# ---- pitch_speed_smoother_flat ----
pitch_speed_smoother_flat, placement by cell class:
Bar = 50 µm.
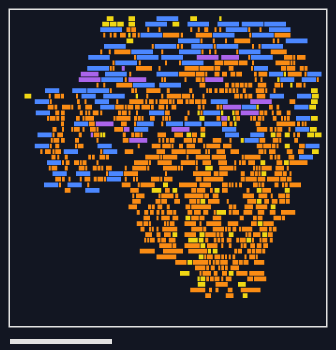

File: config.mk
export PLATFORM = sky130hd
export DESIGN_NAME = pitch_speed_smoother_flat
export DESIGN_NICKNAME = d
export VERILOG_FILES = /design/src/rtl/pitch_speed_smoother_if.sv /design/src/rtl/pitch_speed_smoother.sv /design/src/flat_wrapper.sv
export SDC_FILE = /design/constraint.sdc
export NUM_CORES = 1
export LEC_CHECK = 0
export CAP_MARGIN = 25
export CORE_MARGIN = 2
export CORE_UTILIZATION = 30
export DETAILED_ROUTE_END_ITERATION = 10
export GPL_TIMING_DRIVEN = 0
export PLACE_DENSITY = 0.54
export SKIP_LAST_GASP = 1
export SLEW_MARGIN = 20
export SYNTH_ARGS = -nofsm -noshare
export SYNTH_HDL_FRONTEND = slang
export SYNTH_SLANG_ARGS = --single-unit
File: constraint.sdc
create_clock -name clk -period 7.27 [get_ports clk]
set_clock_uncertainty 0.15 [all_clocks]
set_input_delay 0.727 -clock clk [delete_from_list [all_inputs] [get_ports clk]]
set_output_delay 0.727 -clock clk [all_outputs]
set_load 0.1 [all_outputs]
File: src/rtl/pitch_speed_smoother_if.sv
// Purpose: frame-in / level-out bundle between fft_pitch_detect, the smoother and motor/display logic.
// Latency: none (wires only).
// Backpressure: none; every pitch_valid strobe is taken.
// Ports:
//   pitch_valid  one-cycle strobe per FFT frame
//   pitch_data   peak bin index (BIN_W bits)
//   level        smoothed level 1..16, 0 when idle
//   level_valid  one-cycle pulse per level/speed update
//   speed        0 idle, 1 slow, 2 fast
// Modports: master = frame producer / level consumer, slave = the smoother.
interface pitch_speed_smoother_if #(
  parameter int BIN_W = 10
) ();
  logic             pitch_valid;
  logic [BIN_W-1:0] pitch_data;
  logic [4:0]       level;
  logic             level_valid;
  logic [1:0]       speed;

  modport master (
    output pitch_valid, pitch_data,
    input  level, level_valid, speed
  );

  modport slave (
    input  pitch_valid, pitch_data,
    output level, level_valid, speed
  );
endinterface

File: src/rtl/pitch_speed_smoother.sv
// Purpose: DEPTH-frame moving average of FFT peak bins -> level 1..16 and speed (idle/slow/fast).
// Latency: 2 cycles from pitch_valid to level_valid; one frame per cycle sustained.
// Backpressure: none; every frame is accepted, silence timeout forces idle.
// Ports: clk (adc_clk domain), reset (sync, active-high), bus (pitch_speed_smoother_if.slave).
// Optional feature macro: SPEED_DEBOUNCE_EN -- SLOW<->FAST needs two consecutive qualifying updates.
module pitch_speed_smoother #(
  parameter int BIN_W       = 10,
  parameter int MAX_BIN     = 300,
  parameter int DEPTH       = 4,
  parameter int FAST_ON     = 10,
  parameter int FAST_OFF    = 7,
  parameter int TIMEOUT_CYC = 2_000_000
) (
  input logic clk,
  input logic reset,
  pitch_speed_smoother_if.slave bus
);

  localparam int XW    = $clog2(MAX_BIN + 1);
  localparam int SUM_W = $clog2(MAX_BIN * DEPTH + 1);
  localparam int PTR_W = $clog2(DEPTH);
  localparam int LOG2D = $clog2(DEPTH);
  localparam int PW    = SUM_W + 4;
  localparam int TO_W  = $clog2(TIMEOUT_CYC + 1);

  localparam logic [BIN_W-1:0] MAX_BIN_B = BIN_W'(MAX_BIN);

  typedef enum logic [1:0] {
    ST_IDLE = 2'd0,
    ST_SLOW = 2'd1,
    ST_FAST = 2'd2
  } state_t;

  logic [XW-1:0]    x;
  logic [XW-1:0]    ring_q [DEPTH];
  logic [PTR_W-1:0] wp_q;
  logic             empty_q;
  logic [SUM_W-1:0] sum_q;
  logic             sum_vld_q;
  logic [TO_W-1:0]  to_cnt_q;
  logic             expire;
  logic [SUM_W-1:0] avg;
  logic [PW-1:0]    scaled;
  logic [4:0]       lvl_calc;
  state_t           state_q;
  state_t           src_state;
  logic [4:0]       level_q;
  logic             level_vld_q;
`ifdef SPEED_DEBOUNCE_EN
  logic             db_pend_q;
`endif

  // Clamp so the running sum can never exceed MAX_BIN*DEPTH.
  always_comb begin
    x = (bus.pitch_data >= MAX_BIN_B) ? XW'(MAX_BIN) : XW'(bus.pitch_data);
  end

  // Fires once, on the cycle the silent-cycle count would reach TIMEOUT_CYC.
  // A frame arriving in that same cycle suppresses it.
  assign expire = !bus.pitch_valid && (to_cnt_q == TO_W'(TIMEOUT_CYC - 1));

  // Input stage: ring buffer, running sum, silence counter.
  always_ff @(posedge clk) begin
    if (reset) begin
      for (int i = 0; i < DEPTH; i++) ring_q[i] <= '0;
      wp_q      <= '0;
      empty_q   <= 1'b1;
      sum_q     <= '0;
      sum_vld_q <= 1'b0;
      to_cnt_q  <= '0;
    end else begin
      sum_vld_q <= bus.pitch_valid;
      if (bus.pitch_valid) begin
        to_cnt_q <= '0;
        if (empty_q) begin
          // First frame after reset/timeout stands in for the whole window.
          for (int i = 0; i < DEPTH; i++) ring_q[i] <= x;
          sum_q   <= SUM_W'(x) << LOG2D;
          empty_q <= 1'b0;
        end else begin
          ring_q[wp_q] <= x;
          sum_q        <= sum_q - SUM_W'(ring_q[wp_q]) + SUM_W'(x);
          wp_q         <= wp_q + PTR_W'(1);
        end
      end else begin
        if (to_cnt_q != TO_W'(TIMEOUT_CYC)) to_cnt_q <= to_cnt_q + TO_W'(1);
        if (expire) empty_q <= 1'b1;
      end
    end
  end

  // Average -> level. Below MAX_BIN the quotient is at most 14, so level stays 1..15 there.
  always_comb begin
    avg      = sum_q >> LOG2D;
    scaled   = (PW'(avg) * PW'(15)) / PW'(MAX_BIN);
    lvl_calc = (avg >= SUM_W'(MAX_BIN)) ? 5'd16 : 5'(scaled + PW'(1));
  end

  // An update landing together with a timeout is judged from IDLE.
  always_comb begin
    src_state = expire ? ST_IDLE : state_q;
  end

  // Output stage and speed FSM.
  always_ff @(posedge clk) begin
    if (reset) begin
      state_q     <= ST_IDLE;
      level_q     <= '0;
      level_vld_q <= 1'b0;
`ifdef SPEED_DEBOUNCE_EN
      db_pend_q   <= 1'b0;
`endif
    end else begin
      level_vld_q <= sum_vld_q;
      if (sum_vld_q) begin
        level_q <= lvl_calc;
        case (src_state)
          ST_IDLE: begin
            state_q <= (lvl_calc >= 5'(FAST_ON)) ? ST_FAST : ST_SLOW;
`ifdef SPEED_DEBOUNCE_EN
            db_pend_q <= 1'b0;
`endif
          end
          ST_SLOW: begin
`ifdef SPEED_DEBOUNCE_EN
            if (lvl_calc >= 5'(FAST_ON)) begin
              if (db_pend_q) begin
                state_q   <= ST_FAST;
                db_pend_q <= 1'b0;
              end else begin
                db_pend_q <= 1'b1;
              end
            end else begin
              db_pend_q <= 1'b0;
            end
`else
            if (lvl_calc >= 5'(FAST_ON)) state_q <= ST_FAST;
`endif
          end
          ST_FAST: begin
`ifdef SPEED_DEBOUNCE_EN
            if (lvl_calc <= 5'(FAST_OFF)) begin
              if (db_pend_q) begin
                state_q   <= ST_SLOW;
                db_pend_q <= 1'b0;
              end else begin
                db_pend_q <= 1'b1;
              end
            end else begin
              db_pend_q <= 1'b0;
            end
`else
            if (lvl_calc <= 5'(FAST_OFF)) state_q <= ST_SLOW;
`endif
          end
          default: state_q <= ST_IDLE;
        endcase
      end else if (expire) begin
        state_q <= ST_IDLE;
        level_q <= '0;
`ifdef SPEED_DEBOUNCE_EN
        db_pend_q <= 1'b0;
`endif
      end
    end
  end

  assign bus.level       = level_q;
  assign bus.level_valid = level_vld_q;
  assign bus.speed       = state_q;

endmodule

File: src/flat_wrapper.sv
// flat-port wrapper written by rule: the top's interface ports become plain ports
module pitch_speed_smoother_flat 
#(
  parameter int BIN_W       = 10,
  parameter int MAX_BIN     = 300,
  parameter int DEPTH       = 4,
  parameter int FAST_ON     = 10,
  parameter int FAST_OFF    = 7,
  parameter int TIMEOUT_CYC = 2_000_000
)
  (clk, reset, bus_pitch_valid, bus_pitch_data, bus_level, bus_level_valid, bus_speed);
  pitch_speed_smoother_if #(.BIN_W(BIN_W)) bus_i ();
  input logic clk;
  input logic reset;
  input wire logic [$bits(bus_i.pitch_valid)-1:0] bus_pitch_valid;
  input wire logic [$bits(bus_i.pitch_data)-1:0] bus_pitch_data;
  output wire logic [$bits(bus_i.level)-1:0] bus_level;
  output wire logic [$bits(bus_i.level_valid)-1:0] bus_level_valid;
  output wire logic [$bits(bus_i.speed)-1:0] bus_speed;
  assign bus_i.pitch_valid = bus_pitch_valid;
  assign bus_i.pitch_data = bus_pitch_data;
  assign bus_level = bus_i.level;
  assign bus_level_valid = bus_i.level_valid;
  assign bus_speed = bus_i.speed;
  pitch_speed_smoother #(.BIN_W(BIN_W), .MAX_BIN(MAX_BIN), .DEPTH(DEPTH), .FAST_ON(FAST_ON), .FAST_OFF(FAST_OFF), .TIMEOUT_CYC(TIMEOUT_CYC)) u_core (.clk(clk), .reset(reset), .bus(bus_i));
endmodule
# ---- io_stream_write_array_flat ----
<file path="src/rtl/io_stream_write_array_if.sv">
// Bundle for io_stream_write_array: caller handshake, array read port and output stream.
// slave is the streamer's view; master is the surrounding environment's view.
interface io_stream_write_array_if #(
  parameter int INT_N  = 8,
  parameter int ADDR_N = 8
);
  logic              in_valid;
  logic              in_ready;
  logic              out_valid;
  logic              out_ready;
  logic [ADDR_N-1:0] base;
  logic [ADDR_N-1:0] len;
  logic [ADDR_N-1:0] count;

  logic [ADDR_N-1:0] arr_addr;
  logic              arr_we;
  logic [INT_N-1:0]  arr_di;
  logic [INT_N-1:0]  arr_do;
  logic              arr_valid;
  logic              arr_ready;

  logic [INT_N-1:0]  sOut;
  logic              sOut_valid;
  logic              sOut_ready;

  modport slave (
    input  in_valid, out_ready, base, len, arr_do, arr_ready, sOut_ready,
    output in_ready, out_valid, count, arr_addr, arr_we, arr_di, arr_valid,
           sOut, sOut_valid
  );

  modport master (
    output in_valid, out_ready, base, len, arr_do, arr_ready, sOut_ready,
    input  in_ready, out_valid, count, arr_addr, arr_we, arr_di, arr_valid,
           sOut, sOut_valid
  );
endinterface

</file>
<file path="src/rtl/io_stream_write_array.sv">
// Streams array[base .. base+len-1] out one element per beat, overlapping reads with
// output through a 2-entry buffer whose head register drives the stream directly.
//
// state | meaning
// IDLE  | waiting for a start request, in_ready high
// RUN   | issuing array reads, buffer may also be emitting beats
// DRAIN | all reads accepted, emptying in-flight data and buffer
// DONE  | completion presented with count until out_ready
module io_stream_write_array #(
  parameter int INT_N  = 8,
  parameter int ADDR_N = 8
) (
  input  logic                   clk,
  input  logic                   nrst,
  io_stream_write_array_if.slave bus
);

  typedef enum logic [1:0] {
    S_IDLE,
    S_RUN,
    S_DRAIN,
    S_DONE
  } state_t;

  state_t            state_q, state_d;
  logic [ADDR_N-1:0] addr_q, addr_d;
  logic [ADDR_N-1:0] rem_q, rem_d;
  logic [ADDR_N-1:0] count_q, count_d;
  logic              inflight_q, inflight_d;
  logic [1:0]        occ_q, occ_d;
  logic [INT_N-1:0]  head_q, head_d;
  logic [INT_N-1:0]  tail_q, tail_d;

  logic              pop;
  logic [1:0]        used;
  logic              arr_valid_c;
  logic              req_fire;

  always_comb begin
    state_d    = state_q;
    addr_d     = addr_q;
    rem_d      = rem_q;
    count_d    = count_q;
    occ_d      = occ_q;
    head_d     = head_q;
    tail_d     = tail_q;

    pop = (occ_q != 2'd0) && bus.sOut_ready;
    // A beat leaving this cycle frees its slot before the new read can land.
    used        = occ_q + {1'b0, inflight_q} - {1'b0, pop};
    arr_valid_c = (state_q == S_RUN) && (used < 2'd2);
    req_fire    = arr_valid_c && bus.arr_ready;
    inflight_d  = req_fire;

    case ({inflight_q, pop})
      2'b10: begin
        if (occ_q == 2'd0) head_d = bus.arr_do;
        else               tail_d = bus.arr_do;
        occ_d = occ_q + 2'd1;
      end
      2'b01: begin
        head_d = tail_q;
        occ_d  = occ_q - 2'd1;
      end
      2'b11: begin
        if (occ_q == 2'd1) begin
          head_d = bus.arr_do;
        end else begin
          head_d = tail_q;
          tail_d = bus.arr_do;
        end
      end
      default: ;
    endcase

    if (pop) count_d = count_q + ADDR_N'(1);

    case (state_q)
      S_IDLE: begin
        if (bus.in_valid) begin
          addr_d  = bus.base;
          rem_d   = bus.len;
          count_d = '0;
          state_d = (bus.len == '0) ? S_DONE : S_RUN;
        end
      end
      S_RUN: begin
        if (req_fire) begin
          addr_d = addr_q + ADDR_N'(1);
          rem_d  = rem_q - ADDR_N'(1);
          if (rem_q == ADDR_N'(1)) state_d = S_DRAIN;
        end
      end
      S_DRAIN: begin
        if (occ_d == 2'd0) state_d = S_DONE;
      end
      S_DONE: begin
        if (bus.out_ready) state_d = S_IDLE;
      end
      default: state_d = S_IDLE;
    endcase
  end

  always_ff @(posedge clk or negedge nrst) begin
    if (!nrst) begin
      state_q    <= S_IDLE;
      addr_q     <= '0;
      rem_q      <= '0;
      count_q    <= '0;
      inflight_q <= 1'b0;
      occ_q      <= 2'd0;
      head_q     <= '0;
      tail_q     <= '0;
    end else begin
      state_q    <= state_d;
      addr_q     <= addr_d;
      rem_q      <= rem_d;
      count_q    <= count_d;
      inflight_q <= inflight_d;
      occ_q      <= occ_d;
      head_q     <= head_d;
      tail_q     <= tail_d;
    end
  end

  assign bus.in_ready   = (state_q == S_IDLE);
  assign bus.out_valid  = (state_q == S_DONE);
  assign bus.count      = count_q;
  assign bus.arr_addr   = addr_q;
  assign bus.arr_we     = 1'b0;
  assign bus.arr_di     = '0;
  assign bus.arr_valid  = arr_valid_c;
  assign bus.sOut       = head_q;
  assign bus.sOut_valid = (occ_q != 2'd0);

endmodule

</file>
<file path="src/flat_wrapper.sv">
// flat-port wrapper written by rule: the top's interface ports become plain ports
module io_stream_write_array_flat 
#(
  parameter int INT_N  = 8,
  parameter int ADDR_N = 8
)
  (clk, nrst, bus_in_valid, bus_out_ready, bus_base, bus_len, bus_arr_do, bus_arr_ready, bus_sOut_ready, bus_in_ready, bus_out_valid, bus_count, bus_arr_addr, bus_arr_we, bus_arr_di, bus_arr_valid, bus_sOut, bus_sOut_valid);
  io_stream_write_array_if #(.INT_N(INT_N), .ADDR_N(ADDR_N)) bus_i ();
  input  logic clk;
  input  logic nrst;
  input wire logic [$bits(bus_i.in_valid)-1:0] bus_in_valid;
  input wire logic [$bits(bus_i.out_ready)-1:0] bus_out_ready;
  input wire logic [$bits(bus_i.base)-1:0] bus_base;
  input wire logic [$bits(bus_i.len)-1:0] bus_len;
  input wire logic [$bits(bus_i.arr_do)-1:0] bus_arr_do;
  input wire logic [$bits(bus_i.arr_ready)-1:0] bus_arr_ready;
  input wire logic [$bits(bus_i.sOut_ready)-1:0] bus_sOut_ready;
  output wire logic [$bits(bus_i.in_ready)-1:0] bus_in_ready;
  output wire logic [$bits(bus_i.out_valid)-1:0] bus_out_valid;
  output wire logic [$bits(bus_i.count)-1:0] bus_count;
  output wire logic [$bits(bus_i.arr_addr)-1:0] bus_arr_addr;
  output wire logic [$bits(bus_i.arr_we)-1:0] bus_arr_we;
  output wire logic [$bits(bus_i.arr_di)-1:0] bus_arr_di;
  output wire logic [$bits(bus_i.arr_valid)-1:0] bus_arr_valid;
  output wire logic [$bits(bus_i.sOut)-1:0] bus_sOut;
  output wire logic [$bits(bus_i.sOut_valid)-1:0] bus_sOut_valid;
  assign bus_i.in_valid = bus_in_valid;
  assign bus_i.out_ready = bus_out_ready;
  assign bus_i.base = bus_base;
  assign bus_i.len = bus_len;
  assign bus_i.arr_do = bus_arr_do;
  assign bus_i.arr_ready = bus_arr_ready;
  assign bus_i.sOut_ready = bus_sOut_ready;
  assign bus_in_ready = bus_i.in_ready;
  assign bus_out_valid = bus_i.out_valid;
  assign bus_count = bus_i.count;
  assign bus_arr_addr = bus_i.arr_addr;
  assign bus_arr_we = bus_i.arr_we;
  assign bus_arr_di = bus_i.arr_di;
  assign bus_arr_valid = bus_i.arr_valid;
  assign bus_sOut = bus_i.sOut;
  assign bus_sOut_valid = bus_i.sOut_valid;
  io_stream_write_array #(.INT_N(INT_N), .ADDR_N(ADDR_N)) u_core (.clk(clk), .nrst(nrst), .bus(bus_i));
endmodule
</file>
<file path="config.mk">
export PLATFORM = sky130hd
export DESIGN_NAME = io_stream_write_array_flat
export DESIGN_NICKNAME = d
export VERILOG_FILES = /design/src/rtl/io_stream_write_array_if.sv /design/src/rtl/io_stream_write_array.sv /design/src/flat_wrapper.sv
export SDC_FILE = /design/constraint.sdc
export NUM_CORES = 1
export LEC_CHECK = 0
export ABC_CLOCK_PERIOD_IN_PS = 5800
export CAP_MARGIN = 25
export CORE_MARGIN = 2
export CORE_UTILIZATION = 53
export CTS_CLUSTER_DIAMETER = 200
export CTS_CLUSTER_SIZE = 24
export DETAILED_ROUTE_END_ITERATION = 10
export MAX_ROUTING_LAYER = met4
export PLACE_DENSITY_LB_ADDON = 0.15
export SETUP_SLACK_MARGIN = 0.2
export SLEW_MARGIN = 20
export SYNTH_ARGS = -nofsm -noshare
export SYNTH_HDL_FRONTEND = slang
export SYNTH_SLANG_ARGS = --single-unit
export TNS_END_PERCENT = 100
</file>
<file path="constraint.sdc">
create_clock -name clk -period 5.8 [get_ports clk]
set_input_delay 1.45 -clock clk [delete_from_list [all_inputs] [get_ports clk]]
set_output_delay 1.45 -clock clk [all_outputs]
set_load 0.03 [all_outputs]
</file>
# ---- cla_pipe_alu ----
[src/rtl/cla_pipe_alu.sv]
// cla_pipe_alu -- two-stage pipelined carry-lookahead add/subtract unit.
//
// Stage 1 registers the effective operands (a, Be = b or ~b, Ci) as per-bit
// generate/propagate plus per-group G/P. Stage 2 resolves the group carries
// by lookahead, ripples inside each group, and registers sum and flags.
// A valid/ready handshake with backpressure moves beats through both stages
// in order.
//
// Parameters:
//   WIDTH  operand/result width (>= 4, multiple of GROUP)
//   GROUP  lookahead group size in bits
//
// Ports:
//   clk, rst              clock, asynchronous active-high reset
//   in_valid / in_ready   operand beat handshake
//   a, b, op, cin         operands; op 00 ADD, 01 ADC, 10 SUB, 11 SBB
//   out_valid / out_ready result beat handshake
//   sum, co, v, z, n      result, carry-out, signed overflow, zero, negative
//
// Optional feature macro: CLA_PIPE_SATURATE_EN
//   When defined, a signed overflow clamps sum to the most positive or most
//   negative value (by the sign of a); v and co still report the raw result,
//   while z and n follow the clamped sum. When undefined, sum wraps.

module cla_pipe_alu #(
  parameter int WIDTH = 16,
  parameter int GROUP = 4
) (
  input  logic             clk,
  input  logic             rst,
  input  logic             in_valid,
  output logic             in_ready,
  input  logic [WIDTH-1:0] a,
  input  logic [WIDTH-1:0] b,
  input  logic [1:0]       op,
  input  logic             cin,
  output logic             out_valid,
  input  logic             out_ready,
  output logic [WIDTH-1:0] sum,
  output logic             co,
  output logic             v,
  output logic             z,
  output logic             n
);

  localparam int NG  = WIDTH / GROUP;
  localparam int MSB = WIDTH - 1;

  // Stage 1 input-side logic
  logic [WIDTH-1:0] be_in;
  logic             ci_in;
  logic [WIDTH-1:0] g_in;
  logic [WIDTH-1:0] p_in;
  logic [NG-1:0]    gg_in;
  logic [NG-1:0]    gp_in;

  // Stage 1 registers
  logic             s1_valid;
  logic             s1_a_msb;
  logic             s1_be_msb;
  logic             s1_ci;
  logic [WIDTH-1:0] s1_g;
  logic [WIDTH-1:0] s1_p;
  logic [NG-1:0]    s1_gg;
  logic [NG-1:0]    s1_gp;

  // Stage 2 logic
  logic             s2_valid;
  logic [NG:0]      gc;
  logic [WIDTH-1:0] sum_raw;
  logic [WIDTH-1:0] sum_fin;
  logic             v_raw;
  logic             rc;

  logic s1_adv;
  logic s2_adv;

  assign s2_adv    = !s2_valid || out_ready;
  assign s1_adv    = !s1_valid || s2_adv;
  assign in_ready  = s1_adv;
  assign out_valid = s2_valid;

  // SUB/SBB invert b; ADD forces Ci=0, SUB forces Ci=1, ADC/SBB take cin.
  assign be_in = op[1] ? ~b : b;
  assign ci_in = op[0] ? cin : op[1];
  assign g_in  = a & be_in;
  assign p_in  = a ^ be_in;

  // Group generate/propagate: walking bits low to high leaves
  // G = g[top] | p[top] & (g[top-1] | ...).
  always_comb begin
    gg_in = '0;
    gp_in = '1;
    for (int j = 0; j < NG; j++) begin
      for (int k = 0; k < GROUP; k++) begin
        gg_in[j] = g_in[j*GROUP+k] | (p_in[j*GROUP+k] & gg_in[j]);
        gp_in[j] = gp_in[j] & p_in[j*GROUP+k];
      end
    end
  end

  // Group carries from G/P, then ripple inside each group from its carry-in.
  always_comb begin
    gc      = '0;
    gc[0]   = s1_ci;
    sum_raw = '0;
    rc      = 1'b0;
    for (int j = 0; j < NG; j++) begin
      gc[j+1] = s1_gg[j] | (s1_gp[j] & gc[j]);
    end
    for (int j = 0; j < NG; j++) begin
      rc = gc[j];
      for (int k = 0; k < GROUP; k++) begin
        sum_raw[j*GROUP+k] = s1_p[j*GROUP+k] ^ rc;
        rc = s1_g[j*GROUP+k] | (s1_p[j*GROUP+k] & rc);
      end
    end
  end

  assign v_raw = (s1_a_msb == s1_be_msb) && (sum_raw[MSB] != s1_a_msb);

`ifdef CLA_PIPE_SATURATE_EN
  assign sum_fin = !v_raw  ? sum_raw :
                   s1_a_msb ? {1'b1, {(WIDTH-1){1'b0}}} :
                              {1'b0, {(WIDTH-1){1'b1}}};
`else
  assign sum_fin = sum_raw;
`endif

  // Only the sign bits of a/Be are kept past stage 1; g/p carry the rest.
  always_ff @(posedge clk or posedge rst) begin
    if (rst) begin
      s1_valid  <= 1'b0;
      s1_a_msb  <= 1'b0;
      s1_be_msb <= 1'b0;
      s1_ci     <= 1'b0;
      s1_g      <= '0;
      s1_p      <= '0;
      s1_gg     <= '0;
      s1_gp     <= '0;
      s2_valid  <= 1'b0;
      sum       <= '0;
      co        <= 1'b0;
      v         <= 1'b0;
      z         <= 1'b0;
      n         <= 1'b0;
    end else begin
      if (s1_adv) begin
        s1_valid <= in_valid;
        if (in_valid) begin
          s1_a_msb  <= a[MSB];
          s1_be_msb <= be_in[MSB];
          s1_ci     <= ci_in;
          s1_g      <= g_in;
          s1_p      <= p_in;
          s1_gg     <= gg_in;
          s1_gp     <= gp_in;
        end
      end
      // Result registers only change on an advance, so they stay stable
      // while a stalled beat waits for out_ready.
      if (s2_adv) begin
        s2_valid <= s1_valid;
        if (s1_valid) begin
          sum <= sum_fin;
          co  <= gc[NG];
          v   <= v_raw;
          z   <= (sum_fin == '0);
          n   <= sum_fin[MSB];
        end
      end
    end
  end

endmodule

[config.mk]
export PLATFORM = sky130hd
export DESIGN_NAME = cla_pipe_alu
export DESIGN_NICKNAME = d
export VERILOG_FILES = /design/src/rtl/cla_pipe_alu.sv
export SDC_FILE = /design/constraint.sdc
export NUM_CORES = 1
export LEC_CHECK = 0
export CELL_PAD_IN_SITES_DETAIL_PLACEMENT = 1
export CELL_PAD_IN_SITES_GLOBAL_PLACEMENT = 2
export CORE_MARGIN = 2
export CORE_UTILIZATION = 34
export DETAILED_ROUTE_END_ITERATION = 8
export GPL_TIMING_DRIVEN = 0
export PLACE_DENSITY = 0.87
export SLEW_MARGIN = 20
export SYNTH_ARGS = -nofsm -noshare
export SYNTH_HDL_FRONTEND = slang
export SYNTH_SLANG_ARGS = --single-unit
[constraint.sdc]
create_clock -name clk -period 3.2 [get_ports clk]
set_input_delay 0.48 -clock clk [delete_from_list [all_inputs] [get_ports clk]]
set_output_delay 0.48 -clock clk [all_outputs]
set_load 0.03 [all_outputs]
# ---- iterative_divider ----
==> src/rtl/div_pkg.sv <==
// Shared definitions for the iterative divider.
//   div_state_e : FSM state encoding (IDLE, CALC, FIX, DONE), STATE_W bits wide
//   cond_neg    : conditional two's-complement negate on a NEG_W-bit value;
//                 callers cast narrower operands up and truncate the result back.
package div_pkg;

  localparam int STATE_W = 2;
  localparam int NEG_W   = 64;

  typedef enum logic [STATE_W-1:0] {
    ST_IDLE = 2'd0,
    ST_CALC = 2'd1,
    ST_FIX  = 2'd2,
    ST_DONE = 2'd3
  } div_state_e;

  function automatic logic [NEG_W-1:0] cond_neg(input logic [NEG_W-1:0] v,
                                                input logic             en);
    return en ? (~v + {{(NEG_W-1){1'b0}}, 1'b1}) : v;
  endfunction

endpackage

==> src/rtl/div_step.sv <==
// One combinational restoring-division step.
//   rem_i  : partial remainder in (DIV_WIDTH+1 bits, always < divisor)
//   bit_i  : next dividend bit shifted into the partial remainder
//   dvs_i  : divisor magnitude
//   rem_o  : next partial remainder
//   q_o    : quotient bit (1 when the trial subtraction does not borrow)
module div_step #(
  parameter int DIV_WIDTH = 8
) (
  input  logic [DIV_WIDTH:0]   rem_i,
  input  logic                 bit_i,
  input  logic [DIV_WIDTH-1:0] dvs_i,
  output logic [DIV_WIDTH:0]   rem_o,
  output logic                 q_o
);

  logic [DIV_WIDTH:0] shifted;
  logic [DIV_WIDTH:0] dvs_ext;
  logic [DIV_WIDTH:0] diff;
  logic               no_borrow;

  // rem_i < divisor < 2^DIV_WIDTH, so the shifted value always fits in DIV_WIDTH+1 bits.
  assign shifted   = (rem_i << 1) | {{DIV_WIDTH{1'b0}}, bit_i};
  assign dvs_ext   = {1'b0, dvs_i};
  assign no_borrow = (shifted >= dvs_ext);
  assign diff      = shifted - dvs_ext;
  assign rem_o     = no_borrow ? diff : shifted;
  assign q_o       = no_borrow;

endmodule

==> src/rtl/iterative_divider.sv <==
// Multi-cycle signed/unsigned integer divider (truncating; remainder takes the
// dividend's sign). Resolves BITS_PER_CYCLE quotient bits per CALC cycle using a
// chain of div_step instances. Divide-by-zero and signed overflow bypass CALC.
// Optional build macro: DIV_EARLY_TERM_EN -- when |in2| > |in1| the CALC phase is
// skipped (q=0, r=in1); results are identical, only latency changes.
// Ports:
//   clk, rst            : clock, asynchronous active-high reset
//   in_valid / in_ready : request handshake (in_ready only in IDLE)
//   sign                : 1 = signed operands, 0 = unsigned
//   in1, in2            : dividend, divisor
//   out_valid/out_ready : result handshake (result held until accepted)
//   q, r                : quotient, remainder
//   dz, ovf             : divide-by-zero and signed-overflow flags for the result
module iterative_divider
  import div_pkg::*;
#(
  parameter int DIV_WIDTH      = 8,
  parameter int BITS_PER_CYCLE = 1
) (
  input  logic                 clk,
  input  logic                 rst,
  input  logic                 in_valid,
  output logic                 in_ready,
  input  logic                 sign,
  input  logic [DIV_WIDTH-1:0] in1,
  input  logic [DIV_WIDTH-1:0] in2,
  output logic                 out_valid,
  input  logic                 out_ready,
  output logic [DIV_WIDTH-1:0] q,
  output logic [DIV_WIDTH-1:0] r,
  output logic                 dz,
  output logic                 ovf
);

  localparam int W     = DIV_WIDTH;
  localparam int B     = BITS_PER_CYCLE;
  localparam int N     = DIV_WIDTH / BITS_PER_CYCLE;
  localparam int CNT_W = (N > 1) ? $clog2(N) : 1;
  localparam logic [W-1:0] MIN_VAL = {1'b1, {(W-1){1'b0}}};

  div_state_e state_q, state_d;

  // dvd_q starts as |dividend| and is shifted left each cycle while quotient
  // bits enter at the bottom; after N cycles it holds the quotient magnitude.
  logic [W-1:0]     dvd_q, dvd_d;
  logic [W-1:0]     dvs_q, dvs_d;
  logic [W:0]       rem_q, rem_d;
  logic [W-1:0]     in1_q, in1_d;
  logic [CNT_W-1:0] cnt_q, cnt_d;
  logic             negq_q, negq_d;
  logic             negr_q, negr_d;
  logic             exc_dz_q, exc_dz_d;
  logic             exc_ovf_q, exc_ovf_d;
  logic [W-1:0]     q_q, q_d;
  logic [W-1:0]     r_q, r_d;
  logic             dz_q, dz_d;
  logic             ovf_q, ovf_d;

  logic [W-1:0] mag1, mag2;
  logic         is_dz, is_ovf;

  assign mag1   = W'(cond_neg(NEG_W'(in1), sign && in1[W-1]));
  assign mag2   = W'(cond_neg(NEG_W'(in2), sign && in2[W-1]));
  assign is_dz  = (in2 == '0);
  assign is_ovf = sign && (in1 == MIN_VAL) && (in2 == '1);

  // Restoring-step chain: step j consumes dividend bit W-1-j this cycle.
  logic [W:0]   chain_rem [0:B];
  logic [B-1:0] qbits;

  assign chain_rem[0] = rem_q;

  for (genvar j = 0; j < B; j++) begin : g_step
    div_step #(.DIV_WIDTH(W)) u_step (
      .rem_i (chain_rem[j]),
      .bit_i (dvd_q[W-1-j]),
      .dvs_i (dvs_q),
      .rem_o (chain_rem[j+1]),
      .q_o   (qbits[B-1-j])
    );
  end

  always_comb begin
    state_d   = state_q;
    dvd_d     = dvd_q;
    dvs_d     = dvs_q;
    rem_d     = rem_q;
    in1_d     = in1_q;
    cnt_d     = cnt_q;
    negq_d    = negq_q;
    negr_d    = negr_q;
    exc_dz_d  = exc_dz_q;
    exc_ovf_d = exc_ovf_q;
    q_d       = q_q;
    r_d       = r_q;
    dz_d      = dz_q;
    ovf_d     = ovf_q;

    case (state_q)
      ST_IDLE: begin
        if (in_valid) begin
          in1_d     = in1;
          dvd_d     = mag1;
          dvs_d     = mag2;
          rem_d     = '0;
          cnt_d     = CNT_W'(N - 1);
          negq_d    = sign && (in1[W-1] ^ in2[W-1]);
          negr_d    = sign && in1[W-1];
          exc_dz_d  = is_dz;
          exc_ovf_d = is_ovf;
          if (is_dz || is_ovf) begin
            state_d = ST_FIX;
          end
`ifdef DIV_EARLY_TERM_EN
          else if (mag2 > mag1) begin
            // Quotient is zero; the remainder is the dividend magnitude, which
            // FIX re-signs back to in1.
            dvd_d   = '0;
            rem_d   = {1'b0, mag1};
            state_d = ST_FIX;
          end
`endif
          else begin
            state_d = ST_CALC;
          end
        end
      end

      ST_CALC: begin
        rem_d = chain_rem[B];
        dvd_d = (dvd_q << B) | W'(qbits);
        cnt_d = cnt_q - 1'b1;
        if (cnt_q == '0) begin
          state_d = ST_FIX;
        end
      end

      ST_FIX: begin
        if (exc_dz_q) begin
          q_d = '1;
          r_d = in1_q;
        end else if (exc_ovf_q) begin
          q_d = in1_q;
          r_d = '0;
        end else begin
          q_d = W'(cond_neg(NEG_W'(dvd_q), negq_q));
          r_d = W'(cond_neg(NEG_W'(rem_q[W-1:0]), negr_q));
        end
        dz_d    = exc_dz_q;
        ovf_d   = exc_ovf_q;
        state_d = ST_DONE;
      end

      ST_DONE: begin
        if (out_ready) begin
          state_d = ST_IDLE;
        end
      end

      default: state_d = ST_IDLE;
    endcase
  end

  always_ff @(posedge clk or posedge rst) begin
    if (rst) begin
      state_q   <= ST_IDLE;
      dvd_q     <= '0;
      dvs_q     <= '0;
      rem_q     <= '0;
      in1_q     <= '0;
      cnt_q     <= '0;
      negq_q    <= 1'b0;
      negr_q    <= 1'b0;
      exc_dz_q  <= 1'b0;
      exc_ovf_q <= 1'b0;
      q_q       <= '0;
      r_q       <= '0;
      dz_q      <= 1'b0;
      ovf_q     <= 1'b0;
    end else begin
      state_q   <= state_d;
      dvd_q     <= dvd_d;
      dvs_q     <= dvs_d;
      rem_q     <= rem_d;
      in1_q     <= in1_d;
      cnt_q     <= cnt_d;
      negq_q    <= negq_d;
      negr_q    <= negr_d;
      exc_dz_q  <= exc_dz_d;
      exc_ovf_q <= exc_ovf_d;
      q_q       <= q_d;
      r_q       <= r_d;
      dz_q      <= dz_d;
      ovf_q     <= ovf_d;
    end
  end

  assign in_ready  = (state_q == ST_IDLE);
  assign out_valid = (state_q == ST_DONE);
  assign q         = q_q;
  assign r         = r_q;
  assign dz        = dz_q;
  assign ovf       = ovf_q;

endmodule

==> config.mk <==
export PLATFORM = sky130hd
export DESIGN_NAME = iterative_divider
export DESIGN_NICKNAME = d
export VERILOG_FILES = /design/src/rtl/div_pkg.sv /design/src/rtl/div_step.sv /design/src/rtl/iterative_divider.sv
export SDC_FILE = /design/constraint.sdc
export NUM_CORES = 1
export LEC_CHECK = 0
export CAP_MARGIN = 15
export CORE_ASPECT_RATIO = 1.75
export CORE_MARGIN = 10
export CORE_UTILIZATION = 30
export DETAILED_ROUTE_END_ITERATION = 10
export GPL_TIMING_DRIVEN = 0
export HOLD_SLACK_MARGIN = 0.03
export SLEW_MARGIN = 20
export SYNTH_ARGS = -nofsm -noshare
export SYNTH_HDL_FRONTEND = slang
export SYNTH_SLANG_ARGS = --single-unit
==> constraint.sdc <==
create_clock -name clk -period 2.5 [get_ports clk]
set_input_delay 0.5 -clock clk [delete_from_list [all_inputs] [get_ports clk]]
set_output_delay 0.5 -clock clk [all_outputs]
set_load 0.02 [all_outputs]
io_stream_write_array_flat, clock distribution:
Bar = 20 µm.
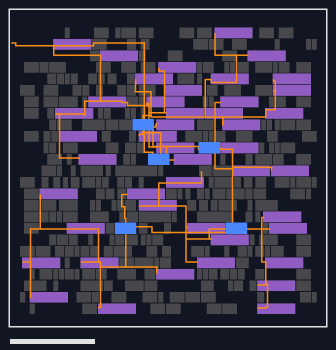
[clock drivers] blue | count: 5
[clock wires] orange | length: 588 µm
[flip-flops] purple | count: 45
flops lie: widely spread
routed clock nets: 6
Latency at later pin: 310 ps
Clock power frac: 10.9%
Clock Skew: 14.2 ps
P_clk: 0.205 mW

io_stream_write_array_flat, placement by cell class:
Bar = 20 µm.
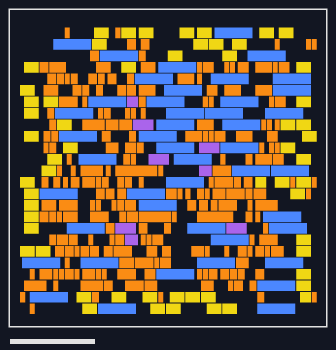
| class | colour | cells | share of their area |
|---|---|---|---|
| clock drivers and dummy loads | purple | 8 | 2.9% |
| sequential cells | blue | 45 | 35% |
| combinational and other logic | orange | 220 | 44% |
| remaining buffers and delay cells | yellow | 58 | 18% |

==> ci_impl_report.md, io_stream_write_array_flat <==
### Metrics collected by this job

| Metric | Value |
|---|---|
| Status | finished clean |
| Cell area after synthesis | 2660 µm² |
| Vias in the first global route | 2023 |
| Sequential power | 0.572 mW |
| Number of max-cap violations | 0 |
| CP cell instances | clkdlybuf4s50_1 -> nor2b_1 -> inv_1 -> ha_1 -> nor2b_1 -> xnor3_2 -> and2_1 -> clkdlybuf4s50_1 |
| CP startpoint | bus_sOut_ready |
| Pwr top | combinational logic |
| WS Path Type | primary input to output pin |
| Min-delay src | u_core.tail_q[2]$_DFFE_PN0P_ |
| Area leader, netlist | dfrtp_1 |
| Pre-antenna DRT Iters | 4 |
| Routed Antenna Nets | 0 |
| Most frequent cells in the layout | clkdlybuf4s50_1, dfrtp_1, nand2_1, nor2_1, o21ai_0 |
| Clock transition at path regs | 100 ps |
| Worst slack at placement | 531 ps |
| NumNets Final | 371 |
| DR WL met3 | 364 µm |
| Final Routed Wirelength | 5640 µm |
| H-tree depth | 2 |
| Arrival time worst endpoint | 3820 ps |
| Synth flops | 45 |
| Clkbuf count | 5 |
## io_stream_write_array_flat: cell families after synthesis
kind of cell | count (synthesis) | share of synthesized area, %
flops | 45 | 42.4
compound gates | 60 | 17.9
simple gates | 105 | 19.7
buf+inv | 34 | 7.26
fa+ha+maj | 11 | 5.18
mux | 12 | 4.90
xor+xnor | 6 | 2.54
other cells | 1 | 0.141
## io_stream_write_array_flat: per-stage QoR
stage	power, mW	cells
final	1.88	398
after floorplan	1.39	282
after global placement	1.66	390
after detailed placement	1.68	390
after CTS	1.89	398
after global routing	2.01	398
## io_stream_write_array_flat: synthesized netlist by cell type, types with 2 or more instances
cell and n:
a21oi_1 8, a221o_1 2, a221o_2 2, a221oi_2 4
a22oi_1 8, a31oi_1 2, and2_1 3, and3_1 8
buf_4 9, buf_6 2, clkbuf_1 4, dfrtp_1 45
ha_1 11, inv_1 17, mux2_2 8, mux2i_1 4
nand2_1 34, nand2b_1 3, nand3_1 9, nand4_1 5
nor2_1 19, nor2b_1 4, nor3_1 3, nor4_1 3
o211ai_1 4, o21ai_0 18, o21ai_2 4, or2_2 4
or3_1 4, or4_1 3, xor2_1 4
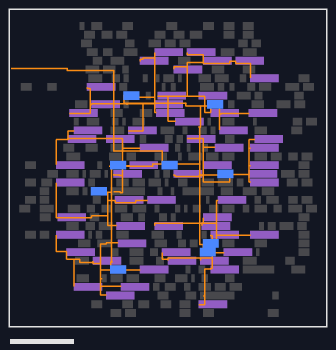
cla_pipe_alu: clock distribution
Bar = 20 µm.
[clock wires] orange | length: 767 µm
[clock drivers] blue | count: 9
[flip-flops] purple | count: 60
routed clock nets: 10

==> ci_impl_report.md, cla_pipe_alu <==
### Metrics collected by this job

| Metric | Value |
|---|---|
| Clock transition at path regs | 70 ps |
| Relative slew margins | 72.0% |
| Data buffer area share | 17.1% |
| Core area | 8720 µm² |
| Clk cell area share | 5.57% |
| Number of I/O pins | 61 |
| Largest type area fraction | 49.1% |
| Largest class | registers |
| Post-Place Cell Area | 3810 µm² |
| Fraction of area in multi-input gates | 36.7% |
| WS Path Type | flip-flop to flip-flop |
| Crit path DRT | 3470 ps |
| Core Rows | 34 |
| RSZ-0062 raised after global routing | false |
| Most common library cells after synthesis | dfrtp_1, mux2_2, ha_1 |
| CP bufs+invs | 0 |
| VDD IR max | 0.357 mV |
| Clock power frac | 25.1% |
| Placed instance count | 405 |
| Reg-to-Reg Start | s1_ci$_DFFE_PP0P_ |
| Wire length on met2 | 3630 µm |
| P_int | 2.00 mW |
| M1 WL | 3150 µm |
| Multi-input gates | 166 |
| Distinct lib cells | 26 |
| Port Buffers | 59 |
| Number of max-cap violations | 0 |
| Status | finished clean |
| Sequential share of cell area | 37.1% |
| Yosys xor share | 5.73% |
| Final routed DRC violation total | 0 |
| Sequential share of power | 36.2% |
| Post-DP HPWL | 5480 µm |
| DR vias/cell | 4.91 |
| Crit path time final | 3030 ps |
| Routed Antenna Nets | 0 |
| F_max | 330 MHz |
| Critical path's slowest cell | dfrtp_1 |
| Clock Skew | 10.5 ps |
| Pre-antenna DRT Iters | 2 |
| Layout cells sized above 1 | 27.5% |
| Max Transition Viols Final | 0 |
| Syn Nets | 304 |
| Simple share | 7.24% |
| NetSw | 1.02 mW |
| Post-route setup TNS | 0 ps |
| Global-route usage over all layers | 15.7% |
| Die height | 98.9 µm |
| DR WL met3 | 271 µm |
[cla_pipe_alu: worst max path at each step]
stage                              start                  end  slack, ps  cells past startpoint
floorplan              s1_ci$_DFFE_PP0P_        v$_DFFE_PP0P_        560                     12
global placement                     rst  s1_g[1]$_DFFE_PP0P_        100                      2
detailed placement  s1_gp[0]$_DFFE_PP0P_        z$_DFFE_PP0P_         50                     12
CTS                    s1_ci$_DFFE_PP0P_        z$_DFFE_PP0P_         20                     12
global route           s1_ci$_DFFE_PP0P_        z$_DFFE_PP0P_         40                     12
finish                 s1_ci$_DFFE_PP0P_        z$_DFFE_PP0P_        170                     12
[cla_pipe_alu: registers in the layout, indices dropped and copies added (netlist names), 4 cells and up]
| name | cells |
|---|---|
| s1_p | 16 |
| sum | 16 |
| s1_g | 12 |
| s1_gg | 4 |
| s1_gp | 4 |
[cla_pipe_alu: layer usage]
metal | vias to the layer above | global-route usage (%)
met5 | - | 0
met4 | 0 | 5.06
met3 | 7 | 3.55
met2 | 39 | 26.6
met1 | 1038 | 19.8
li1 | 983 | -
[cla_pipe_alu: what timing repair did]
item | CTS | global route
endpoints found under the hold margin | 0 | 0
buffers inserted | 0 | 0
setup endpoints to repair | 0 | 1
gates resized | 0 | 1
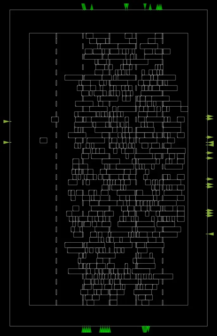
iterative_divider: placed standard cells
Core Util, Final: 38.8%
sequential share of cell area: 32.7%

==> ci_impl_report.md, iterative_divider <==
### Metrics collected by this job

| Metric | Value |
|---|---|
| CP max stage delay | 630 ps |
| Sequential share of power | 27.8% |
| Crit path launch type | primary input |
| Status | finished clean |
| Count of library flops with an enable pin | 0 |
| Clock Sinks | 59 |
| Pwr dens | 1420 nW/µm² |
| Routed vias | 3123 |
| OpenROAD warnings | 30 |
| Wire length on met2 | 5730 µm |
| Arrival time worst endpoint | 2500 ps |
| Met1 usage | 12.0% |
| Antenna diodes | 0 |
| Critical path's slowest cell | clkdlybuf4s50_1 |
| CP bufs+invs | 1 |
| Min-delay worst type | primary input to async pin |
| Simple share | 14.2% |
| CTS Hold Bufs | 0 |
| YS chip area | 3580 µm² |
| Routed Antenna Nets | 0 |
| Largest net degree at the start of global routing | 57 |
| Top cell excl fill/tap | dfrtp_1 |
| Setup slack, reg-to-reg | 230 ps |
| Latency at later pin | 330 ps |
| Met3 GRT Util | 2.68% |
| Max Transition Viols Final | 0 |
| P_int | 3.69 mW |
| Clk cell area share | 7.18% |
| Overflow after GRT | 0 |
| Most frequent cells in the layout | dfrtp_1, nand2_1, clkdlybuf4s50_1, nor2_1, o21ai_0 |
| DR vias/cell | 5.20 |
| Final Non-Filler Cells | 601 |
| Worst reg2reg endpoint | rem_q[6]$_DFFE_PP0P_ |
| Crit path time final | 2280 ps |
| Post-DP HPWL | 8050 µm |
| Data buffer area share | 11.1% |
| Most common cell on crit path | nand3_1 |
| Reg-to-Reg Start | dvd_q[7]$_DFFE_PP0P_ |
| Adders+Majority by Area | 7.21% |
| Port Buffers | 40 |
| Crit path max-delay family | simple AND/OR/NAND/NOR gates |
| Routed WL per cell | 16.9 µm |
| Yosys cell count | 409 |
| VDD IR max | 0.365 mV |
| Worst reg2reg path depth | 10 |
[iterative_divider: stage by stage]
step / setup TNS (ps) / cell area (µm²) / hold WS [ps] / setup slack, ps / total power, mW
after CTS: 0 / 4500 / 376 / 55.6 / 6.42
after detailed placement: -497 / 4180 / 468 / -274 / 5.09
after global routing: 0 / 4510 / 394 / 37.1 / 6.93
after floorplan: 0 / 3580 / 450 / 412 / 4.01
final: 0 / 4510 / 383 / 216 / 6.39
after global placement: -33540 / 4150 / 463 / -568 / 5.00
[iterative_divider: worst max-delay path by stage]
stage                              to  slack (ps)  depth (start not counted)
3_5_place_dp   state_q[0]$_DFFE_PP0P_        -270                          7
5_1_grt          rem_q[7]$_DFFE_PP0P_          40                          8
6_report       state_q[0]$_DFFE_PP0P_         220                          7
3_3_place_gp   state_q[0]$_DFFE_PP0P_        -570                          2
2_1_floorplan    rem_q[7]$_DFFE_PP0P_         410                         10
4_1_cts          rem_q[7]$_DFFE_PP0P_          60                         10
[iterative_divider: worst reg2reg max path, cell delays in order, from the launching register on]
cell and delay [ps]:
dfrtp_1 370, inv_1 170, ha_1 200, inv_1 70
fa_1 410, a211oi_2 270, o21bai_1 140, a21oi_1 190
xnor2_1 140, mux2i_1 90, o21ai_0 140
pitch_speed_smoother_flat, placed standard cells:
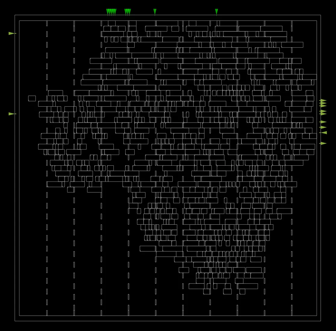
fillers: 2298
Core Util, Final: 37.1%
Seq cells: 82
sequential share of cell area: 24.2%

pitch_speed_smoother_flat, clock distribution:
Bar = 50 µm.
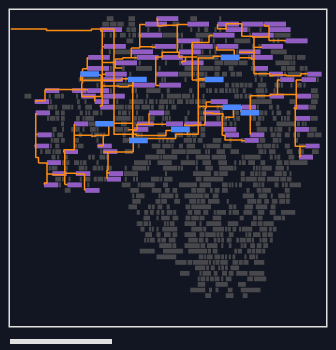
[clock wires] orange | length: 1180 µm
[flip-flops] purple | count: 82
[clock drivers] blue | count: 9
routed clock nets: 10

About 'placement by cell class' of pitch_speed_smoother_flat:
| class | colour | cells | share of their area |
|---|---|---|---|
| clock drivers and dummy loads | purple | 16 | 4.3% |
| remaining buffers and delay cells | yellow | 76 | 7.3% |
| sequential cells | blue | 82 | 25% |
| combinational and other logic | orange | 637 | 63% |
core area: 22600 µm²
Core Rows: 55

==> ci_impl_report.md, pitch_speed_smoother_flat <==
### Metrics collected by this job

| Metric | Value |
|---|---|
| Status | finished clean |
| Final WS setup | 222 ps |
| Starting DRT DRC Count | 335 |
| Latency at later pin | 340 ps |
| Max Transition Viols Final | 0 |
| Crit path time final | 7050 ps |
| WS Path Type | flip-flop to flip-flop |
| Final routed DRC violation total | 0 |
| Setup Fix Bufs, Post-CTS | 9 |
| Routed vias | 5615 |
| Overflow after GRT | 0 |
| M1 WL | 8060 µm |
| Hold endpoint | u_core.bus.level[3]$_SDFFE_PP0P_ |
| Area Overhead vs Synth | 22.2% |
| Final Non-Filler Cells | 1096 |
| Antenna diodes | 0 |
| Top Metal Used | met4 |
| DIE AREA | 24100 µm² |
| CP max stage delay | 510 ps |
| Worst reg2reg path depth | 28 |
| Design Power | 4.32 mW |
| Setup slack, reg-to-reg | 220 ps |
| Lkg Pwr | 3.22 nW |
| Adders+Majority by Area | 14.7% |
| Yosys warning tally | 0 |
| Die height | 155 µm |
| Synth top cell by count | nor2_1 |
| DR WL met3 | 520 µm |
| H-tree depth | 3 |
## pitch_speed_smoother_flat: layout make-up
| class | count | share of cell area, % |
|---|---|---|
| Buffer | 26 | 1.94 |
| Clock buffer | 9 | 2.69 |
| Clock inverter | 7 | 1.39 |
| Inverter | 57 | 2.64 |
| Multi-Input combinational cell | 580 | 57.8 |
| Sequential cell | 82 | 24.2 |
| Tap cell | 285 | 4.26 |
| Timing Repair Buffer | 50 | 5.09 |
## pitch_speed_smoother_flat: power breakdown
part	switching [mW]	internal, mW
Clock	0.190	0.336
Combinational	1.78	1.47
Sequential	0.0246	0.519
Total	2.00	2.32
## pitch_speed_smoother_flat: cell usage in the layout, fill, tap and decap left out, types with 19 or more instances in the layout
| cell type | netlist | final |
|---|---|---|
| buf_4 | 0 | 31 |
| nand3_1 | 30 | 28 |
| xnor2_1 | 29 | 23 |
| a21oi_1 | 29 | 28 |
| fa_1 | 24 | 24 |
| ha_1 | 42 | 39 |
| nand2_1 | 53 | 51 |
| edfxtp_1 | 36 | 36 |
| clkdlybuf4s50_1 | 0 | 19 |
| inv_1 | 57 | 51 |
| dfxtp_1 | 46 | 39 |
| o21ai_0 | 29 | 27 |
| nor2_1 | 101 | 101 |

# ---- omp_iter_seq ----
omp_iter_seq, gate-type map:
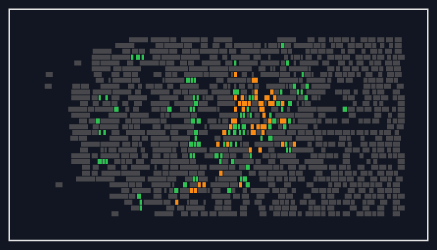

$ cat config.mk
export PLATFORM = sky130hd
export DESIGN_NAME = omp_iter_seq
export DESIGN_NICKNAME = d
export VERILOG_FILES = /design/src/rtl/omp_iter_seq.sv
export SDC_FILE = /design/constraint.sdc
export NUM_CORES = 1
export LEC_CHECK = 0
export CAP_MARGIN = 0
export CORE_ASPECT_RATIO = 0.5
export CORE_MARGIN = 10
export CORE_UTILIZATION = 40
export DETAILED_ROUTE_END_ITERATION = 6
export PLACE_DENSITY_LB_ADDON = 0.3
export SLEW_MARGIN = 20
export SYNTH_ARGS = -nofsm -noshare
export SYNTH_HDL_FRONTEND = slang
export SYNTH_SLANG_ARGS = --single-unit
$ cat constraint.sdc
create_clock -name clk -period 7.7 [get_ports clk]
set_input_delay 1.155 -clock clk [delete_from_list [all_inputs] [get_ports clk]]
set_output_delay 1.155 -clock clk [all_outputs]
set_load 0.01 [all_outputs]
$ cat src/rtl/omp_iter_seq.sv
// Multi-iteration OMP sequencer: copies y rows 0..M into residual RAM r, then runs K rounds of
// Block A (argmax) -> support-set record -> residual update, with range/duplicate/timeout checks.
module omp_iter_seq #(
  parameter int DATA_W  = 96,
  parameter int ADDR_W  = 3,
  parameter int IDX_W   = 6,
  parameter int K_MAX   = 8,
  parameter int Y_LAT   = 1,
  parameter int TIMEOUT = 4096,
  localparam int KW     = $clog2(K_MAX) + 1
) (
  input  logic              clk,
  input  logic              rst,
  input  logic              start,
  input  logic [IDX_W-1:0]  N,
  input  logic [ADDR_W-1:0] M,
  input  logic [KW-1:0]     K,
  output logic [ADDR_W-1:0] y_addr,
  input  logic [DATA_W-1:0] y_data,
  output logic              r_we,
  output logic [ADDR_W-1:0] r_addr,
  output logic [DATA_W-1:0] r_wdata,
  output logic              a_start,
  input  logic              a_done,
  input  logic [IDX_W-1:0]  a_lambda,
  output logic              upd_start,
  input  logic              upd_done,
  output logic              supp_we,
  output logic [KW-1:0]     supp_addr,
  output logic [IDX_W-1:0]  supp_idx,
  output logic [KW-1:0]     iter_cnt,
  output logic              busy,
  output logic              done,
  output logic              err,
  output logic [1:0]        err_code
);

  localparam int DW  = (Y_LAT > 1) ? $clog2(Y_LAT) : 1;
  localparam int WDW = (TIMEOUT > 1) ? $clog2(TIMEOUT) : 1;

  typedef enum logic [2:0] {
    S_IDLE, S_INIT, S_DRAIN, S_RUN_A, S_RECORD, S_RUN_U, S_DONE, S_ERR
  } state_t;

  state_t             state_q;
  logic [IDX_W-1:0]   n_q;
  logic [ADDR_W-1:0]  m_q;
  logic [KW-1:0]      k_q;
  logic [ADDR_W-1:0]  y_addr_q;
  logic               rd_vld_q  [Y_LAT];
  logic [ADDR_W-1:0]  rd_addr_q [Y_LAT];
  logic [DW-1:0]      drain_q;
  logic [WDW-1:0]     wd_q;
  logic               a_start_q, upd_start_q, supp_we_q, done_q;
  logic [KW-1:0]      supp_addr_q, iter_cnt_q;
  logic [IDX_W-1:0]   supp_idx_q;
  logic [1:0]         err_code_q;
  logic               rng_q, dup_q;
  logic [K_MAX-1:0]   vld_q;
  logic [IDX_W-1:0]   supp_mem_q [K_MAX];

  logic [KW-1:0]      k_clamp_d, iter_nxt_d;
  logic               rng_d, dup_d, wd_exp_d;

  always_comb begin
    k_clamp_d  = (K > KW'(K_MAX)) ? KW'(K_MAX) : K;
    iter_nxt_d = iter_cnt_q + KW'(1);
    rng_d      = a_lambda > n_q;
    dup_d      = 1'b0;
    for (int unsigned i = 0; i < K_MAX; i++) begin
      if (vld_q[i] && (supp_mem_q[i] == a_lambda)) dup_d = 1'b1;
    end
    // Expires on the wait cycle where the counter would reach TIMEOUT; a done on that cycle still wins.
    wd_exp_d   = (TIMEOUT != 0) && (wd_q == WDW'(TIMEOUT - 1));
  end

  always_ff @(posedge clk or posedge rst) begin
    if (rst) begin
      state_q     <= S_IDLE;
      n_q         <= '0;
      m_q         <= '0;
      k_q         <= '0;
      y_addr_q    <= '0;
      drain_q     <= '0;
      wd_q        <= '0;
      a_start_q   <= 1'b0;
      upd_start_q <= 1'b0;
      supp_we_q   <= 1'b0;
      done_q      <= 1'b0;
      supp_addr_q <= '0;
      supp_idx_q  <= '0;
      iter_cnt_q  <= '0;
      err_code_q  <= '0;
      rng_q       <= 1'b0;
      dup_q       <= 1'b0;
      vld_q       <= '0;
      for (int unsigned i = 0; i < Y_LAT; i++) begin
        rd_vld_q[i]  <= 1'b0;
        rd_addr_q[i] <= '0;
      end
      for (int unsigned i = 0; i < K_MAX; i++) supp_mem_q[i] <= '0;
    end else begin
      rd_vld_q[0]  <= (state_q == S_INIT);
      rd_addr_q[0] <= y_addr_q;
      for (int unsigned i = 1; i < Y_LAT; i++) begin
        rd_vld_q[i]  <= rd_vld_q[i-1];
        rd_addr_q[i] <= rd_addr_q[i-1];
      end
      a_start_q   <= 1'b0;
      upd_start_q <= 1'b0;
      supp_we_q   <= 1'b0;
      done_q      <= 1'b0;
      wd_q        <= wd_q + WDW'(1);

      case (state_q)
        S_IDLE, S_ERR: begin
          if (start) begin
            n_q        <= N;
            m_q        <= M;
            k_q        <= k_clamp_d;
            iter_cnt_q <= '0;
            vld_q      <= '0;
            err_code_q <= '0;
            y_addr_q   <= '0;
            if (k_clamp_d == '0) begin
              state_q <= S_DONE;
              done_q  <= 1'b1;
            end else begin
              state_q <= S_INIT;
            end
          end
        end
        S_INIT: begin
          if (y_addr_q == m_q) begin
            state_q <= S_DRAIN;
            drain_q <= '0;
          end else begin
            y_addr_q <= y_addr_q + ADDR_W'(1);
          end
        end
        S_DRAIN: begin
          if (drain_q == DW'(Y_LAT - 1)) begin
            state_q   <= S_RUN_A;
            a_start_q <= 1'b1;
            wd_q      <= '0;
          end else begin
            drain_q <= drain_q + DW'(1);
          end
        end
        S_RUN_A: begin
          // a_start_q marks the launch cycle, where a_done is not yet sampled.
          if (!a_start_q && a_done) begin
            state_q     <= S_RECORD;
            supp_idx_q  <= a_lambda;
            supp_addr_q <= iter_cnt_q;
            rng_q       <= rng_d;
            dup_q       <= dup_d;
            supp_we_q   <= !rng_d && !dup_d;
          end else if (wd_exp_d) begin
            state_q    <= S_ERR;
            err_code_q <= 2'b11;
          end
        end
        S_RECORD: begin
          if (rng_q) begin
            state_q    <= S_ERR;
            err_code_q <= 2'b01;
          end else if (dup_q) begin
            state_q    <= S_ERR;
            err_code_q <= 2'b10;
          end else begin
            for (int unsigned i = 0; i < K_MAX; i++) begin
              if (KW'(i) == iter_cnt_q) begin
                vld_q[i]      <= 1'b1;
                supp_mem_q[i] <= supp_idx_q;
              end
            end
            state_q     <= S_RUN_U;
            upd_start_q <= 1'b1;
            wd_q        <= '0;
          end
        end
        S_RUN_U: begin
          if (upd_done) begin
            iter_cnt_q <= iter_nxt_d;
            if (iter_nxt_d == k_q) begin
              state_q <= S_DONE;
              done_q  <= 1'b1;
            end else begin
              state_q   <= S_RUN_A;
              a_start_q <= 1'b1;
              wd_q      <= '0;
            end
          end else if (wd_exp_d) begin
            state_q    <= S_ERR;
            err_code_q <= 2'b11;
          end
        end
        S_DONE:  state_q <= S_IDLE;
        default: state_q <= S_IDLE;
      endcase
    end
  end

  assign y_addr    = y_addr_q;
  assign r_we      = rd_vld_q[Y_LAT-1];
  assign r_addr    = rd_addr_q[Y_LAT-1];
  assign r_wdata   = r_we ? y_data : '0;
  assign a_start   = a_start_q;
  assign upd_start = upd_start_q;
  assign supp_we   = supp_we_q;
  assign supp_addr = supp_addr_q;
  assign supp_idx  = supp_idx_q;
  assign iter_cnt  = iter_cnt_q;
  assign busy      = (state_q != S_IDLE) && (state_q != S_ERR);
  assign done      = done_q;
  assign err       = (state_q == S_ERR);
  assign err_code  = err_code_q;

endmodule
# ---- ladybird_inst_gen ----
[config.mk]
export PLATFORM = sky130hd
export DESIGN_NAME = ladybird_inst_gen
export DESIGN_NICKNAME = d
export VERILOG_FILES = /design/src/rtl/ladybird_config.sv /design/src/rtl/ladybird_sync_fifo.sv /design/src/rtl/ladybird_inst_gen.sv
export SDC_FILE = /design/constraint.sdc
export NUM_CORES = 1
export LEC_CHECK = 0
export CAP_MARGIN = 20
export CORE_ASPECT_RATIO = 1.1
export CORE_MARGIN = 2
export CORE_UTILIZATION = 36
export CTS_BUF_LIST = sky130_fd_sc_hd__clkbuf_4 sky130_fd_sc_hd__clkbuf_8
export CTS_CLUSTER_DIAMETER = 60
export DETAILED_ROUTE_END_ITERATION = 10
export PLACE_DENSITY_LB_ADDON = 0.1
export SLEW_MARGIN = 20
export SYNTH_ARGS = -nofsm -noshare
export SYNTH_HDL_FRONTEND = slang
export SYNTH_SLANG_ARGS = --single-unit
[constraint.sdc]
create_clock -name clk -period 9.25 [get_ports clk]
set_input_delay 1.85 -clock clk [delete_from_list [all_inputs] [get_ports clk]]
set_output_delay 1.85 -clock clk [all_outputs]
set_load 0.03 [all_outputs]
[src/rtl/ladybird_config.sv]
// Shared types and RV32I instruction constructors for the ladybird instruction generator.
package ladybird_config;

    typedef enum logic [1:0] {
        OP_LI   = 2'd0,
        OP_SB   = 2'd1,
        OP_JUMP = 2'd2,
        OP_RAW  = 2'd3
    } inst_gen_op_t;

    typedef enum logic [1:0] {
        ST_IDLE   = 2'd0,
        ST_FIRST  = 2'd1,
        ST_SECOND = 2'd2
    } inst_gen_state_t;

    // Command as held in the FIFO: {op, rd, rs, data}
    typedef struct packed {
        inst_gen_op_t op;
        logic [4:0]   rd;
        logic [4:0]   rs;
        logic [31:0]  data;
    } inst_gen_cmd_t;

    localparam int CMD_W = $bits(inst_gen_cmd_t);

    localparam logic [6:0] OPC_LUI   = 7'b0110111;
    localparam logic [6:0] OPC_OPIMM = 7'b0010011;
    localparam logic [6:0] OPC_JALR  = 7'b1100111;
    localparam logic [6:0] OPC_STORE = 7'b0100011;
    localparam logic [2:0] F3_ADDI   = 3'b000;
    localparam logic [2:0] F3_JALR   = 3'b000;
    localparam logic [2:0] F3_SB     = 3'b000;
    localparam logic [4:0] REG_X0    = 5'd0;

    // Upper 20 bits corrected for the sign extension of the low 12 bits
    function automatic logic [19:0] HI_ADJ(input logic [31:0] imm);
        return imm[31:12] + {19'd0, imm[11]};
    endfunction

    function automatic logic [11:0] LO(input logic [31:0] imm);
        return imm[11:0];
    endfunction

    // True when the value is reproduced by sign-extending its low 12 bits
    function automatic logic FITS_IMM12(input logic [31:0] imm);
        return (imm[31:11] == 21'h000000) || (imm[31:11] == 21'h1FFFFF);
    endfunction

    function automatic logic [31:0] LUI(input logic [4:0] rd, input logic [19:0] hi);
        return {hi, rd, OPC_LUI};
    endfunction

    function automatic logic [31:0] ADDI(input logic [4:0] rd, input logic [4:0] rs1,
                                         input logic [11:0] imm);
        return {imm, rs1, F3_ADDI, rd, OPC_OPIMM};
    endfunction

    function automatic logic [31:0] JALR(input logic [4:0] rd, input logic [4:0] rs1,
                                         input logic [11:0] imm);
        return {imm, rs1, F3_JALR, rd, OPC_JALR};
    endfunction

    function automatic logic [31:0] SB_S(input logic [4:0] rs2, input logic [11:0] offset,
                                         input logic [4:0] base);
        return {offset[11:5], rs2, base, F3_SB, offset[4:0], OPC_STORE};
    endfunction

endpackage

[src/rtl/ladybird_sync_fifo.sv]
// Synchronous FIFO with extra-bit wrapping pointers and first-word-fall-through read.
module ladybird_sync_fifo #(
    parameter int WIDTH = 8,
    parameter int DEPTH = 4
) (
    input  logic             clk,
    input  logic             nrst,
    input  logic             push,
    input  logic [WIDTH-1:0] push_data,
    input  logic             pop,
    output logic [WIDTH-1:0] pop_data,
    output logic             full,
    output logic             empty
);
    localparam int AW = $clog2(DEPTH);

    logic [WIDTH-1:0] mem [DEPTH];
    logic [AW:0]      wr_ptr_reg;
    logic [AW:0]      rd_ptr_reg;

    assign empty    = (wr_ptr_reg == rd_ptr_reg);
    assign full     = (wr_ptr_reg[AW] != rd_ptr_reg[AW]) &&
                      (wr_ptr_reg[AW-1:0] == rd_ptr_reg[AW-1:0]);
    // Head is read combinationally so a pop can load the output register in the same cycle
    assign pop_data = mem[rd_ptr_reg[AW-1:0]];

    // Storage write; contents need no reset since the pointers define validity
    always_ff @(posedge clk) begin
        if (push && !full) begin
            mem[wr_ptr_reg[AW-1:0]] <= push_data;
        end
    end

    // Pointer update
    always_ff @(posedge clk or negedge nrst) begin
        if (!nrst) begin
            wr_ptr_reg <= '0;
            rd_ptr_reg <= '0;
        end else begin
            if (push && !full) begin
                wr_ptr_reg <= wr_ptr_reg + 1'b1;
            end
            if (pop && !empty) begin
                rd_ptr_reg <= rd_ptr_reg + 1'b1;
            end
        end
    end

endmodule

[src/rtl/ladybird_inst_gen.sv]
// RV32I instruction sequencer: expands buffered high-level commands into instruction words.
// Optional feature macro: LADYBIRD_INST_GEN_COUNT_EN adds the inst_count handshake counter.
module ladybird_inst_gen
    import ladybird_config::*;
#(
    parameter int         DEPTH       = 4,
    parameter logic [4:0] SCRATCH_REG = 5'd31
) (
    input  logic        clk,
    input  logic        nrst,
    input  logic        cmd_valid,
    output logic        cmd_ready,
    input  logic [1:0]  cmd_op,
    input  logic [4:0]  cmd_rd,
    input  logic [4:0]  cmd_rs,
    input  logic [31:0] cmd_data,
    output logic        inst_valid,
    input  logic        inst_ready,
    output logic [31:0] inst_data
`ifdef LADYBIRD_INST_GEN_COUNT_EN
    ,
    output logic [31:0] inst_count
`endif
);
    inst_gen_state_t state_reg, state_next;
    inst_gen_cmd_t   push_cmd, head_cmd;
    logic            fifo_full, fifo_empty, fifo_pop, push;
    logic            load_first, load_second, clear_valid, handshake;
    logic [31:0]     head_first, head_second;
    logic            head_two;
    logic [31:0]     inst_data_reg, second_reg;
    logic            inst_valid_reg, two_reg;

    assign cmd_ready  = !fifo_full;
    assign push       = cmd_valid && cmd_ready;
    assign handshake  = inst_valid_reg && inst_ready;
    assign inst_valid = inst_valid_reg;
    assign inst_data  = inst_data_reg;

    assign push_cmd.op   = inst_gen_op_t'(cmd_op);
    assign push_cmd.rd   = cmd_rd;
    assign push_cmd.rs   = cmd_rs;
    assign push_cmd.data = cmd_data;

    ladybird_sync_fifo #(
        .WIDTH (CMD_W),
        .DEPTH (DEPTH)
    ) u_fifo (
        .clk       (clk),
        .nrst      (nrst),
        .push      (push),
        .push_data (push_cmd),
        .pop       (fifo_pop),
        .pop_data  (head_cmd),
        .full      (fifo_full),
        .empty     (fifo_empty)
    );

    // Expand the FIFO head into its one or two instruction words
    always_comb begin
        head_first  = head_cmd.data;
        head_second = 32'h0000_0000;
        head_two    = 1'b0;
        case (head_cmd.op)
            OP_LI: begin
                if (FITS_IMM12(head_cmd.data)) begin
                    head_first = ADDI(head_cmd.rd, REG_X0, LO(head_cmd.data));
                end else if (LO(head_cmd.data) == 12'h000) begin
                    head_first = LUI(head_cmd.rd, HI_ADJ(head_cmd.data));
                end else begin
                    head_first  = LUI(head_cmd.rd, HI_ADJ(head_cmd.data));
                    head_second = ADDI(head_cmd.rd, head_cmd.rd, LO(head_cmd.data));
                    head_two    = 1'b1;
                end
            end
            OP_SB: begin
                head_first  = LUI(SCRATCH_REG, HI_ADJ(head_cmd.data));
                head_second = SB_S(head_cmd.rs, LO(head_cmd.data), SCRATCH_REG);
                head_two    = 1'b1;
            end
            OP_JUMP: begin
                head_first  = LUI(SCRATCH_REG, HI_ADJ(head_cmd.data));
                head_second = JALR(head_cmd.rd, SCRATCH_REG, LO(head_cmd.data));
                head_two    = 1'b1;
            end
            default: begin
                head_first = head_cmd.data;
            end
        endcase
    end

    // FSM state register
    always_ff @(posedge clk or negedge nrst) begin
        if (!nrst) begin
            state_reg <= ST_IDLE;
        end else begin
            state_reg <= state_next;
        end
    end

    // FSM next state and datapath control; the final handshake chains straight into the next command
    always_comb begin
        state_next  = state_reg;
        fifo_pop    = 1'b0;
        load_first  = 1'b0;
        load_second = 1'b0;
        clear_valid = 1'b0;
        case (state_reg)
            ST_IDLE: begin
                if (!fifo_empty) begin
                    fifo_pop   = 1'b1;
                    load_first = 1'b1;
                    state_next = ST_FIRST;
                end
            end
            ST_FIRST, ST_SECOND: begin
                if (handshake) begin
                    if (state_reg == ST_FIRST && two_reg) begin
                        load_second = 1'b1;
                        state_next  = ST_SECOND;
                    end else if (!fifo_empty) begin
                        fifo_pop   = 1'b1;
                        load_first = 1'b1;
                        state_next = ST_FIRST;
                    end else begin
                        clear_valid = 1'b1;
                        state_next  = ST_IDLE;
                    end
                end
            end
            default: begin
                state_next = ST_IDLE;
            end
        endcase
    end

    // Registered instruction output plus the pending second word of the held command
    always_ff @(posedge clk or negedge nrst) begin
        if (!nrst) begin
            inst_valid_reg <= 1'b0;
            inst_data_reg  <= 32'h0000_0000;
            second_reg     <= 32'h0000_0000;
            two_reg        <= 1'b0;
        end else if (load_first) begin
            inst_valid_reg <= 1'b1;
            inst_data_reg  <= head_first;
            second_reg     <= head_second;
            two_reg        <= head_two;
        end else if (load_second) begin
            inst_data_reg  <= second_reg;
        end else if (clear_valid) begin
            inst_valid_reg <= 1'b0;
        end
    end

`ifdef LADYBIRD_INST_GEN_COUNT_EN
    logic [31:0] count_reg;
    assign inst_count = count_reg;

    // Count instruction handshakes, wrapping naturally
    always_ff @(posedge clk or negedge nrst) begin
        if (!nrst) begin
            count_reg <= 32'h0000_0000;
        end else if (handshake) begin
            count_reg <= count_reg + 32'd1;
        end
    end
`endif

endmodule

omp_iter_seq, met2 routing:
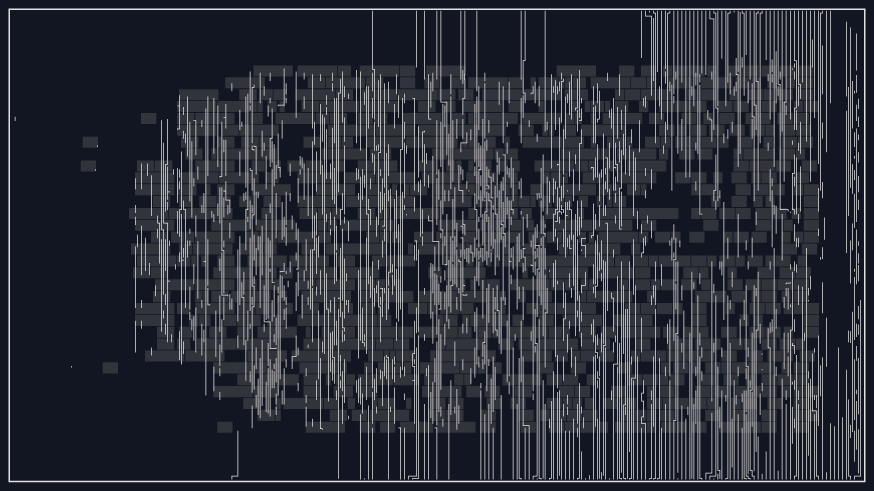
share of all routed wire: 54%
main direction: vertical
wire length on this layer: 11000 µm
routed vias: 5072
Final Routed Wirelength: 20400 µm

omp_iter_seq, placement by cell class:
Bar = 50 µm.
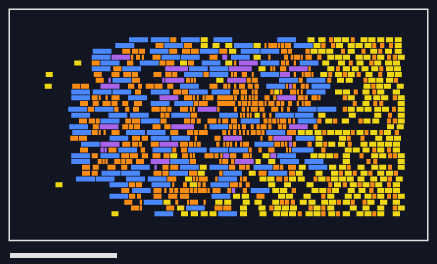
| class | colour | cells | share of their area |
|---|---|---|---|
| sequential cells | blue | 113 | 31% |
| clock drivers and dummy loads | purple | 32 | 6.5% |
| remaining buffers and delay cells | yellow | 247 | 27% |
| combinational and other logic | orange | 451 | 35% |

Notes on 'gate-type map' of omp_iter_seq above:
| family | colour | cells | where |
|---|---|---|---|
| nand cells | green | 88 | middle |
| aoi and oai cells | orange | 42 | middle |

==> ci_impl_report.md, omp_iter_seq <==
### Metrics collected by this job

| Metric | Value |
|---|---|
| H-tree depth | 4 |
| Status | finished clean |
| OpenROAD warnings | 29 |
| Synthesized instance count | 593 |
| Sequential share of cell area | 30.3% |
| Data buffer area share | 26.4% |
| Combinational group share of total power | 39.3% |
| Clock transition at path regs | 50 ps |
| Number of I/O pins | 245 |
| Die height | 108 µm |
| Routed WL per cell | 19.6 µm |
| Final routed DRC violation total | 0 |
| CTS Root Buffer Type | clkbuf_16 |
| Top logic family | simple AND/OR/NAND/NOR gates |
| Crit path DRT | 6550 ps |
| WS Path Type | primary input to output pin |
| N_taps | 198 |
| CP cell instances | clkdlybuf4s50_1 -> and2_1 -> clkdlybuf4s50_1 |
| Distinct lib cells | 44 |
| Area leader, netlist | dfrtp_1 |
| Fillers | 1170 |
| Sw frac | 33.9% |
| Sequential power | 0.930 mW |
| Relative slew margins | 36.7% |
| Layout cells sized above 1 | 13.4% |
| Overflow after GRT | 0 |
| Critical path's slowest cell | clkdlybuf4s50_1 |
| Crit path max-delay family | buffers and inverters |
| Count of library flops with an enable pin | 0 |
| Initial antenna violation count | 0 |
| Number of max-cap violations | 0 |
| Cell area after synthesis | 6170 µm² |
| P_comb | 1.10 mW |
| Largest Register | supp_mem_q |
| NumNets Final | 962 |
| DIE AREA | 21100 µm² |
| CTS tree | done |
| Non-clk invs | 16 |
| Final hold vios | 0 |
| PostCTS Resize Cnt | 0 |
| P_int | 1.86 mW |
| VDD IR max | 0.119 mV |
| RSZ-0062 raised after global routing | false |
| Min-delay worst type | flip-flop to flip-flop |
| Worst setup EP type | output pin |
| CTS Buf Count | 17 |
| Top cell excl fill/tap | clkdlybuf4s50_1 |
| Pwr top | combinational logic |
[omp_iter_seq: path summary, 6_finish.rpt]
check                                  startpoint                    endpoint  slack [ps]  cells past startpoint
max                                    y_data[60]                 r_wdata[60]        4160                      3
min                         y_addr[2]$_DFFE_PP0P_         r_addr[2]$_DFF_PP0_         460                      0
max reg2reg                state_q[2]$_DFFE_PP0P_  supp_mem_q[10]$_DFFE_PP0P_        5430                      5
min reg2reg                 y_addr[2]$_DFFE_PP0P_         r_addr[2]$_DFF_PP0_         460                      0
max in group asynchronous                     rst        vld_q[6]$_DFFE_PP0P_        5260                      3
min in group asynchronous                     rst         r_addr[1]$_DFF_PP0_        1120                      2
[omp_iter_seq: stage by stage]
| step | hold WS (ps) | setup WS, ps | area, µm² |
|---|---|---|---|
| final | 462 | 4160 | 9350 |
| after global placement | 448 | 4110 | 8760 |
| after floorplan | 447 | 3560 | 6170 |
| after CTS | 469 | 4130 | 9350 |
| after detailed placement | 456 | 4130 | 8760 |
| after global routing | 491 | 4130 | 9350 |
[omp_iter_seq: routing by layer]
metal  track usage, %  up-vias  share of wire, %
met4             4.55        0              0.62
met3             4.35       12               4.7
met5                0        -                 0
met1             20.8     2477                41
met2             35.8      123                54
li1                 -     2460                 -
ladybird_inst_gen, gate-type map:
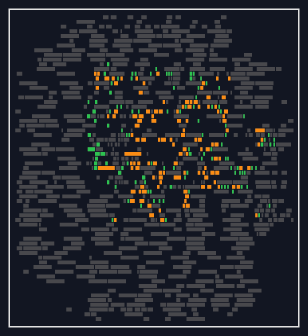
| family | colour | cells |
|---|---|---|
| nand cells | green | 112 |
| aoi and oai cells | orange | 119 |
Top cell excl fill/tap: edfxtp_1
Final Non-Filler Cells: 1200
fraction of area in multi-input gates: 26.0%

ladybird_inst_gen, met2 routing:
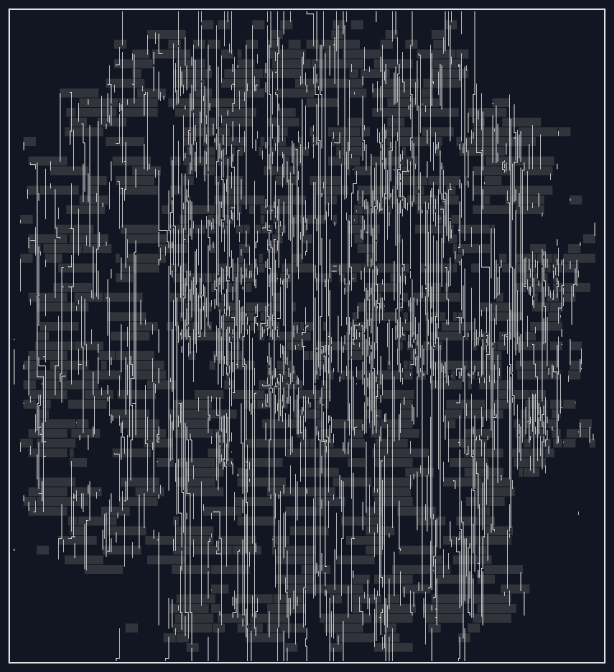
share of all routed wire: 52%
longest straight run: 76.2 µm
nets with wire on the layer: 752
routed vias: 6389
Final Routed Wirelength: 25900 µm
met2 Use GR: 30.4%

==> ci_impl_report.md, ladybird_inst_gen <==
### Metrics collected by this job

| Metric | Value |
|---|---|
| Status | finished clean |
| Final routed DRC violation total | 0 |
| VDD IR max | 0.378 mV |
| Layout cells sized above 1 | 17.1% |
| Core area | 28500 µm² |
| Pre-antenna DRT Iters | 5 |
| Routed WL per cell | 21.6 µm |
| Crit path time final | 4850 ps |
| CP Depth | 5 |
| Worst slack at placement | 4860 ps |
| Crit path launch type | flip-flop |
| Placed instance count | 1124 |
| Syn Nets | 764 |
| Area Overhead vs Synth | 19.4% |
| Mux contribution to synthesized area | 10.5% |
| Yosys xor share | 1.77% |
| Post-route setup TNS | 0 ps |
| Vias in the first global route | 6606 |
| Worst reg2reg path depth | 10 |
| Synthesized instance count | 700 |
| Cycle use final | 52.4% |
| Sequential cell area fraction in the yosys report | 66.9% |
| Min-Delay Path Depth | 2 |
| Worst setup EP type | output pin |
| Setup slack, reg-to-reg | 5060 ps |
| Initial antenna violation count | 0 |
| Area leader, netlist | edfxtp_1 |
| Hold endpoint | second_reg[6]$_DFFE_PN0P_ |
| Fillers | 2599 |
| Yosys warning tally | 0 |
| Crit path max-delay family | buffers and inverters |
| CTS Hold Bufs | 0 |
| CP Max Fanout | 27 |
| Design Power | 4.93 mW |
| Final hold vios | 0 |
| Most used flip-flop cell | edfxtp_1 |
| CP bufs+invs | 2 |
| Compound-Gate Fraction of Synth Area | 8.65% |
| CTS tree | done |
| Synth top cell by count | edfxtp_1 |
| Number of max-cap violations | 0 |
| Worst Tran Pin Value | 898 ps |
| Final WS setup | 4400 ps |
| Synth flops | 243 |
| Simple share | 8.09% |
| H-tree depth | 2 |
| Min-delay src | second_reg[6]$_DFFE_PN0P_ |
| Adders+Majority by Area | 1.92% |
| Post-DP HPWL | 16500 µm |
==> ladybird_inst_gen: cell usage in the layout, fill, tap and decap left out, types with 18 or more instances in the layout <==
cell / count
clkdlybuf4s50_1: 80
clkbuf_4: 18
edfxtp_1: 176
a21oi_1: 28
clkbuf_8: 44
nor2_1: 27
mux4_2: 44
dfrtp_1: 65
nand2_1: 86
o21ai_0: 23
==> ladybird_inst_gen: final cells by class <==
| class | count | area, µm² | share of cell area, % |
|---|---|---|---|
| inverter | 16 | 60.1 | 0.483 |
| sequential | 243 | 6970 | 56.1 |
| multi-input combinational | 404 | 3230 | 26.0 |
| timing repair buffer | 93 | 896 | 7.21 |
| tap | 368 | 460 | 3.71 |
| clock buffer | 62 | 741 | 5.96 |
| clock inverter | 14 | 68.8 | 0.554 |
==> ladybird_inst_gen: report_power, final <==
part | switching [mW] | leakage (nW) | total (mW) | internal (mW)
Clock | 0.416 | 0.437 | 0.930 | 0.514
Combinational | 1.46 | 1.54 | 2.29 | 0.832
Sequential | 0.183 | 2.42 | 1.71 | 1.53
Total | 2.06 | 4.40 | 4.93 | 2.87

==> gallery <==
Clock distribution.
Bar = 50 µm.
shot_01.png
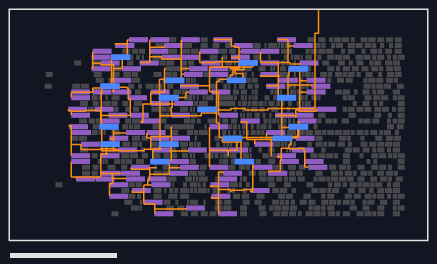
shot_02.png
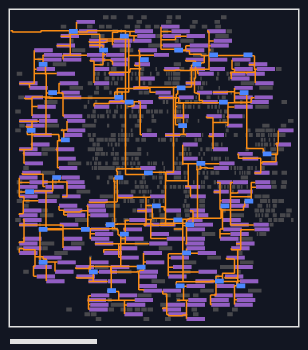
The one with the largest die is shot_02.png.
shot_01.png -> omp_iter_seq
shot_02.png -> ladybird_inst_gen

Key to shot_02.png:
[clock wires] orange | length: 3210 µm
[flip-flops] purple | count: 243
[clock drivers] blue | count: 41
flops lie: widely spread


# ---- csa_acc_seq ----
===== src/rtl/csa_pkg.sv =====
// Shared definitions for the carry-save multi-operand accumulator:
// FSM state encoding and the accumulator-width derivation.
package csa_pkg;

  typedef enum logic [1:0] {
    IDLE    = 2'd0,
    ACC     = 2'd1,
    RESOLVE = 2'd2,
    DONE    = 2'd3
  } state_e;

  // Guard bits make sums of up to 2**guard operands exact.
  function automatic int aw_of(input int width, input int guard);
    return width + guard;
  endfunction

endpackage


===== src/rtl/csa_3to2.sv =====
// Bitwise 3:2 compressor: a + b + c == sum + carry (mod 2**W), carry pre-shifted.
module csa_3to2 #(
  parameter int W = 8
) (
  input  logic [W-1:0] a,
  input  logic [W-1:0] b,
  input  logic [W-1:0] c,
  output logic [W-1:0] sum,
  output logic [W-1:0] carry
);

  logic [W-1:0] maj;

  assign sum   = a ^ b ^ c;
  assign maj   = (a & b) | (a & c) | (b & c);
  // The majority out of bit W-1 would land at weight 2**W, outside the modulus.
  assign carry = {maj[W-2:0], 1'b0};

endmodule


===== src/rtl/csa_acc_seq.sv =====
// Packet accumulator: running total kept as sum/carry vectors, resolved by a
// single carry-propagate add after the last beat, then held until consumed.
module csa_acc_seq
  import csa_pkg::*;
#(
  parameter  int WIDTH = 32,
  parameter  int GUARD = 4,
  parameter  int CNT_W = 8,
  localparam int AW    = aw_of(WIDTH, GUARD)
) (
  input  logic             clk,
  input  logic             reset,
  input  logic             in_valid,
  output logic             in_ready,
  input  logic [WIDTH-1:0] in_data,
  input  logic             in_last,
  output logic             out_valid,
  input  logic             out_ready,
  output logic [AW-1:0]    out_sum,
  output logic [CNT_W-1:0] out_count,
  output logic             out_ovf,
  output logic             busy
);

  localparam int MAX_OPS = 1 << GUARD;

  state_e           state, state_nxt;
  logic [AW-1:0]    acc_s, acc_c;
  logic [AW-1:0]    csa_sum, csa_carry;
  logic [AW-1:0]    in_ext;
  logic [CNT_W-1:0] count, count_inc;
  logic             ovf, ovf_hit, accept;

  assign in_ext    = AW'(in_data);
  assign accept    = in_valid & in_ready;
  assign count_inc = (count == '1) ? count : count + 1'b1;
  // The incoming beat is number count+1; it overflows once count reaches MAX_OPS.
  assign ovf_hit   = int'(count) >= MAX_OPS;
  assign busy      = (state != IDLE);

  csa_3to2 #(.W(AW)) u_csa (
    .a     (acc_s),
    .b     (acc_c),
    .c     (in_ext),
    .sum   (csa_sum),
    .carry (csa_carry)
  );

  // NOTE: sequential state uses non-blocking assignments so every register
  // samples pre-edge values regardless of process ordering.
  always_ff @(posedge clk or posedge reset) begin
    if (reset) state <= IDLE;
    else       state <= state_nxt;
  end

  // NOTE: every output of this block gets a default first, otherwise any path
  // that skips an assignment infers a latch.
  always_comb begin
    state_nxt = state;
    in_ready  = 1'b0;
    out_valid = 1'b0;
    unique case (state)
      IDLE: begin
        in_ready = 1'b1;
        if (in_valid) state_nxt = in_last ? RESOLVE : ACC;
      end
      ACC: begin
        in_ready = 1'b1;
        if (in_valid && in_last) state_nxt = RESOLVE;
      end
      RESOLVE: state_nxt = DONE;
      DONE: begin
        out_valid = 1'b1;
        if (out_ready) state_nxt = IDLE;
      end
      default: state_nxt = IDLE;
    endcase
  end

  // NOTE: the datapath is a handful of registers, not a memory, so all of it is
  // reset; a reset mid-packet must also clear the previous result outputs.
  always_ff @(posedge clk or posedge reset) begin
    if (reset) begin
      acc_s     <= '0;
      acc_c     <= '0;
      count     <= '0;
      ovf       <= 1'b0;
      out_sum   <= '0;
      out_count <= '0;
      out_ovf   <= 1'b0;
    end else begin
      unique case (state)
        IDLE: if (accept) begin
          acc_s <= in_ext;
          acc_c <= '0;
          count <= CNT_W'(1);
          ovf   <= 1'b0;
        end
        ACC: if (accept) begin
          acc_s <= csa_sum;
          acc_c <= csa_carry;
          count <= count_inc;
          if (ovf_hit) ovf <= 1'b1;
        end
        RESOLVE: begin
          out_sum   <= acc_s + acc_c;
          out_count <= count;
          out_ovf   <= ovf;
        end
        default: ;
      endcase
    end
  end

endmodule


===== config.mk =====
export PLATFORM = sky130hd
export DESIGN_NAME = csa_acc_seq
export DESIGN_NICKNAME = d
export VERILOG_FILES = /design/src/rtl/csa_pkg.sv /design/src/rtl/csa_3to2.sv /design/src/rtl/csa_acc_seq.sv
export SDC_FILE = /design/constraint.sdc
export NUM_CORES = 1
export LEC_CHECK = 0
export CAP_MARGIN = 25
export CORE_MARGIN = 1
export CORE_UTILIZATION = 30
export CTS_CLUSTER_SIZE = 16
export DETAILED_ROUTE_END_ITERATION = 10
export GPL_TIMING_DRIVEN = 0
export HOLD_SLACK_MARGIN = 0.1
export PLACE_DENSITY = 0.55
export SLEW_MARGIN = 20
export SYNTH_ARGS = -nofsm -noshare
export SYNTH_HDL_FRONTEND = slang
export SYNTH_HIERARCHICAL = 1
export SYNTH_SLANG_ARGS = --single-unit

===== constraint.sdc =====
create_clock -name clk -period 3.9 [get_ports clk]
set_input_delay 0.39 -clock clk [delete_from_list [all_inputs] [get_ports clk]]
set_output_delay 0.39 -clock clk [all_outputs]
set_load 0.05 [all_outputs]

# ---- reorder_buffer_param ----
===== src/rtl/rob_pkg.sv =====
// Shared widths, constants and bus-slicing helpers for the reorder buffer.
// Imported by reorder_buffer_param and rob_wb_arbiter.
package rob_pkg;

    localparam int DEF_DEPTH  = 8;
    localparam int DEF_TAG_W  = 3;
    localparam int DEF_DATA_W = 32;
    localparam int DEF_ADDR_W = 32;
    localparam int DEF_RD_W   = 5;
    localparam int DEF_NUM_WB = 2;

    // Sequential fall-through distance used to detect a mispredict.
    localparam int PC_STEP = 4;

    // LSB of channel ch inside a flattened per-channel bus of given width.
    function automatic int wb_lsb(input int ch, input int width);
        return ch * width;
    endfunction

endpackage


===== src/rtl/rob_wb_arbiter.sv =====
// Per-entry writeback selector: picks the lowest-index channel hitting IDX.
// Ports: flattened wb_valid/tag/data/jpc in; hit, data, jpc out.
module rob_wb_arbiter
    import rob_pkg::*;
#(
    parameter int TAG_W  = DEF_TAG_W,
    parameter int DATA_W = DEF_DATA_W,
    parameter int ADDR_W = DEF_ADDR_W,
    parameter int NUM_WB = DEF_NUM_WB,
    parameter int IDX    = 0
) (
    input  logic [NUM_WB-1:0]        wb_valid_i,
    input  logic [NUM_WB*TAG_W-1:0]  wb_tag_i,
    input  logic [NUM_WB*DATA_W-1:0] wb_data_i,
    input  logic [NUM_WB*ADDR_W-1:0] wb_jpc_i,
    output logic                     hit_o,
    output logic [DATA_W-1:0]        data_o,
    output logic [ADDR_W-1:0]        jpc_o
);

    localparam logic [TAG_W-1:0] MY_TAG = TAG_W'(IDX);

    // Scan from the highest channel down so the lowest index overrides.
    always_comb begin
        hit_o  = 1'b0;
        data_o = '0;
        jpc_o  = '0;
        for (int i = NUM_WB - 1; i >= 0; i--) begin
            if (wb_valid_i[i] &&
                wb_tag_i[wb_lsb(i, TAG_W) +: TAG_W] == MY_TAG) begin
                hit_o  = 1'b1;
                data_o = wb_data_i[wb_lsb(i, DATA_W) +: DATA_W];
                jpc_o  = wb_jpc_i[wb_lsb(i, ADDR_W) +: ADDR_W];
            end
        end
    end

endmodule


===== src/rtl/reorder_buffer_param.sv =====
// In-order-retire reorder buffer: dispatch in, NUM_WB writebacks, one commit
// per cycle, one-cycle flush with redirect PC when a mispredicted branch retires.
// Ports: disp_* (handshake + tag), wb_* (flattened), commit_*, flush*, count.
module reorder_buffer_param
    import rob_pkg::*;
#(
    parameter int DEPTH  = DEF_DEPTH,
    parameter int TAG_W  = DEF_TAG_W,
    parameter int DATA_W = DEF_DATA_W,
    parameter int ADDR_W = DEF_ADDR_W,
    parameter int RD_W   = DEF_RD_W,
    parameter int NUM_WB = DEF_NUM_WB
) (
    input  logic                     clk,
    input  logic                     rst,
    input  logic                     disp_valid,
    output logic                     disp_ready,
    input  logic [RD_W-1:0]          disp_rd,
    input  logic [ADDR_W-1:0]        disp_pc,
    input  logic                     disp_is_branch,
    input  logic                     disp_is_store,
    output logic [TAG_W-1:0]         disp_tag,
    input  logic [NUM_WB-1:0]        wb_valid,
    input  logic [NUM_WB*TAG_W-1:0]  wb_tag,
    input  logic [NUM_WB*DATA_W-1:0] wb_data,
    input  logic [NUM_WB*ADDR_W-1:0] wb_jpc,
    output logic                     commit_valid,
    output logic [TAG_W-1:0]         commit_tag,
    output logic [RD_W-1:0]          commit_rd,
    output logic [DATA_W-1:0]        commit_data,
    output logic                     commit_store,
    output logic                     flush,
    output logic [ADDR_W-1:0]        flush_pc,
    output logic [TAG_W:0]           count
);

    logic [TAG_W-1:0]  head_q, tail_q;
    logic [TAG_W:0]    count_q, count_d;
    logic [DEPTH-1:0]  busy_q, done_q, mp_q, br_q, st_q;
    logic [RD_W-1:0]   rd_q   [DEPTH];
    logic [ADDR_W-1:0] pc_q   [DEPTH];
    logic [ADDR_W-1:0] jpc_q  [DEPTH];
    logic [DATA_W-1:0] data_q [DEPTH];

    logic              cv_q, cst_q, flush_q;
    logic [TAG_W-1:0]  ctag_q;
    logic [RD_W-1:0]   crd_q;
    logic [DATA_W-1:0] cdata_q;
    logic [ADDR_W-1:0] fpc_q;

    logic [DEPTH-1:0]  wb_hit, wb_en, mp_new;
    logic [DATA_W-1:0] wb_dat [DEPTH];
    logic [ADDR_W-1:0] wb_jp  [DEPTH];

    logic disp_fire, commit_fire, flush_now;

    for (genvar e = 0; e < DEPTH; e++) begin : g_arb
        rob_wb_arbiter #(
            .TAG_W  (TAG_W),
            .DATA_W (DATA_W),
            .ADDR_W (ADDR_W),
            .NUM_WB (NUM_WB),
            .IDX    (e)
        ) u_arb (
            .wb_valid_i (wb_valid),
            .wb_tag_i   (wb_tag),
            .wb_data_i  (wb_data),
            .wb_jpc_i   (wb_jpc),
            .hit_o      (wb_hit[e]),
            .data_o     (wb_dat[e]),
            .jpc_o      (wb_jp[e])
        );
    end

    // Only live, still-pending entries accept a result.
    always_comb begin
        wb_en  = '0;
        mp_new = '0;
        for (int e = 0; e < DEPTH; e++) begin
            wb_en[e]  = wb_hit[e] && busy_q[e] && !done_q[e];
            mp_new[e] = br_q[e] &&
                        (wb_jp[e] != pc_q[e] + ADDR_W'(PC_STEP));
        end
    end

    assign disp_ready  = (count_q != (TAG_W+1)'(DEPTH)) && !flush_q;
    assign disp_fire   = disp_valid && disp_ready;
    assign commit_fire = busy_q[head_q] && done_q[head_q];
    assign flush_now   = commit_fire && mp_q[head_q];
    assign count_d     = count_q + (TAG_W+1)'(disp_fire)
                                 - (TAG_W+1)'(commit_fire);

    always_ff @(posedge clk or posedge rst) begin
        if (rst) begin
            head_q  <= '0;
            tail_q  <= '0;
            count_q <= '0;
            busy_q  <= '0;
            done_q  <= '0;
            mp_q    <= '0;
            cv_q    <= 1'b0;
            ctag_q  <= '0;
            crd_q   <= '0;
            cdata_q <= '0;
            cst_q   <= 1'b0;
            flush_q <= 1'b0;
            fpc_q   <= '0;
        end else begin
            cv_q    <= commit_fire;
            flush_q <= flush_now;
            if (commit_fire) begin
                ctag_q  <= head_q;
                crd_q   <= rd_q[head_q];
                cdata_q <= data_q[head_q];
                cst_q   <= st_q[head_q];
            end
            if (flush_now) begin
                // Everything younger than the branch is wrong-path.
                fpc_q   <= jpc_q[head_q];
                busy_q  <= '0;
                done_q  <= '0;
                mp_q    <= '0;
                head_q  <= '0;
                tail_q  <= '0;
                count_q <= '0;
            end else begin
                for (int e = 0; e < DEPTH; e++) begin
                    if (wb_en[e]) begin
                        done_q[e] <= 1'b1;
                        mp_q[e]   <= mp_new[e];
                    end
                end
                if (commit_fire) begin
                    busy_q[head_q] <= 1'b0;
                    head_q         <= head_q + TAG_W'(1);
                end
                if (disp_fire) begin
                    busy_q[tail_q] <= 1'b1;
                    done_q[tail_q] <= 1'b0;
                    mp_q[tail_q]   <= 1'b0;
                    tail_q         <= tail_q + TAG_W'(1);
                end
                count_q <= count_d;
            end
        end
    end

    // Payload needs no reset: it is only observed through busy/done.
    always_ff @(posedge clk) begin
        for (int e = 0; e < DEPTH; e++) begin
            if (wb_en[e]) begin
                data_q[e] <= wb_dat[e];
                if (br_q[e]) begin
                    jpc_q[e] <= wb_jp[e];
                end
            end
        end
        if (disp_fire) begin
            rd_q[tail_q] <= disp_rd;
            pc_q[tail_q] <= disp_pc;
            br_q[tail_q] <= disp_is_branch;
            st_q[tail_q] <= disp_is_store;
        end
    end

    assign disp_tag     = tail_q;
    assign commit_valid = cv_q;
    assign commit_tag   = ctag_q;
    assign commit_rd    = crd_q;
    assign commit_data  = cdata_q;
    assign commit_store = cst_q;
    assign flush        = flush_q;
    assign flush_pc     = fpc_q;
    assign count        = count_q;

endmodule

===== config.mk =====
export PLATFORM = sky130hd
export DESIGN_NAME = reorder_buffer_param
export DESIGN_NICKNAME = d
export VERILOG_FILES = /design/src/rtl/rob_pkg.sv /design/src/rtl/rob_wb_arbiter.sv /design/src/rtl/reorder_buffer_param.sv
export SDC_FILE = /design/constraint.sdc
export NUM_CORES = 2
export LEC_CHECK = 0
export ABC_AREA = 1
export ABC_CLOCK_PERIOD_IN_PS = 4500
export CORE_ASPECT_RATIO = 1.2
export CORE_MARGIN = 4
export CORE_UTILIZATION = 25
export DETAILED_ROUTE_END_ITERATION = 12
export DONT_BUFFER_PORTS = 1
export GPL_TIMING_DRIVEN = 1
export PLACE_DENSITY = 0.43
export SYNTH_ARGS = -nofsm -noshare
export SYNTH_HDL_FRONTEND = slang
export SYNTH_SLANG_ARGS = --single-unit
export TNS_END_PERCENT = 10

===== constraint.sdc =====
create_clock -name clk -period 4.5 [get_ports clk]
set_input_delay 0.9 -clock clk [delete_from_list [all_inputs] [get_ports clk]]
set_output_delay 0.9 -clock clk [all_outputs]
set_load 0.005 [all_outputs]

csa_acc_seq, gate-type map:
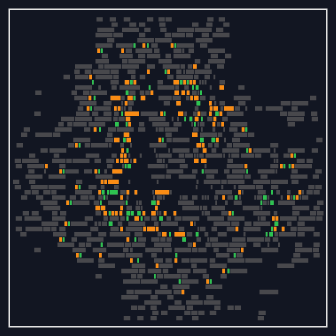
| family | colour | cells |
|---|---|---|
| aoi and oai cells | orange | 131 |
| nand cells | green | 88 |

csa_acc_seq, clock distribution:
Bar = 50 µm.
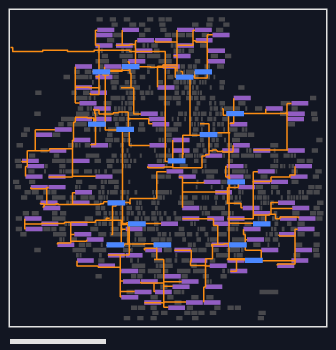
[clock drivers] blue | count: 17
[clock wires] orange | length: 2140 µm
[flip-flops] purple | count: 128
routed clock nets: 18
flops lie: widely spread

==> ci_impl_report.md, csa_acc_seq <==
### Metrics collected by this job

| Metric | Value |
|---|---|
| Status | finished clean |
| Synthesized instance count | 714 |
| YS chip area | 7870 µm² |
| CP max stage delay | 490 ps |
| Met1 usage | 22.1% |
| Top Metal Used | met4 |
| Fin area | 9750 µm² |
| Largest type area fraction | 40.7% |
| Synth top cell by count | dfrtp_1 |
| Core area | 25500 µm² |
| Sequential cell area fraction in the yosys report | 40.7% |
| Min-delay worst type | primary input to async pin |
| Vias in the first global route | 5990 |
| Top cell excl fill/tap | dfrtp_1 |
| CTS Hold Bufs | 0 |
| CTS tree | done |
| PostCTS Resize Cnt | 0 |
| CTS Root Buffer Type | clkbuf_16 |
| Pwr dens | 965 nW/µm² |
| Pre-antenna DRT Iters | 5 |
| Clock buffer depth | 2 |
| Relative slew margins | 41.0% |
| Count of library flops with an enable pin | 0 |
| Async SR Flop Fraction | 100% |
| Critical path's slowest cell | a2111oi_0 |
| H-tree depth | 4 |
| Worst setup path end | out_sum[34]$_DFFE_PP0P_ |
| DIE AREA | 26900 µm² |
| Routed vias | 5808 |
| Die height | 164 µm |
| Setup Fix Bufs, Post-CTS | 0 |
| Port Buffers | 84 |
| CP startpoint | acc_s[25]$_DFFE_PP0P_ |
| Synth flops | 128 |
| Most used flip-flop cell | dfrtp_1 |
| Largest net degree at the start of global routing | 82 |
| Post-route setup TNS | 0 ps |
| Clock Sinks | 128 |
[csa_acc_seq: power breakdown]
group | leakage (nW) | internal [mW] | switching [mW]
combinational | 2.41 | 2.14 | 3.18
clock | 0.281 | 0.983 | 0.624
sequential | 1.65 | 1.92 | 0.568
total | 4.34 | 5.04 | 4.37
[csa_acc_seq: stage by stage]
step                util [%]  instances
finish                  38.3       1163
detailed placement      36.0       1132
global route            38.3       1163
global placement        35.9       1131
CTS                     38.3       1163
floorplan                  -        717
[csa_acc_seq: sequential cells by signal (all words and copies together) (netlist names)]
signal     cells
state          2
out_ovf        1
out_count      8
ovf            1
count          8
acc_s         36
acc_c         36
out_sum       36
[csa_acc_seq: layout make-up]
type	instances	area, µm²
Buffer	37	146
Clock buffer	21	470
Clock inverter	10	111
Fill cell	2461	15700
Inverter	13	56.3
Multi-Input combinational cell	539	4480
Sequential cell	128	3200
Tap cell	330	413
Timing Repair Buffer	85	868
[csa_acc_seq: cell families after synthesis]
group                      share of synthesized area [%]
other                                             0.0954
DFF                                                 40.7
and+or+nand+nor                                     8.52
xor gates and xnor gates                            4.64
muxes                                               10.3
buffers and inverters                               2.48
AOI/OAI and AO/OA                                   17.6
adders and majority gates                           15.7
reorder_buffer_param, placed standard cells:
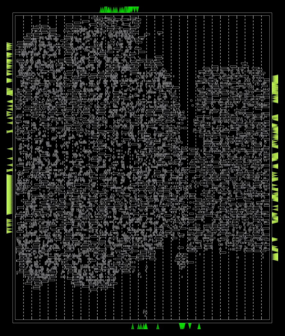
n_taps: 2850
Seq cells: 933
fillers: 23900
core area: 219000 µm²
Core Util, Final: 28.9%

==> ci_impl_report.md, reorder_buffer_param <==
### Metrics collected by this job

| Metric | Value |
|---|---|
| VDD IR max | 0.494 mV |
| Status | finished clean |
| Starting DRT DRC Count | 6598 |
| Worst setup EP type | flip-flop |
| Top cell excl fill/tap | nand2_1 |
| Setup Fix Bufs, Post-CTS | 0 |
| Routed Antenna Nets | 0 |
| Distinct lib cells | 36 |
| Largest net degree at the start of global routing | 150 |
| Synth top cell by count | nand2_1 |
| Final Routed Wirelength | 306000 µm |
| Final WS setup | 1100 ps |
| CTS Buf Count | 115 |
| Gate Area | 23100 µm² |
| Largest class | registers |
| H-tree depth | 3 |
==> reorder_buffer_param: worst max-delay path, delay by kind of cell, from the launching register on <==
family	cells	cell delay, ps
AND-OR/OR-AND	1	210
buffers and inverters	3	1320
flip-flops	1	530
AND/OR/NAND/NOR	6	1210
==> reorder_buffer_param: routing by layer <==
layer,up-vias,track usage [%],part of all wire (%)
li1,23800,-,-
met5,-,0,0.0042
met3,632,5.88,9.4
met4,2,17.9,7.0
met2,2914,41.1,45
met1,25600,31.4,38
==> reorder_buffer_param: final timing paths <==
path                       slack [ps]                          end  cells after the start                         from
setup / recovery                 1100            mp_q[3]$_DFF_PP0_                     10        head_q[2]$_DFFE_PP0P_
hold / removal                    180  commit_data[15]$_DFFE_PP0P_                      1                          rst
setup reg to reg                 1100            mp_q[3]$_DFF_PP0_                     10        head_q[2]$_DFFE_PP0P_
hold reg to reg                   500  commit_data[31]$_DFFE_PP0P_                      2  commit_data[31]$_DFFE_PP0P_
max in group asynchronous        3320  commit_data[23]$_DFFE_PP0P_                      2                          rst
min in group clk                  220        pc_q[2][23]$_DFFE_PP_                      0                  disp_pc[23]

## Gallery

Placement by cell class.
panel A
Bar = 50 µm.
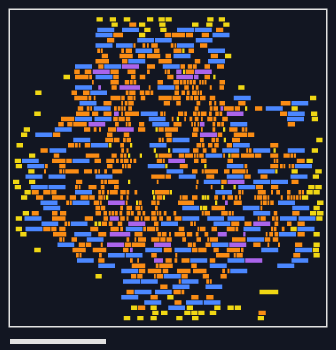
panel B
Bar = 100 µm.
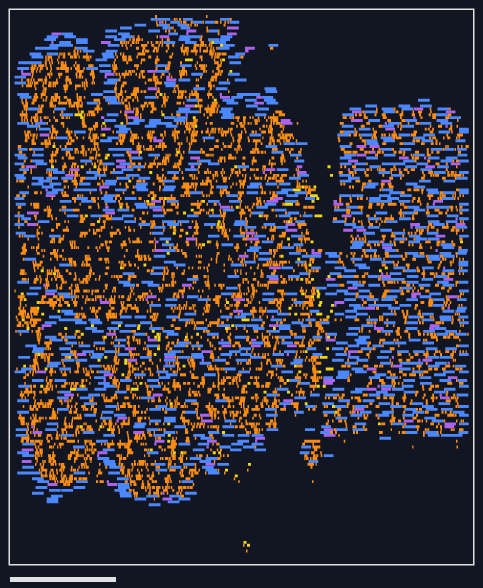
For csa_acc_seq, see panel A.
For reorder_buffer_param, see panel B.


# ---- matrix_elementwise_add_flat ----
--- config.mk ---
export PLATFORM = sky130hd
export DESIGN_NAME = matrix_elementwise_add_flat
export DESIGN_NICKNAME = d
export VERILOG_FILES = /design/src/rtl/matrix_elementwise_add_pkg.sv /design/src/rtl/matrix_elementwise_add_if.sv /design/src/rtl/matrix_elementwise_add_sat_add.sv /design/src/rtl/matrix_elementwise_add.sv /design/src/flat_wrapper.sv
export SDC_FILE = /design/constraint.sdc
export NUM_CORES = 1
export LEC_CHECK = 0
export ABC_AREA = 1
export ABC_CLOCK_PERIOD_IN_PS = 7370
export CAP_MARGIN = 20
export CORE_MARGIN = 2
export CORE_UTILIZATION = 30
export DETAILED_ROUTE_END_ITERATION = 12
export GPL_TIMING_DRIVEN = 0
export HOLD_SLACK_MARGIN = 0.12
export PLACE_DENSITY_LB_ADDON = 0.08
export REMOVE_ABC_BUFFERS = 1
export SLEW_MARGIN = 20
export SYNTH_ARGS = -nofsm -noshare
export SYNTH_HDL_FRONTEND = slang
export SYNTH_SLANG_ARGS = --single-unit
--- constraint.sdc ---
create_clock -name clk -period 7.37 [get_ports clk]
set_input_delay 0.737 -clock clk [delete_from_list [all_inputs] [get_ports clk]]
set_output_delay 0.737 -clock clk [all_outputs]
set_load 0.05 [all_outputs]
--- src/rtl/matrix_elementwise_add_pkg.sv ---
// Shared definitions for the element-wise matrix add engine: memory request
// codes, header layout, FSM states and the engine's operation code.
package matrix_elementwise_add_pkg;

  localparam int DEF_TYPE_BW   = 32;
  localparam int DEF_MEM_WORDS = 256;

  localparam logic [2:0] OPCODE_EWADD = 3'd3;

  localparam logic [31:0] HDR_ROWS  = 32'd0;
  localparam logic [31:0] HDR_COLS  = 32'd1;
  localparam logic [31:0] DATA_BASE = 32'd2;

  typedef enum logic [1:0] {
    MEM_NONE  = 2'b00,
    MEM_READ  = 2'b01,
    MEM_WRITE = 2'b11
  } mem_op_e;

  typedef enum logic [2:0] {
    ST_IDLE,
    ST_RD_ROWS,
    ST_RD_COLS,
    ST_CHECK,
    ST_RD_A,
    ST_RD_B,
    ST_WR_C,
    ST_FIN
  } state_e;

endpackage

--- src/rtl/matrix_elementwise_add_if.sv ---
// Single-outstanding-request SRAM port between a compute engine (master)
// and the top-level memory controller (slave).
interface matrix_elementwise_add_if
  import matrix_elementwise_add_pkg::*;
#(
  parameter int TYPE_BW = DEF_TYPE_BW
);
  logic [31:0]        addr_o;
  logic [TYPE_BW-1:0] data_o;
  logic [31:0]        data_i;
  logic               mem_opdone;
  logic [1:0]         mem_operation;

  modport master (
    output addr_o,
    output data_o,
    output mem_operation,
    input  data_i,
    input  mem_opdone
  );

  modport slave (
    input  addr_o,
    input  data_o,
    input  mem_operation,
    output data_i,
    output mem_opdone
  );
endinterface

--- src/rtl/matrix_elementwise_add_sat_add.sv ---
// Combinational signed adder that clamps to the TYPE_BW two's complement range
// instead of wrapping; shared with the convolution accumulator.
module sat_add
  import matrix_elementwise_add_pkg::*;
#(
  parameter int TYPE_BW = DEF_TYPE_BW
) (
  input  logic signed [TYPE_BW-1:0] a_i,
  input  logic signed [TYPE_BW-1:0] b_i,
  output logic signed [TYPE_BW-1:0] sum_o
);

  // Overflow shows up as the two top bits of the one-bit-wider sum disagreeing.
  function automatic logic signed [TYPE_BW-1:0] saturate(input logic signed [TYPE_BW:0] x);
    if (x[TYPE_BW] != x[TYPE_BW-1])
      return x[TYPE_BW] ? {1'b1, {(TYPE_BW-1){1'b0}}} : {1'b0, {(TYPE_BW-1){1'b1}}};
    return x[TYPE_BW-1:0];
  endfunction

  logic signed [TYPE_BW:0] wide;

  assign wide  = (TYPE_BW+1)'(a_i) + (TYPE_BW+1)'(b_i);
  assign sum_o = saturate(wide);

endmodule

--- src/rtl/matrix_elementwise_add.sv ---
// Element-wise saturating matrix add engine: reads a rows/cols header and two
// operand matrices from SRAM and writes C = sat(A+B) behind them.
module matrix_elementwise_add
  import matrix_elementwise_add_pkg::*;
#(
  parameter int TYPE_BW   = DEF_TYPE_BW,
  parameter int MEM_WORDS = DEF_MEM_WORDS
) (
  input  logic clk,
  input  logic reset,
  input  logic enable,
  output logic done,
  output logic error,
  matrix_elementwise_add_if.master mem
);

  state_e  state_q;
  mem_op_e op_q;
  mem_op_e req_op_d;
  logic    pend_q;
  logic    done_q;
  logic    error_q;

  logic [31:0] addr_q;
  logic [31:0] req_addr_d;
  logic [31:0] i_q;
  logic [31:0] n_q;
  logic [31:0] n_d;
  logic [31:0] b_base_q;
  logic [31:0] c_base_q;
  logic [33:0] span_d;
  logic [15:0] rows_q;
  logic [15:0] cols_q;

  logic signed [TYPE_BW-1:0] a_q;
  logic signed [TYPE_BW-1:0] b_q;
  logic signed [TYPE_BW-1:0] data_q;
  logic signed [TYPE_BW-1:0] sum_d;

  sat_add #(
    .TYPE_BW(TYPE_BW)
  ) u_sat_add (
    .a_i  (a_q),
    .b_i  (b_q),
    .sum_o(sum_d)
  );

  // The only multiply; per-element addresses are base + i.
  assign n_d    = 32'(rows_q) * 32'(cols_q);
  assign span_d = 34'(n_d) * 34'd3 + 34'(DATA_BASE);

  always_comb begin
    req_addr_d = HDR_ROWS;
    req_op_d   = MEM_READ;
    case (state_q)
      ST_RD_COLS: req_addr_d = HDR_COLS;
      ST_RD_A:    req_addr_d = DATA_BASE + i_q;
      ST_RD_B:    req_addr_d = b_base_q + i_q;
      ST_WR_C: begin
        req_addr_d = c_base_q + i_q;
        req_op_d   = MEM_WRITE;
      end
      default: ;
    endcase
  end

  always_ff @(posedge clk) begin
    if (reset) begin
      state_q <= ST_IDLE;
      pend_q  <= 1'b0;
      op_q    <= MEM_NONE;
      addr_q  <= '0;
      data_q  <= '0;
      done_q  <= 1'b0;
      error_q <= 1'b0;
      i_q     <= '0;
    end else if (state_q != ST_IDLE && !enable) begin
      // Abort (or FIN release): a same-cycle opdone is deliberately dropped.
      state_q <= ST_IDLE;
      pend_q  <= 1'b0;
      op_q    <= MEM_NONE;
      done_q  <= 1'b0;
      error_q <= 1'b0;
    end else begin
      case (state_q)
        ST_IDLE: begin
          if (enable && !done_q) state_q <= ST_RD_ROWS;
        end
        ST_CHECK: begin
          n_q      <= n_d;
          b_base_q <= DATA_BASE + n_d;
          c_base_q <= DATA_BASE + (n_d << 1);
          i_q      <= '0;
          if (n_d == 32'd0) begin
            state_q <= ST_FIN;
            done_q  <= 1'b1;
            error_q <= 1'b0;
          end else if (span_d > 34'(MEM_WORDS)) begin
            state_q <= ST_FIN;
            done_q  <= 1'b1;
            error_q <= 1'b1;
          end else begin
            state_q <= ST_RD_A;
          end
        end
        ST_FIN: ;
        default: begin
          // Memory states: the first cycle in a state is always an idle (00)
          // cycle, which gives the controller time to clear its opdone.
          if (!pend_q) begin
            pend_q <= 1'b1;
            op_q   <= req_op_d;
            addr_q <= req_addr_d;
            if (req_op_d == MEM_WRITE) data_q <= sum_d;
          end else if (mem.mem_opdone) begin
            pend_q <= 1'b0;
            op_q   <= MEM_NONE;
            case (state_q)
              ST_RD_ROWS: begin
                rows_q  <= mem.data_i[15:0];
                state_q <= ST_RD_COLS;
              end
              ST_RD_COLS: begin
                cols_q  <= mem.data_i[15:0];
                state_q <= ST_CHECK;
              end
              ST_RD_A: begin
                a_q     <= mem.data_i[TYPE_BW-1:0];
                state_q <= ST_RD_B;
              end
              ST_RD_B: begin
                b_q     <= mem.data_i[TYPE_BW-1:0];
                state_q <= ST_WR_C;
              end
              ST_WR_C: begin
                i_q <= i_q + 32'd1;
                if (i_q + 32'd1 == n_q) begin
                  state_q <= ST_FIN;
                  done_q  <= 1'b1;
                end else begin
                  state_q <= ST_RD_A;
                end
              end
              default: ;
            endcase
          end
        end
      endcase
    end
  end

  assign done              = done_q;
  assign error             = error_q;
  assign mem.addr_o        = addr_q;
  assign mem.data_o        = data_q;
  assign mem.mem_operation = op_q;

endmodule

--- src/flat_wrapper.sv ---
// flat-port wrapper written by rule: the top's interface ports become plain ports
module matrix_elementwise_add_flat import matrix_elementwise_add_pkg::*;
#(
  parameter int TYPE_BW   = DEF_TYPE_BW,
  parameter int MEM_WORDS = DEF_MEM_WORDS
)
  (clk, reset, enable, done, error, mem_addr_o, mem_data_o, mem_mem_operation, mem_data_i, mem_mem_opdone);
  matrix_elementwise_add_if #(.TYPE_BW(TYPE_BW)) mem_i ();
  input  logic clk;
  input  logic reset;
  input  logic enable;
  output logic done;
  output logic error;
  output wire logic [$bits(mem_i.addr_o)-1:0] mem_addr_o;
  output wire logic [$bits(mem_i.data_o)-1:0] mem_data_o;
  output wire logic [$bits(mem_i.mem_operation)-1:0] mem_mem_operation;
  input wire logic [$bits(mem_i.data_i)-1:0] mem_data_i;
  input wire logic [$bits(mem_i.mem_opdone)-1:0] mem_mem_opdone;
  assign mem_addr_o = mem_i.addr_o;
  assign mem_data_o = mem_i.data_o;
  assign mem_mem_operation = mem_i.mem_operation;
  assign mem_i.data_i = mem_data_i;
  assign mem_i.mem_opdone = mem_mem_opdone;
  matrix_elementwise_add #(.TYPE_BW(TYPE_BW), .MEM_WORDS(MEM_WORDS)) u_core (.clk(clk), .reset(reset), .enable(enable), .done(done), .error(error), .mem(mem_i));
endmodule
# ---- stream_mux_nto1 ----
`config.mk`:
```
export PLATFORM = sky130hd
export DESIGN_NAME = stream_mux_nto1
export DESIGN_NICKNAME = d
export VERILOG_FILES = /design/src/rtl/stream_mux_nto1.sv
export SDC_FILE = /design/constraint.sdc
export NUM_CORES = 1
export LEC_CHECK = 0
export ABC_CLOCK_PERIOD_IN_PS = 5200
export CORE_ASPECT_RATIO = 1.2
export CORE_UTILIZATION = 38
export CTS_CLUSTER_DIAMETER = 100
export CTS_CLUSTER_SIZE = 40
export DETAILED_ROUTE_END_ITERATION = 6
export GPL_ROUTABILITY_DRIVEN = 0
export PLACE_DENSITY = 0.82
export SLEW_MARGIN = 20
export SYNTH_ARGS = -nofsm -noshare
export SYNTH_HDL_FRONTEND = slang
export SYNTH_SLANG_ARGS = --single-unit
```
`constraint.sdc`:
```
create_clock -name clk_in -period 5.2 [get_ports clk_in]
set_input_delay 1.3 -clock clk_in [delete_from_list [all_inputs] [get_ports clk_in]]
set_output_delay 1.3 -clock clk_in [all_outputs]
set_load 0.02 [all_outputs]
```
`src/rtl/stream_mux_nto1.sv`:
```
// N-to-1 valid/ready stream mux with a single registered output stage.
// Define STREAM_MUX_RR_EN for round-robin arbitration; otherwise lowest index wins.
module stream_mux_nto1 #(
    parameter  int DATA_W   = 4,
    parameter  int CHANNELS = 4,
    localparam int SEL_W    = $clog2(CHANNELS)
) (
    input  logic                         clk_in,
    input  logic                         rst_n_in,
    input  logic [CHANNELS*DATA_W-1:0]   data_in,
    input  logic [CHANNELS-1:0]          valid_in,
    output logic [CHANNELS-1:0]          ready_out,
    input  logic                         force_en_in,
    input  logic [SEL_W-1:0]             force_sel_in,
    output logic [DATA_W-1:0]            y_out,
    output logic                         y_valid_out,
    input  logic                         y_ready_in,
    output logic [SEL_W-1:0]             y_chan_out
);

    logic                load;
    logic [CHANNELS-1:0] elig;
    logic                found;
    logic [SEL_W-1:0]    grant;
    logic [DATA_W-1:0]   grant_data;

    logic [DATA_W-1:0]   y_q, y_d;
    logic [SEL_W-1:0]    chan_q, chan_d;
    logic                valid_q, valid_d;

    assign load = !valid_q || y_ready_in;

    // Force mode narrows eligibility to one channel; an out-of-range index matches none.
    always_comb begin
        elig = '0;
        if (force_en_in) begin
            for (int unsigned i = 0; i < CHANNELS; i++) begin
                if (force_sel_in == SEL_W'(i)) begin
                    elig[i] = valid_in[i];
                end
            end
        end else begin
            elig = valid_in;
        end
    end

`ifdef STREAM_MUX_RR_EN
    logic [SEL_W-1:0] ptr_q, ptr_d;

    // Search begins one past the last granted channel and wraps.
    always_comb begin
        found = 1'b0;
        grant = '0;
        for (int unsigned off = 1; off <= CHANNELS; off++) begin
            for (int unsigned i = 0; i < CHANNELS; i++) begin
                if (!found && elig[i] && ((32'(ptr_q) + off) % CHANNELS == i)) begin
                    found = 1'b1;
                    grant = SEL_W'(i);
                end
            end
        end
    end

    always_comb begin
        ptr_d = ptr_q;
        if (found && load) begin
            ptr_d = grant;
        end
    end

    always_ff @(posedge clk_in or negedge rst_n_in) begin
        if (!rst_n_in) begin
            ptr_q <= SEL_W'(CHANNELS - 1);
        end else begin
            ptr_q <= ptr_d;
        end
    end
`else
    always_comb begin
        found = 1'b0;
        grant = '0;
        for (int unsigned i = 0; i < CHANNELS; i++) begin
            if (!found && elig[i]) begin
                found = 1'b1;
                grant = SEL_W'(i);
            end
        end
    end
`endif

    always_comb begin
        grant_data = '0;
        for (int unsigned i = 0; i < CHANNELS; i++) begin
            if (grant == SEL_W'(i)) begin
                grant_data = data_in[i*DATA_W +: DATA_W];
            end
        end
    end

    always_comb begin
        ready_out = '0;
        for (int unsigned i = 0; i < CHANNELS; i++) begin
            ready_out[i] = found && load && rst_n_in && (grant == SEL_W'(i));
        end
    end

    always_comb begin
        y_d     = y_q;
        chan_d  = chan_q;
        valid_d = valid_q;
        if (load) begin
            valid_d = found;
            if (found) begin
                y_d    = grant_data;
                chan_d = grant;
            end
        end
    end

    always_ff @(posedge clk_in or negedge rst_n_in) begin
        if (!rst_n_in) begin
            y_q     <= '0;
            chan_q  <= '0;
            valid_q <= 1'b0;
        end else begin
            y_q     <= y_d;
            chan_q  <= chan_d;
            valid_q <= valid_d;
        end
    end

    assign y_out       = y_q;
    assign y_chan_out  = chan_q;
    assign y_valid_out = valid_q;

endmodule

```

==> gallery <==
Placed standard cells.
(a)
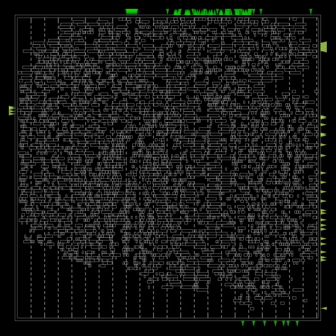
(b)
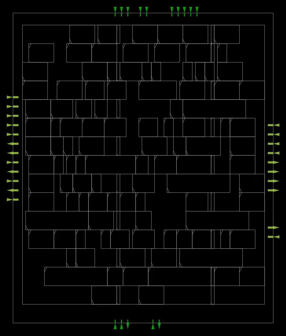
The one with the most sequential cells is (a).
The one with the highest utilization is (b).
(a): matrix_elementwise_add_flat
(b): stream_mux_nto1

matrix_elementwise_add_flat, met2 routing:
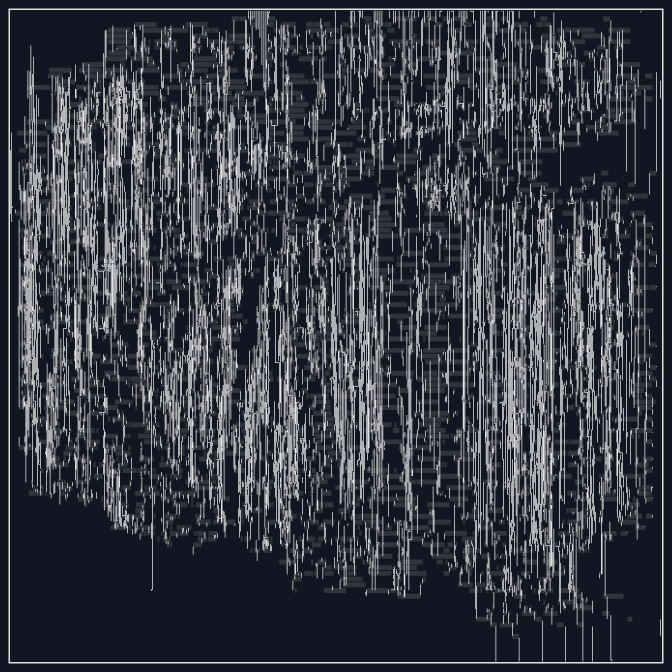
main direction: vertical
share of all routed wire: 48%
longest straight run: 165 µm

matrix_elementwise_add_flat, placement by cell class:
Bar = 100 µm.
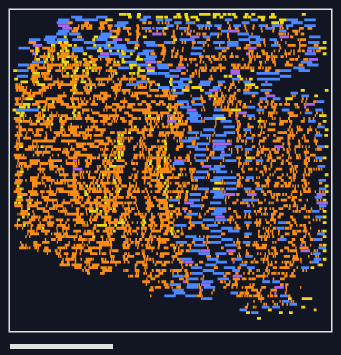
| class | colour | cells | share of their area |
|---|---|---|---|
| remaining buffers and delay cells | yellow | 321 | 9.3% |
| sequential cells | blue | 294 | 23% |
| combinational and other logic | orange | 3220 | 64% |
| clock drivers and dummy loads | purple | 68 | 3.6% |
fin area: 34900 µm²
Core Util, Final: 37.5%
sequential share of cell area: 22.3%
core area: 93000 µm²
Core Rows: 112

==> ci_impl_report.md, matrix_elementwise_add_flat <==
### Metrics collected by this job

| Metric | Value |
|---|---|
| Failing checks | negative setup slack |
| P_clk | 1.85 mW |
| # setup viols final | 4 |
| Final WS setup | -705 ps |
| Multi-input gates | 2552 |
| Synthesized instance count | 3619 |
| Final routed DRC violation total | 0 |
| Latency at later pin | 590 ps |
| Starting DRT DRC Count | 1183 |
| Mean Syn Cell Area | 7.77 µm² |
| Gate Area | 18800 µm² |
| Largest net degree at the start of global routing | 51 |
| Status | finished, violations left |
| Setup Fix Bufs, Post-CTS | 174 |
| Min-Delay Path Depth | 2 |
| Non-clk invs | 668 |
| Fillers | 9898 |
| Clock power frac | 17.3% |
| Critical path's slowest cell | fa_2 |
| Reg-to-Reg Start | u_core.rows_q[5]$_DFFE_PP_ |
| WS Path Type | flip-flop to flip-flop |
| Global-route usage over all layers | 19.4% |
matrix_elementwise_add_flat: kinds of logic after synthesis:
logic type	share of synthesized area [%]
compound gates	9.69
mux	0.0356
flops	27.7
fa+ha+maj	24.8
xor+xnor	5.81
buf+inv	10.4
simple gates	21.6
matrix_elementwise_add_flat: per-layer routing:
metal / share of wire, % / track usage [%] / up-vias
met1: 48 / 26.6 / 11300
met3: 2.8 / 1.73 / 91
met4: 1.6 / 3.84 / 0
met5: 0 / 0 / -
li1: - / - / 11900
met2: 48 / 33.4 / 350
matrix_elementwise_add_flat: per-stage QoR:
stage          area (µm²)  util, %  setup WS [ps]  hold slack (ps)
5_1_grt             34900     37.5          -1040              476
3_3_place_gp        30300     32.6          -3910              453
3_5_place_dp        30600     32.9          -2240              455
4_1_cts             34300     36.9           -741              464
2_1_floorplan       27700        -           -334              470
6_report            34900     37.5           -705              461
matrix_elementwise_add_flat: worst reg2reg max path, delay by kind of cell (launching register included):
kind | cells | cell delay [ps]
compound gates | 4 | 600
xor+xnor | 2 | 360
simple gates | 16 | 1760
flops | 1 | 460
fa+ha+maj | 9 | 4020
buf+inv | 9 | 720
stream_mux_nto1, placement by cell class:
Bar = 10 µm.
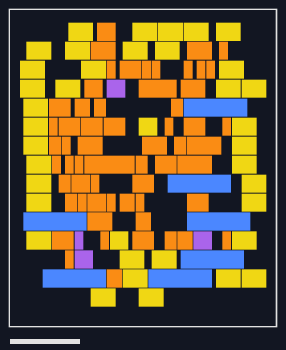
| class | colour | cells | share of their area |
|---|---|---|---|
| sequential cells | blue | 7 | 18% |
| remaining buffers and delay cells | yellow | 38 | 38% |
| clock drivers and dummy loads | purple | 4 | 2.7% |
| combinational and other logic | orange | 59 | 41% |
sequential share of cell area: 17.6%
core area: 1450 µm²
Core Rows: 15
Core Util, Final: 69.0%
fin area: 997 µm²

stream_mux_nto1, clock distribution:
Bar = 10 µm.
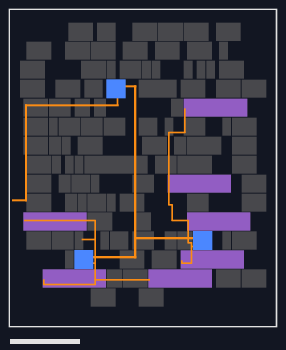
[clock drivers] blue | count: 3
[clock wires] orange | length: 146 µm
[flip-flops] purple | count: 7
routed clock nets: 4

==> ci_impl_report.md, stream_mux_nto1 <==
### Metrics collected by this job

| Metric | Value |
|---|---|
| Status | finished clean |
| Largest type area fraction | 29.5% |
| CP bufs+invs | 2 |
| Yosys cell count | 68 |
| Cycle use final | 94.7% |
| Die height | 45.3 µm |
| CP Max Fanout | 10 |
| Worst reg2reg path depth | 4 |
| Setup Fix Bufs, Post-CTS | 0 |
| VDD IR max | 0.185 mV |
| Routed WL per cell | 12.8 µm |
| Synthesized instance count | 68 |
| Area Overhead vs Synth | 68.1% |
| DR vias/cell | 5.24 |
| Sequential share of power | 31.6% |
| Pwr dens | 229 nW/µm² |
| Synth top area cells | dfrtp_1, nand2_1, nor2_1 |
| Yosys xor share | 0% |
| Width of the die | 38.1 µm |
| Top logic family | simple AND/OR/NAND/NOR gates |
| P_clk | 0.0530 mW |
| Synth top cell by count | nand2_1 |
| Post-Place Cell Area | 971 µm² |
==> stream_mux_nto1: final cells by class <==
type / instances / area (µm²) / area share, %
Tap cell: 17 / 21.3 / 2.13
Inverter: 4 / 15.0 / 1.51
Multi-Input combinational cell: 55 / 384 / 38.5
Clock buffer: 4 / 26.3 / 2.63
Timing Repair Buffer: 38 / 375 / 37.6
Sequential cell: 7 / 175 / 17.6
==> stream_mux_nto1: metrics by stage <==
stage / hold slack [ps] / setup slack [ps] / instances / power (mW)
after CTS: 505 / 272 / 125 / 0.230
final: 495 / 275 / 125 / 0.228
after detailed placement: 494 / 267 / 121 / 0.177
after global placement: 492 / 345 / 121 / 0.176
after floorplan: 606 / 1250 / 68 / 0.126
after global routing: 526 / 186 / 125 / 0.241
==> stream_mux_nto1: layer usage <==
metal	vias up	GRT usage (%)
met4	0	10.7
met1	296	23.6
met5	-	0
met3	5	5.91
met2	25	36.9
li1	329	-
==> stream_mux_nto1: state kept, by name, summed over array words and instances (netlist names) <==
signal,count
y_chan_out,2
y_out,4
y_valid_out,1


## Gallery

Placed standard cells.
Plate I
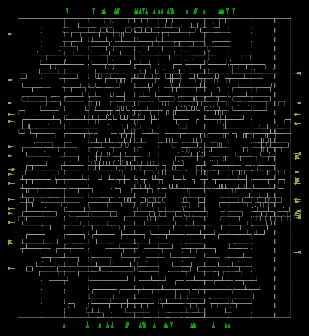
Plate II
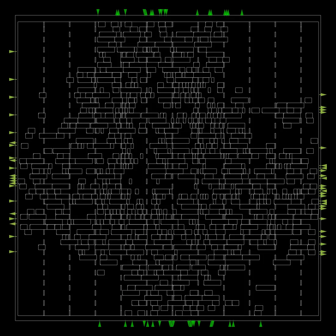
Plate III
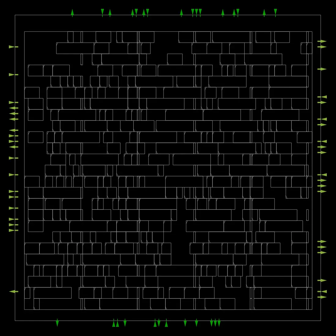
Plate IV
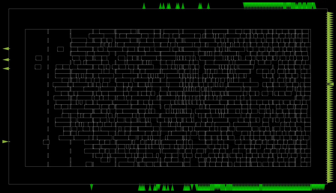
Plate V
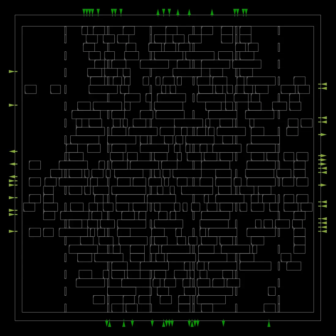
Of these, most sequential cells: Plate I
Of these, fewest sequential cells: Plate III
Plate IV: omp_iter_seq
Plate II: csa_acc_seq
Plate V: cla_pipe_alu
Plate I: ladybird_inst_gen
Plate III: io_stream_write_array_flat


==> notes/layouts.md <==
Pictures saved along the way, in no particular order.

Gate-type map.
image #1
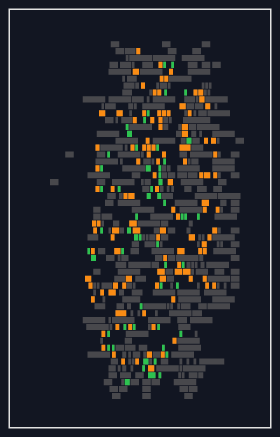
image #2
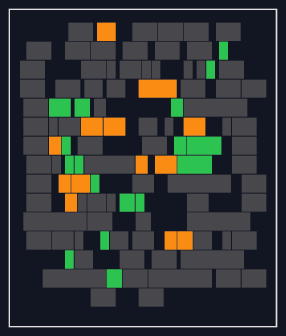
image #3
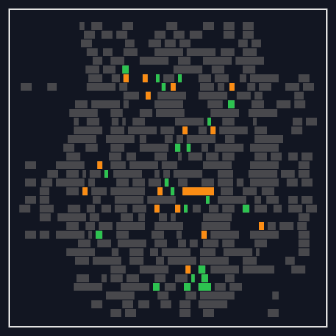
image #4
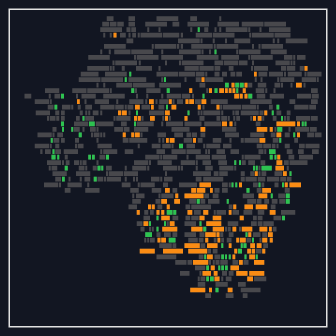
image #5
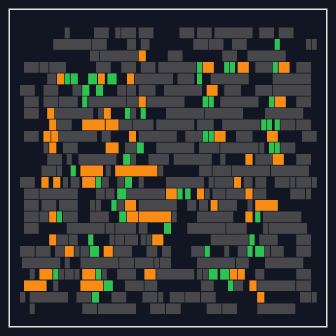
| from | picture |
|---|---|
| io_stream_write_array_flat | image #5 |
| pitch_speed_smoother_flat | image #4 |
| stream_mux_nto1 | image #2 |
| iterative_divider | image #1 |
| cla_pipe_alu | image #3 |
The one with the most cells is image #4.

Power figures rest on the tool's default switching activity, not on a simulated workload.
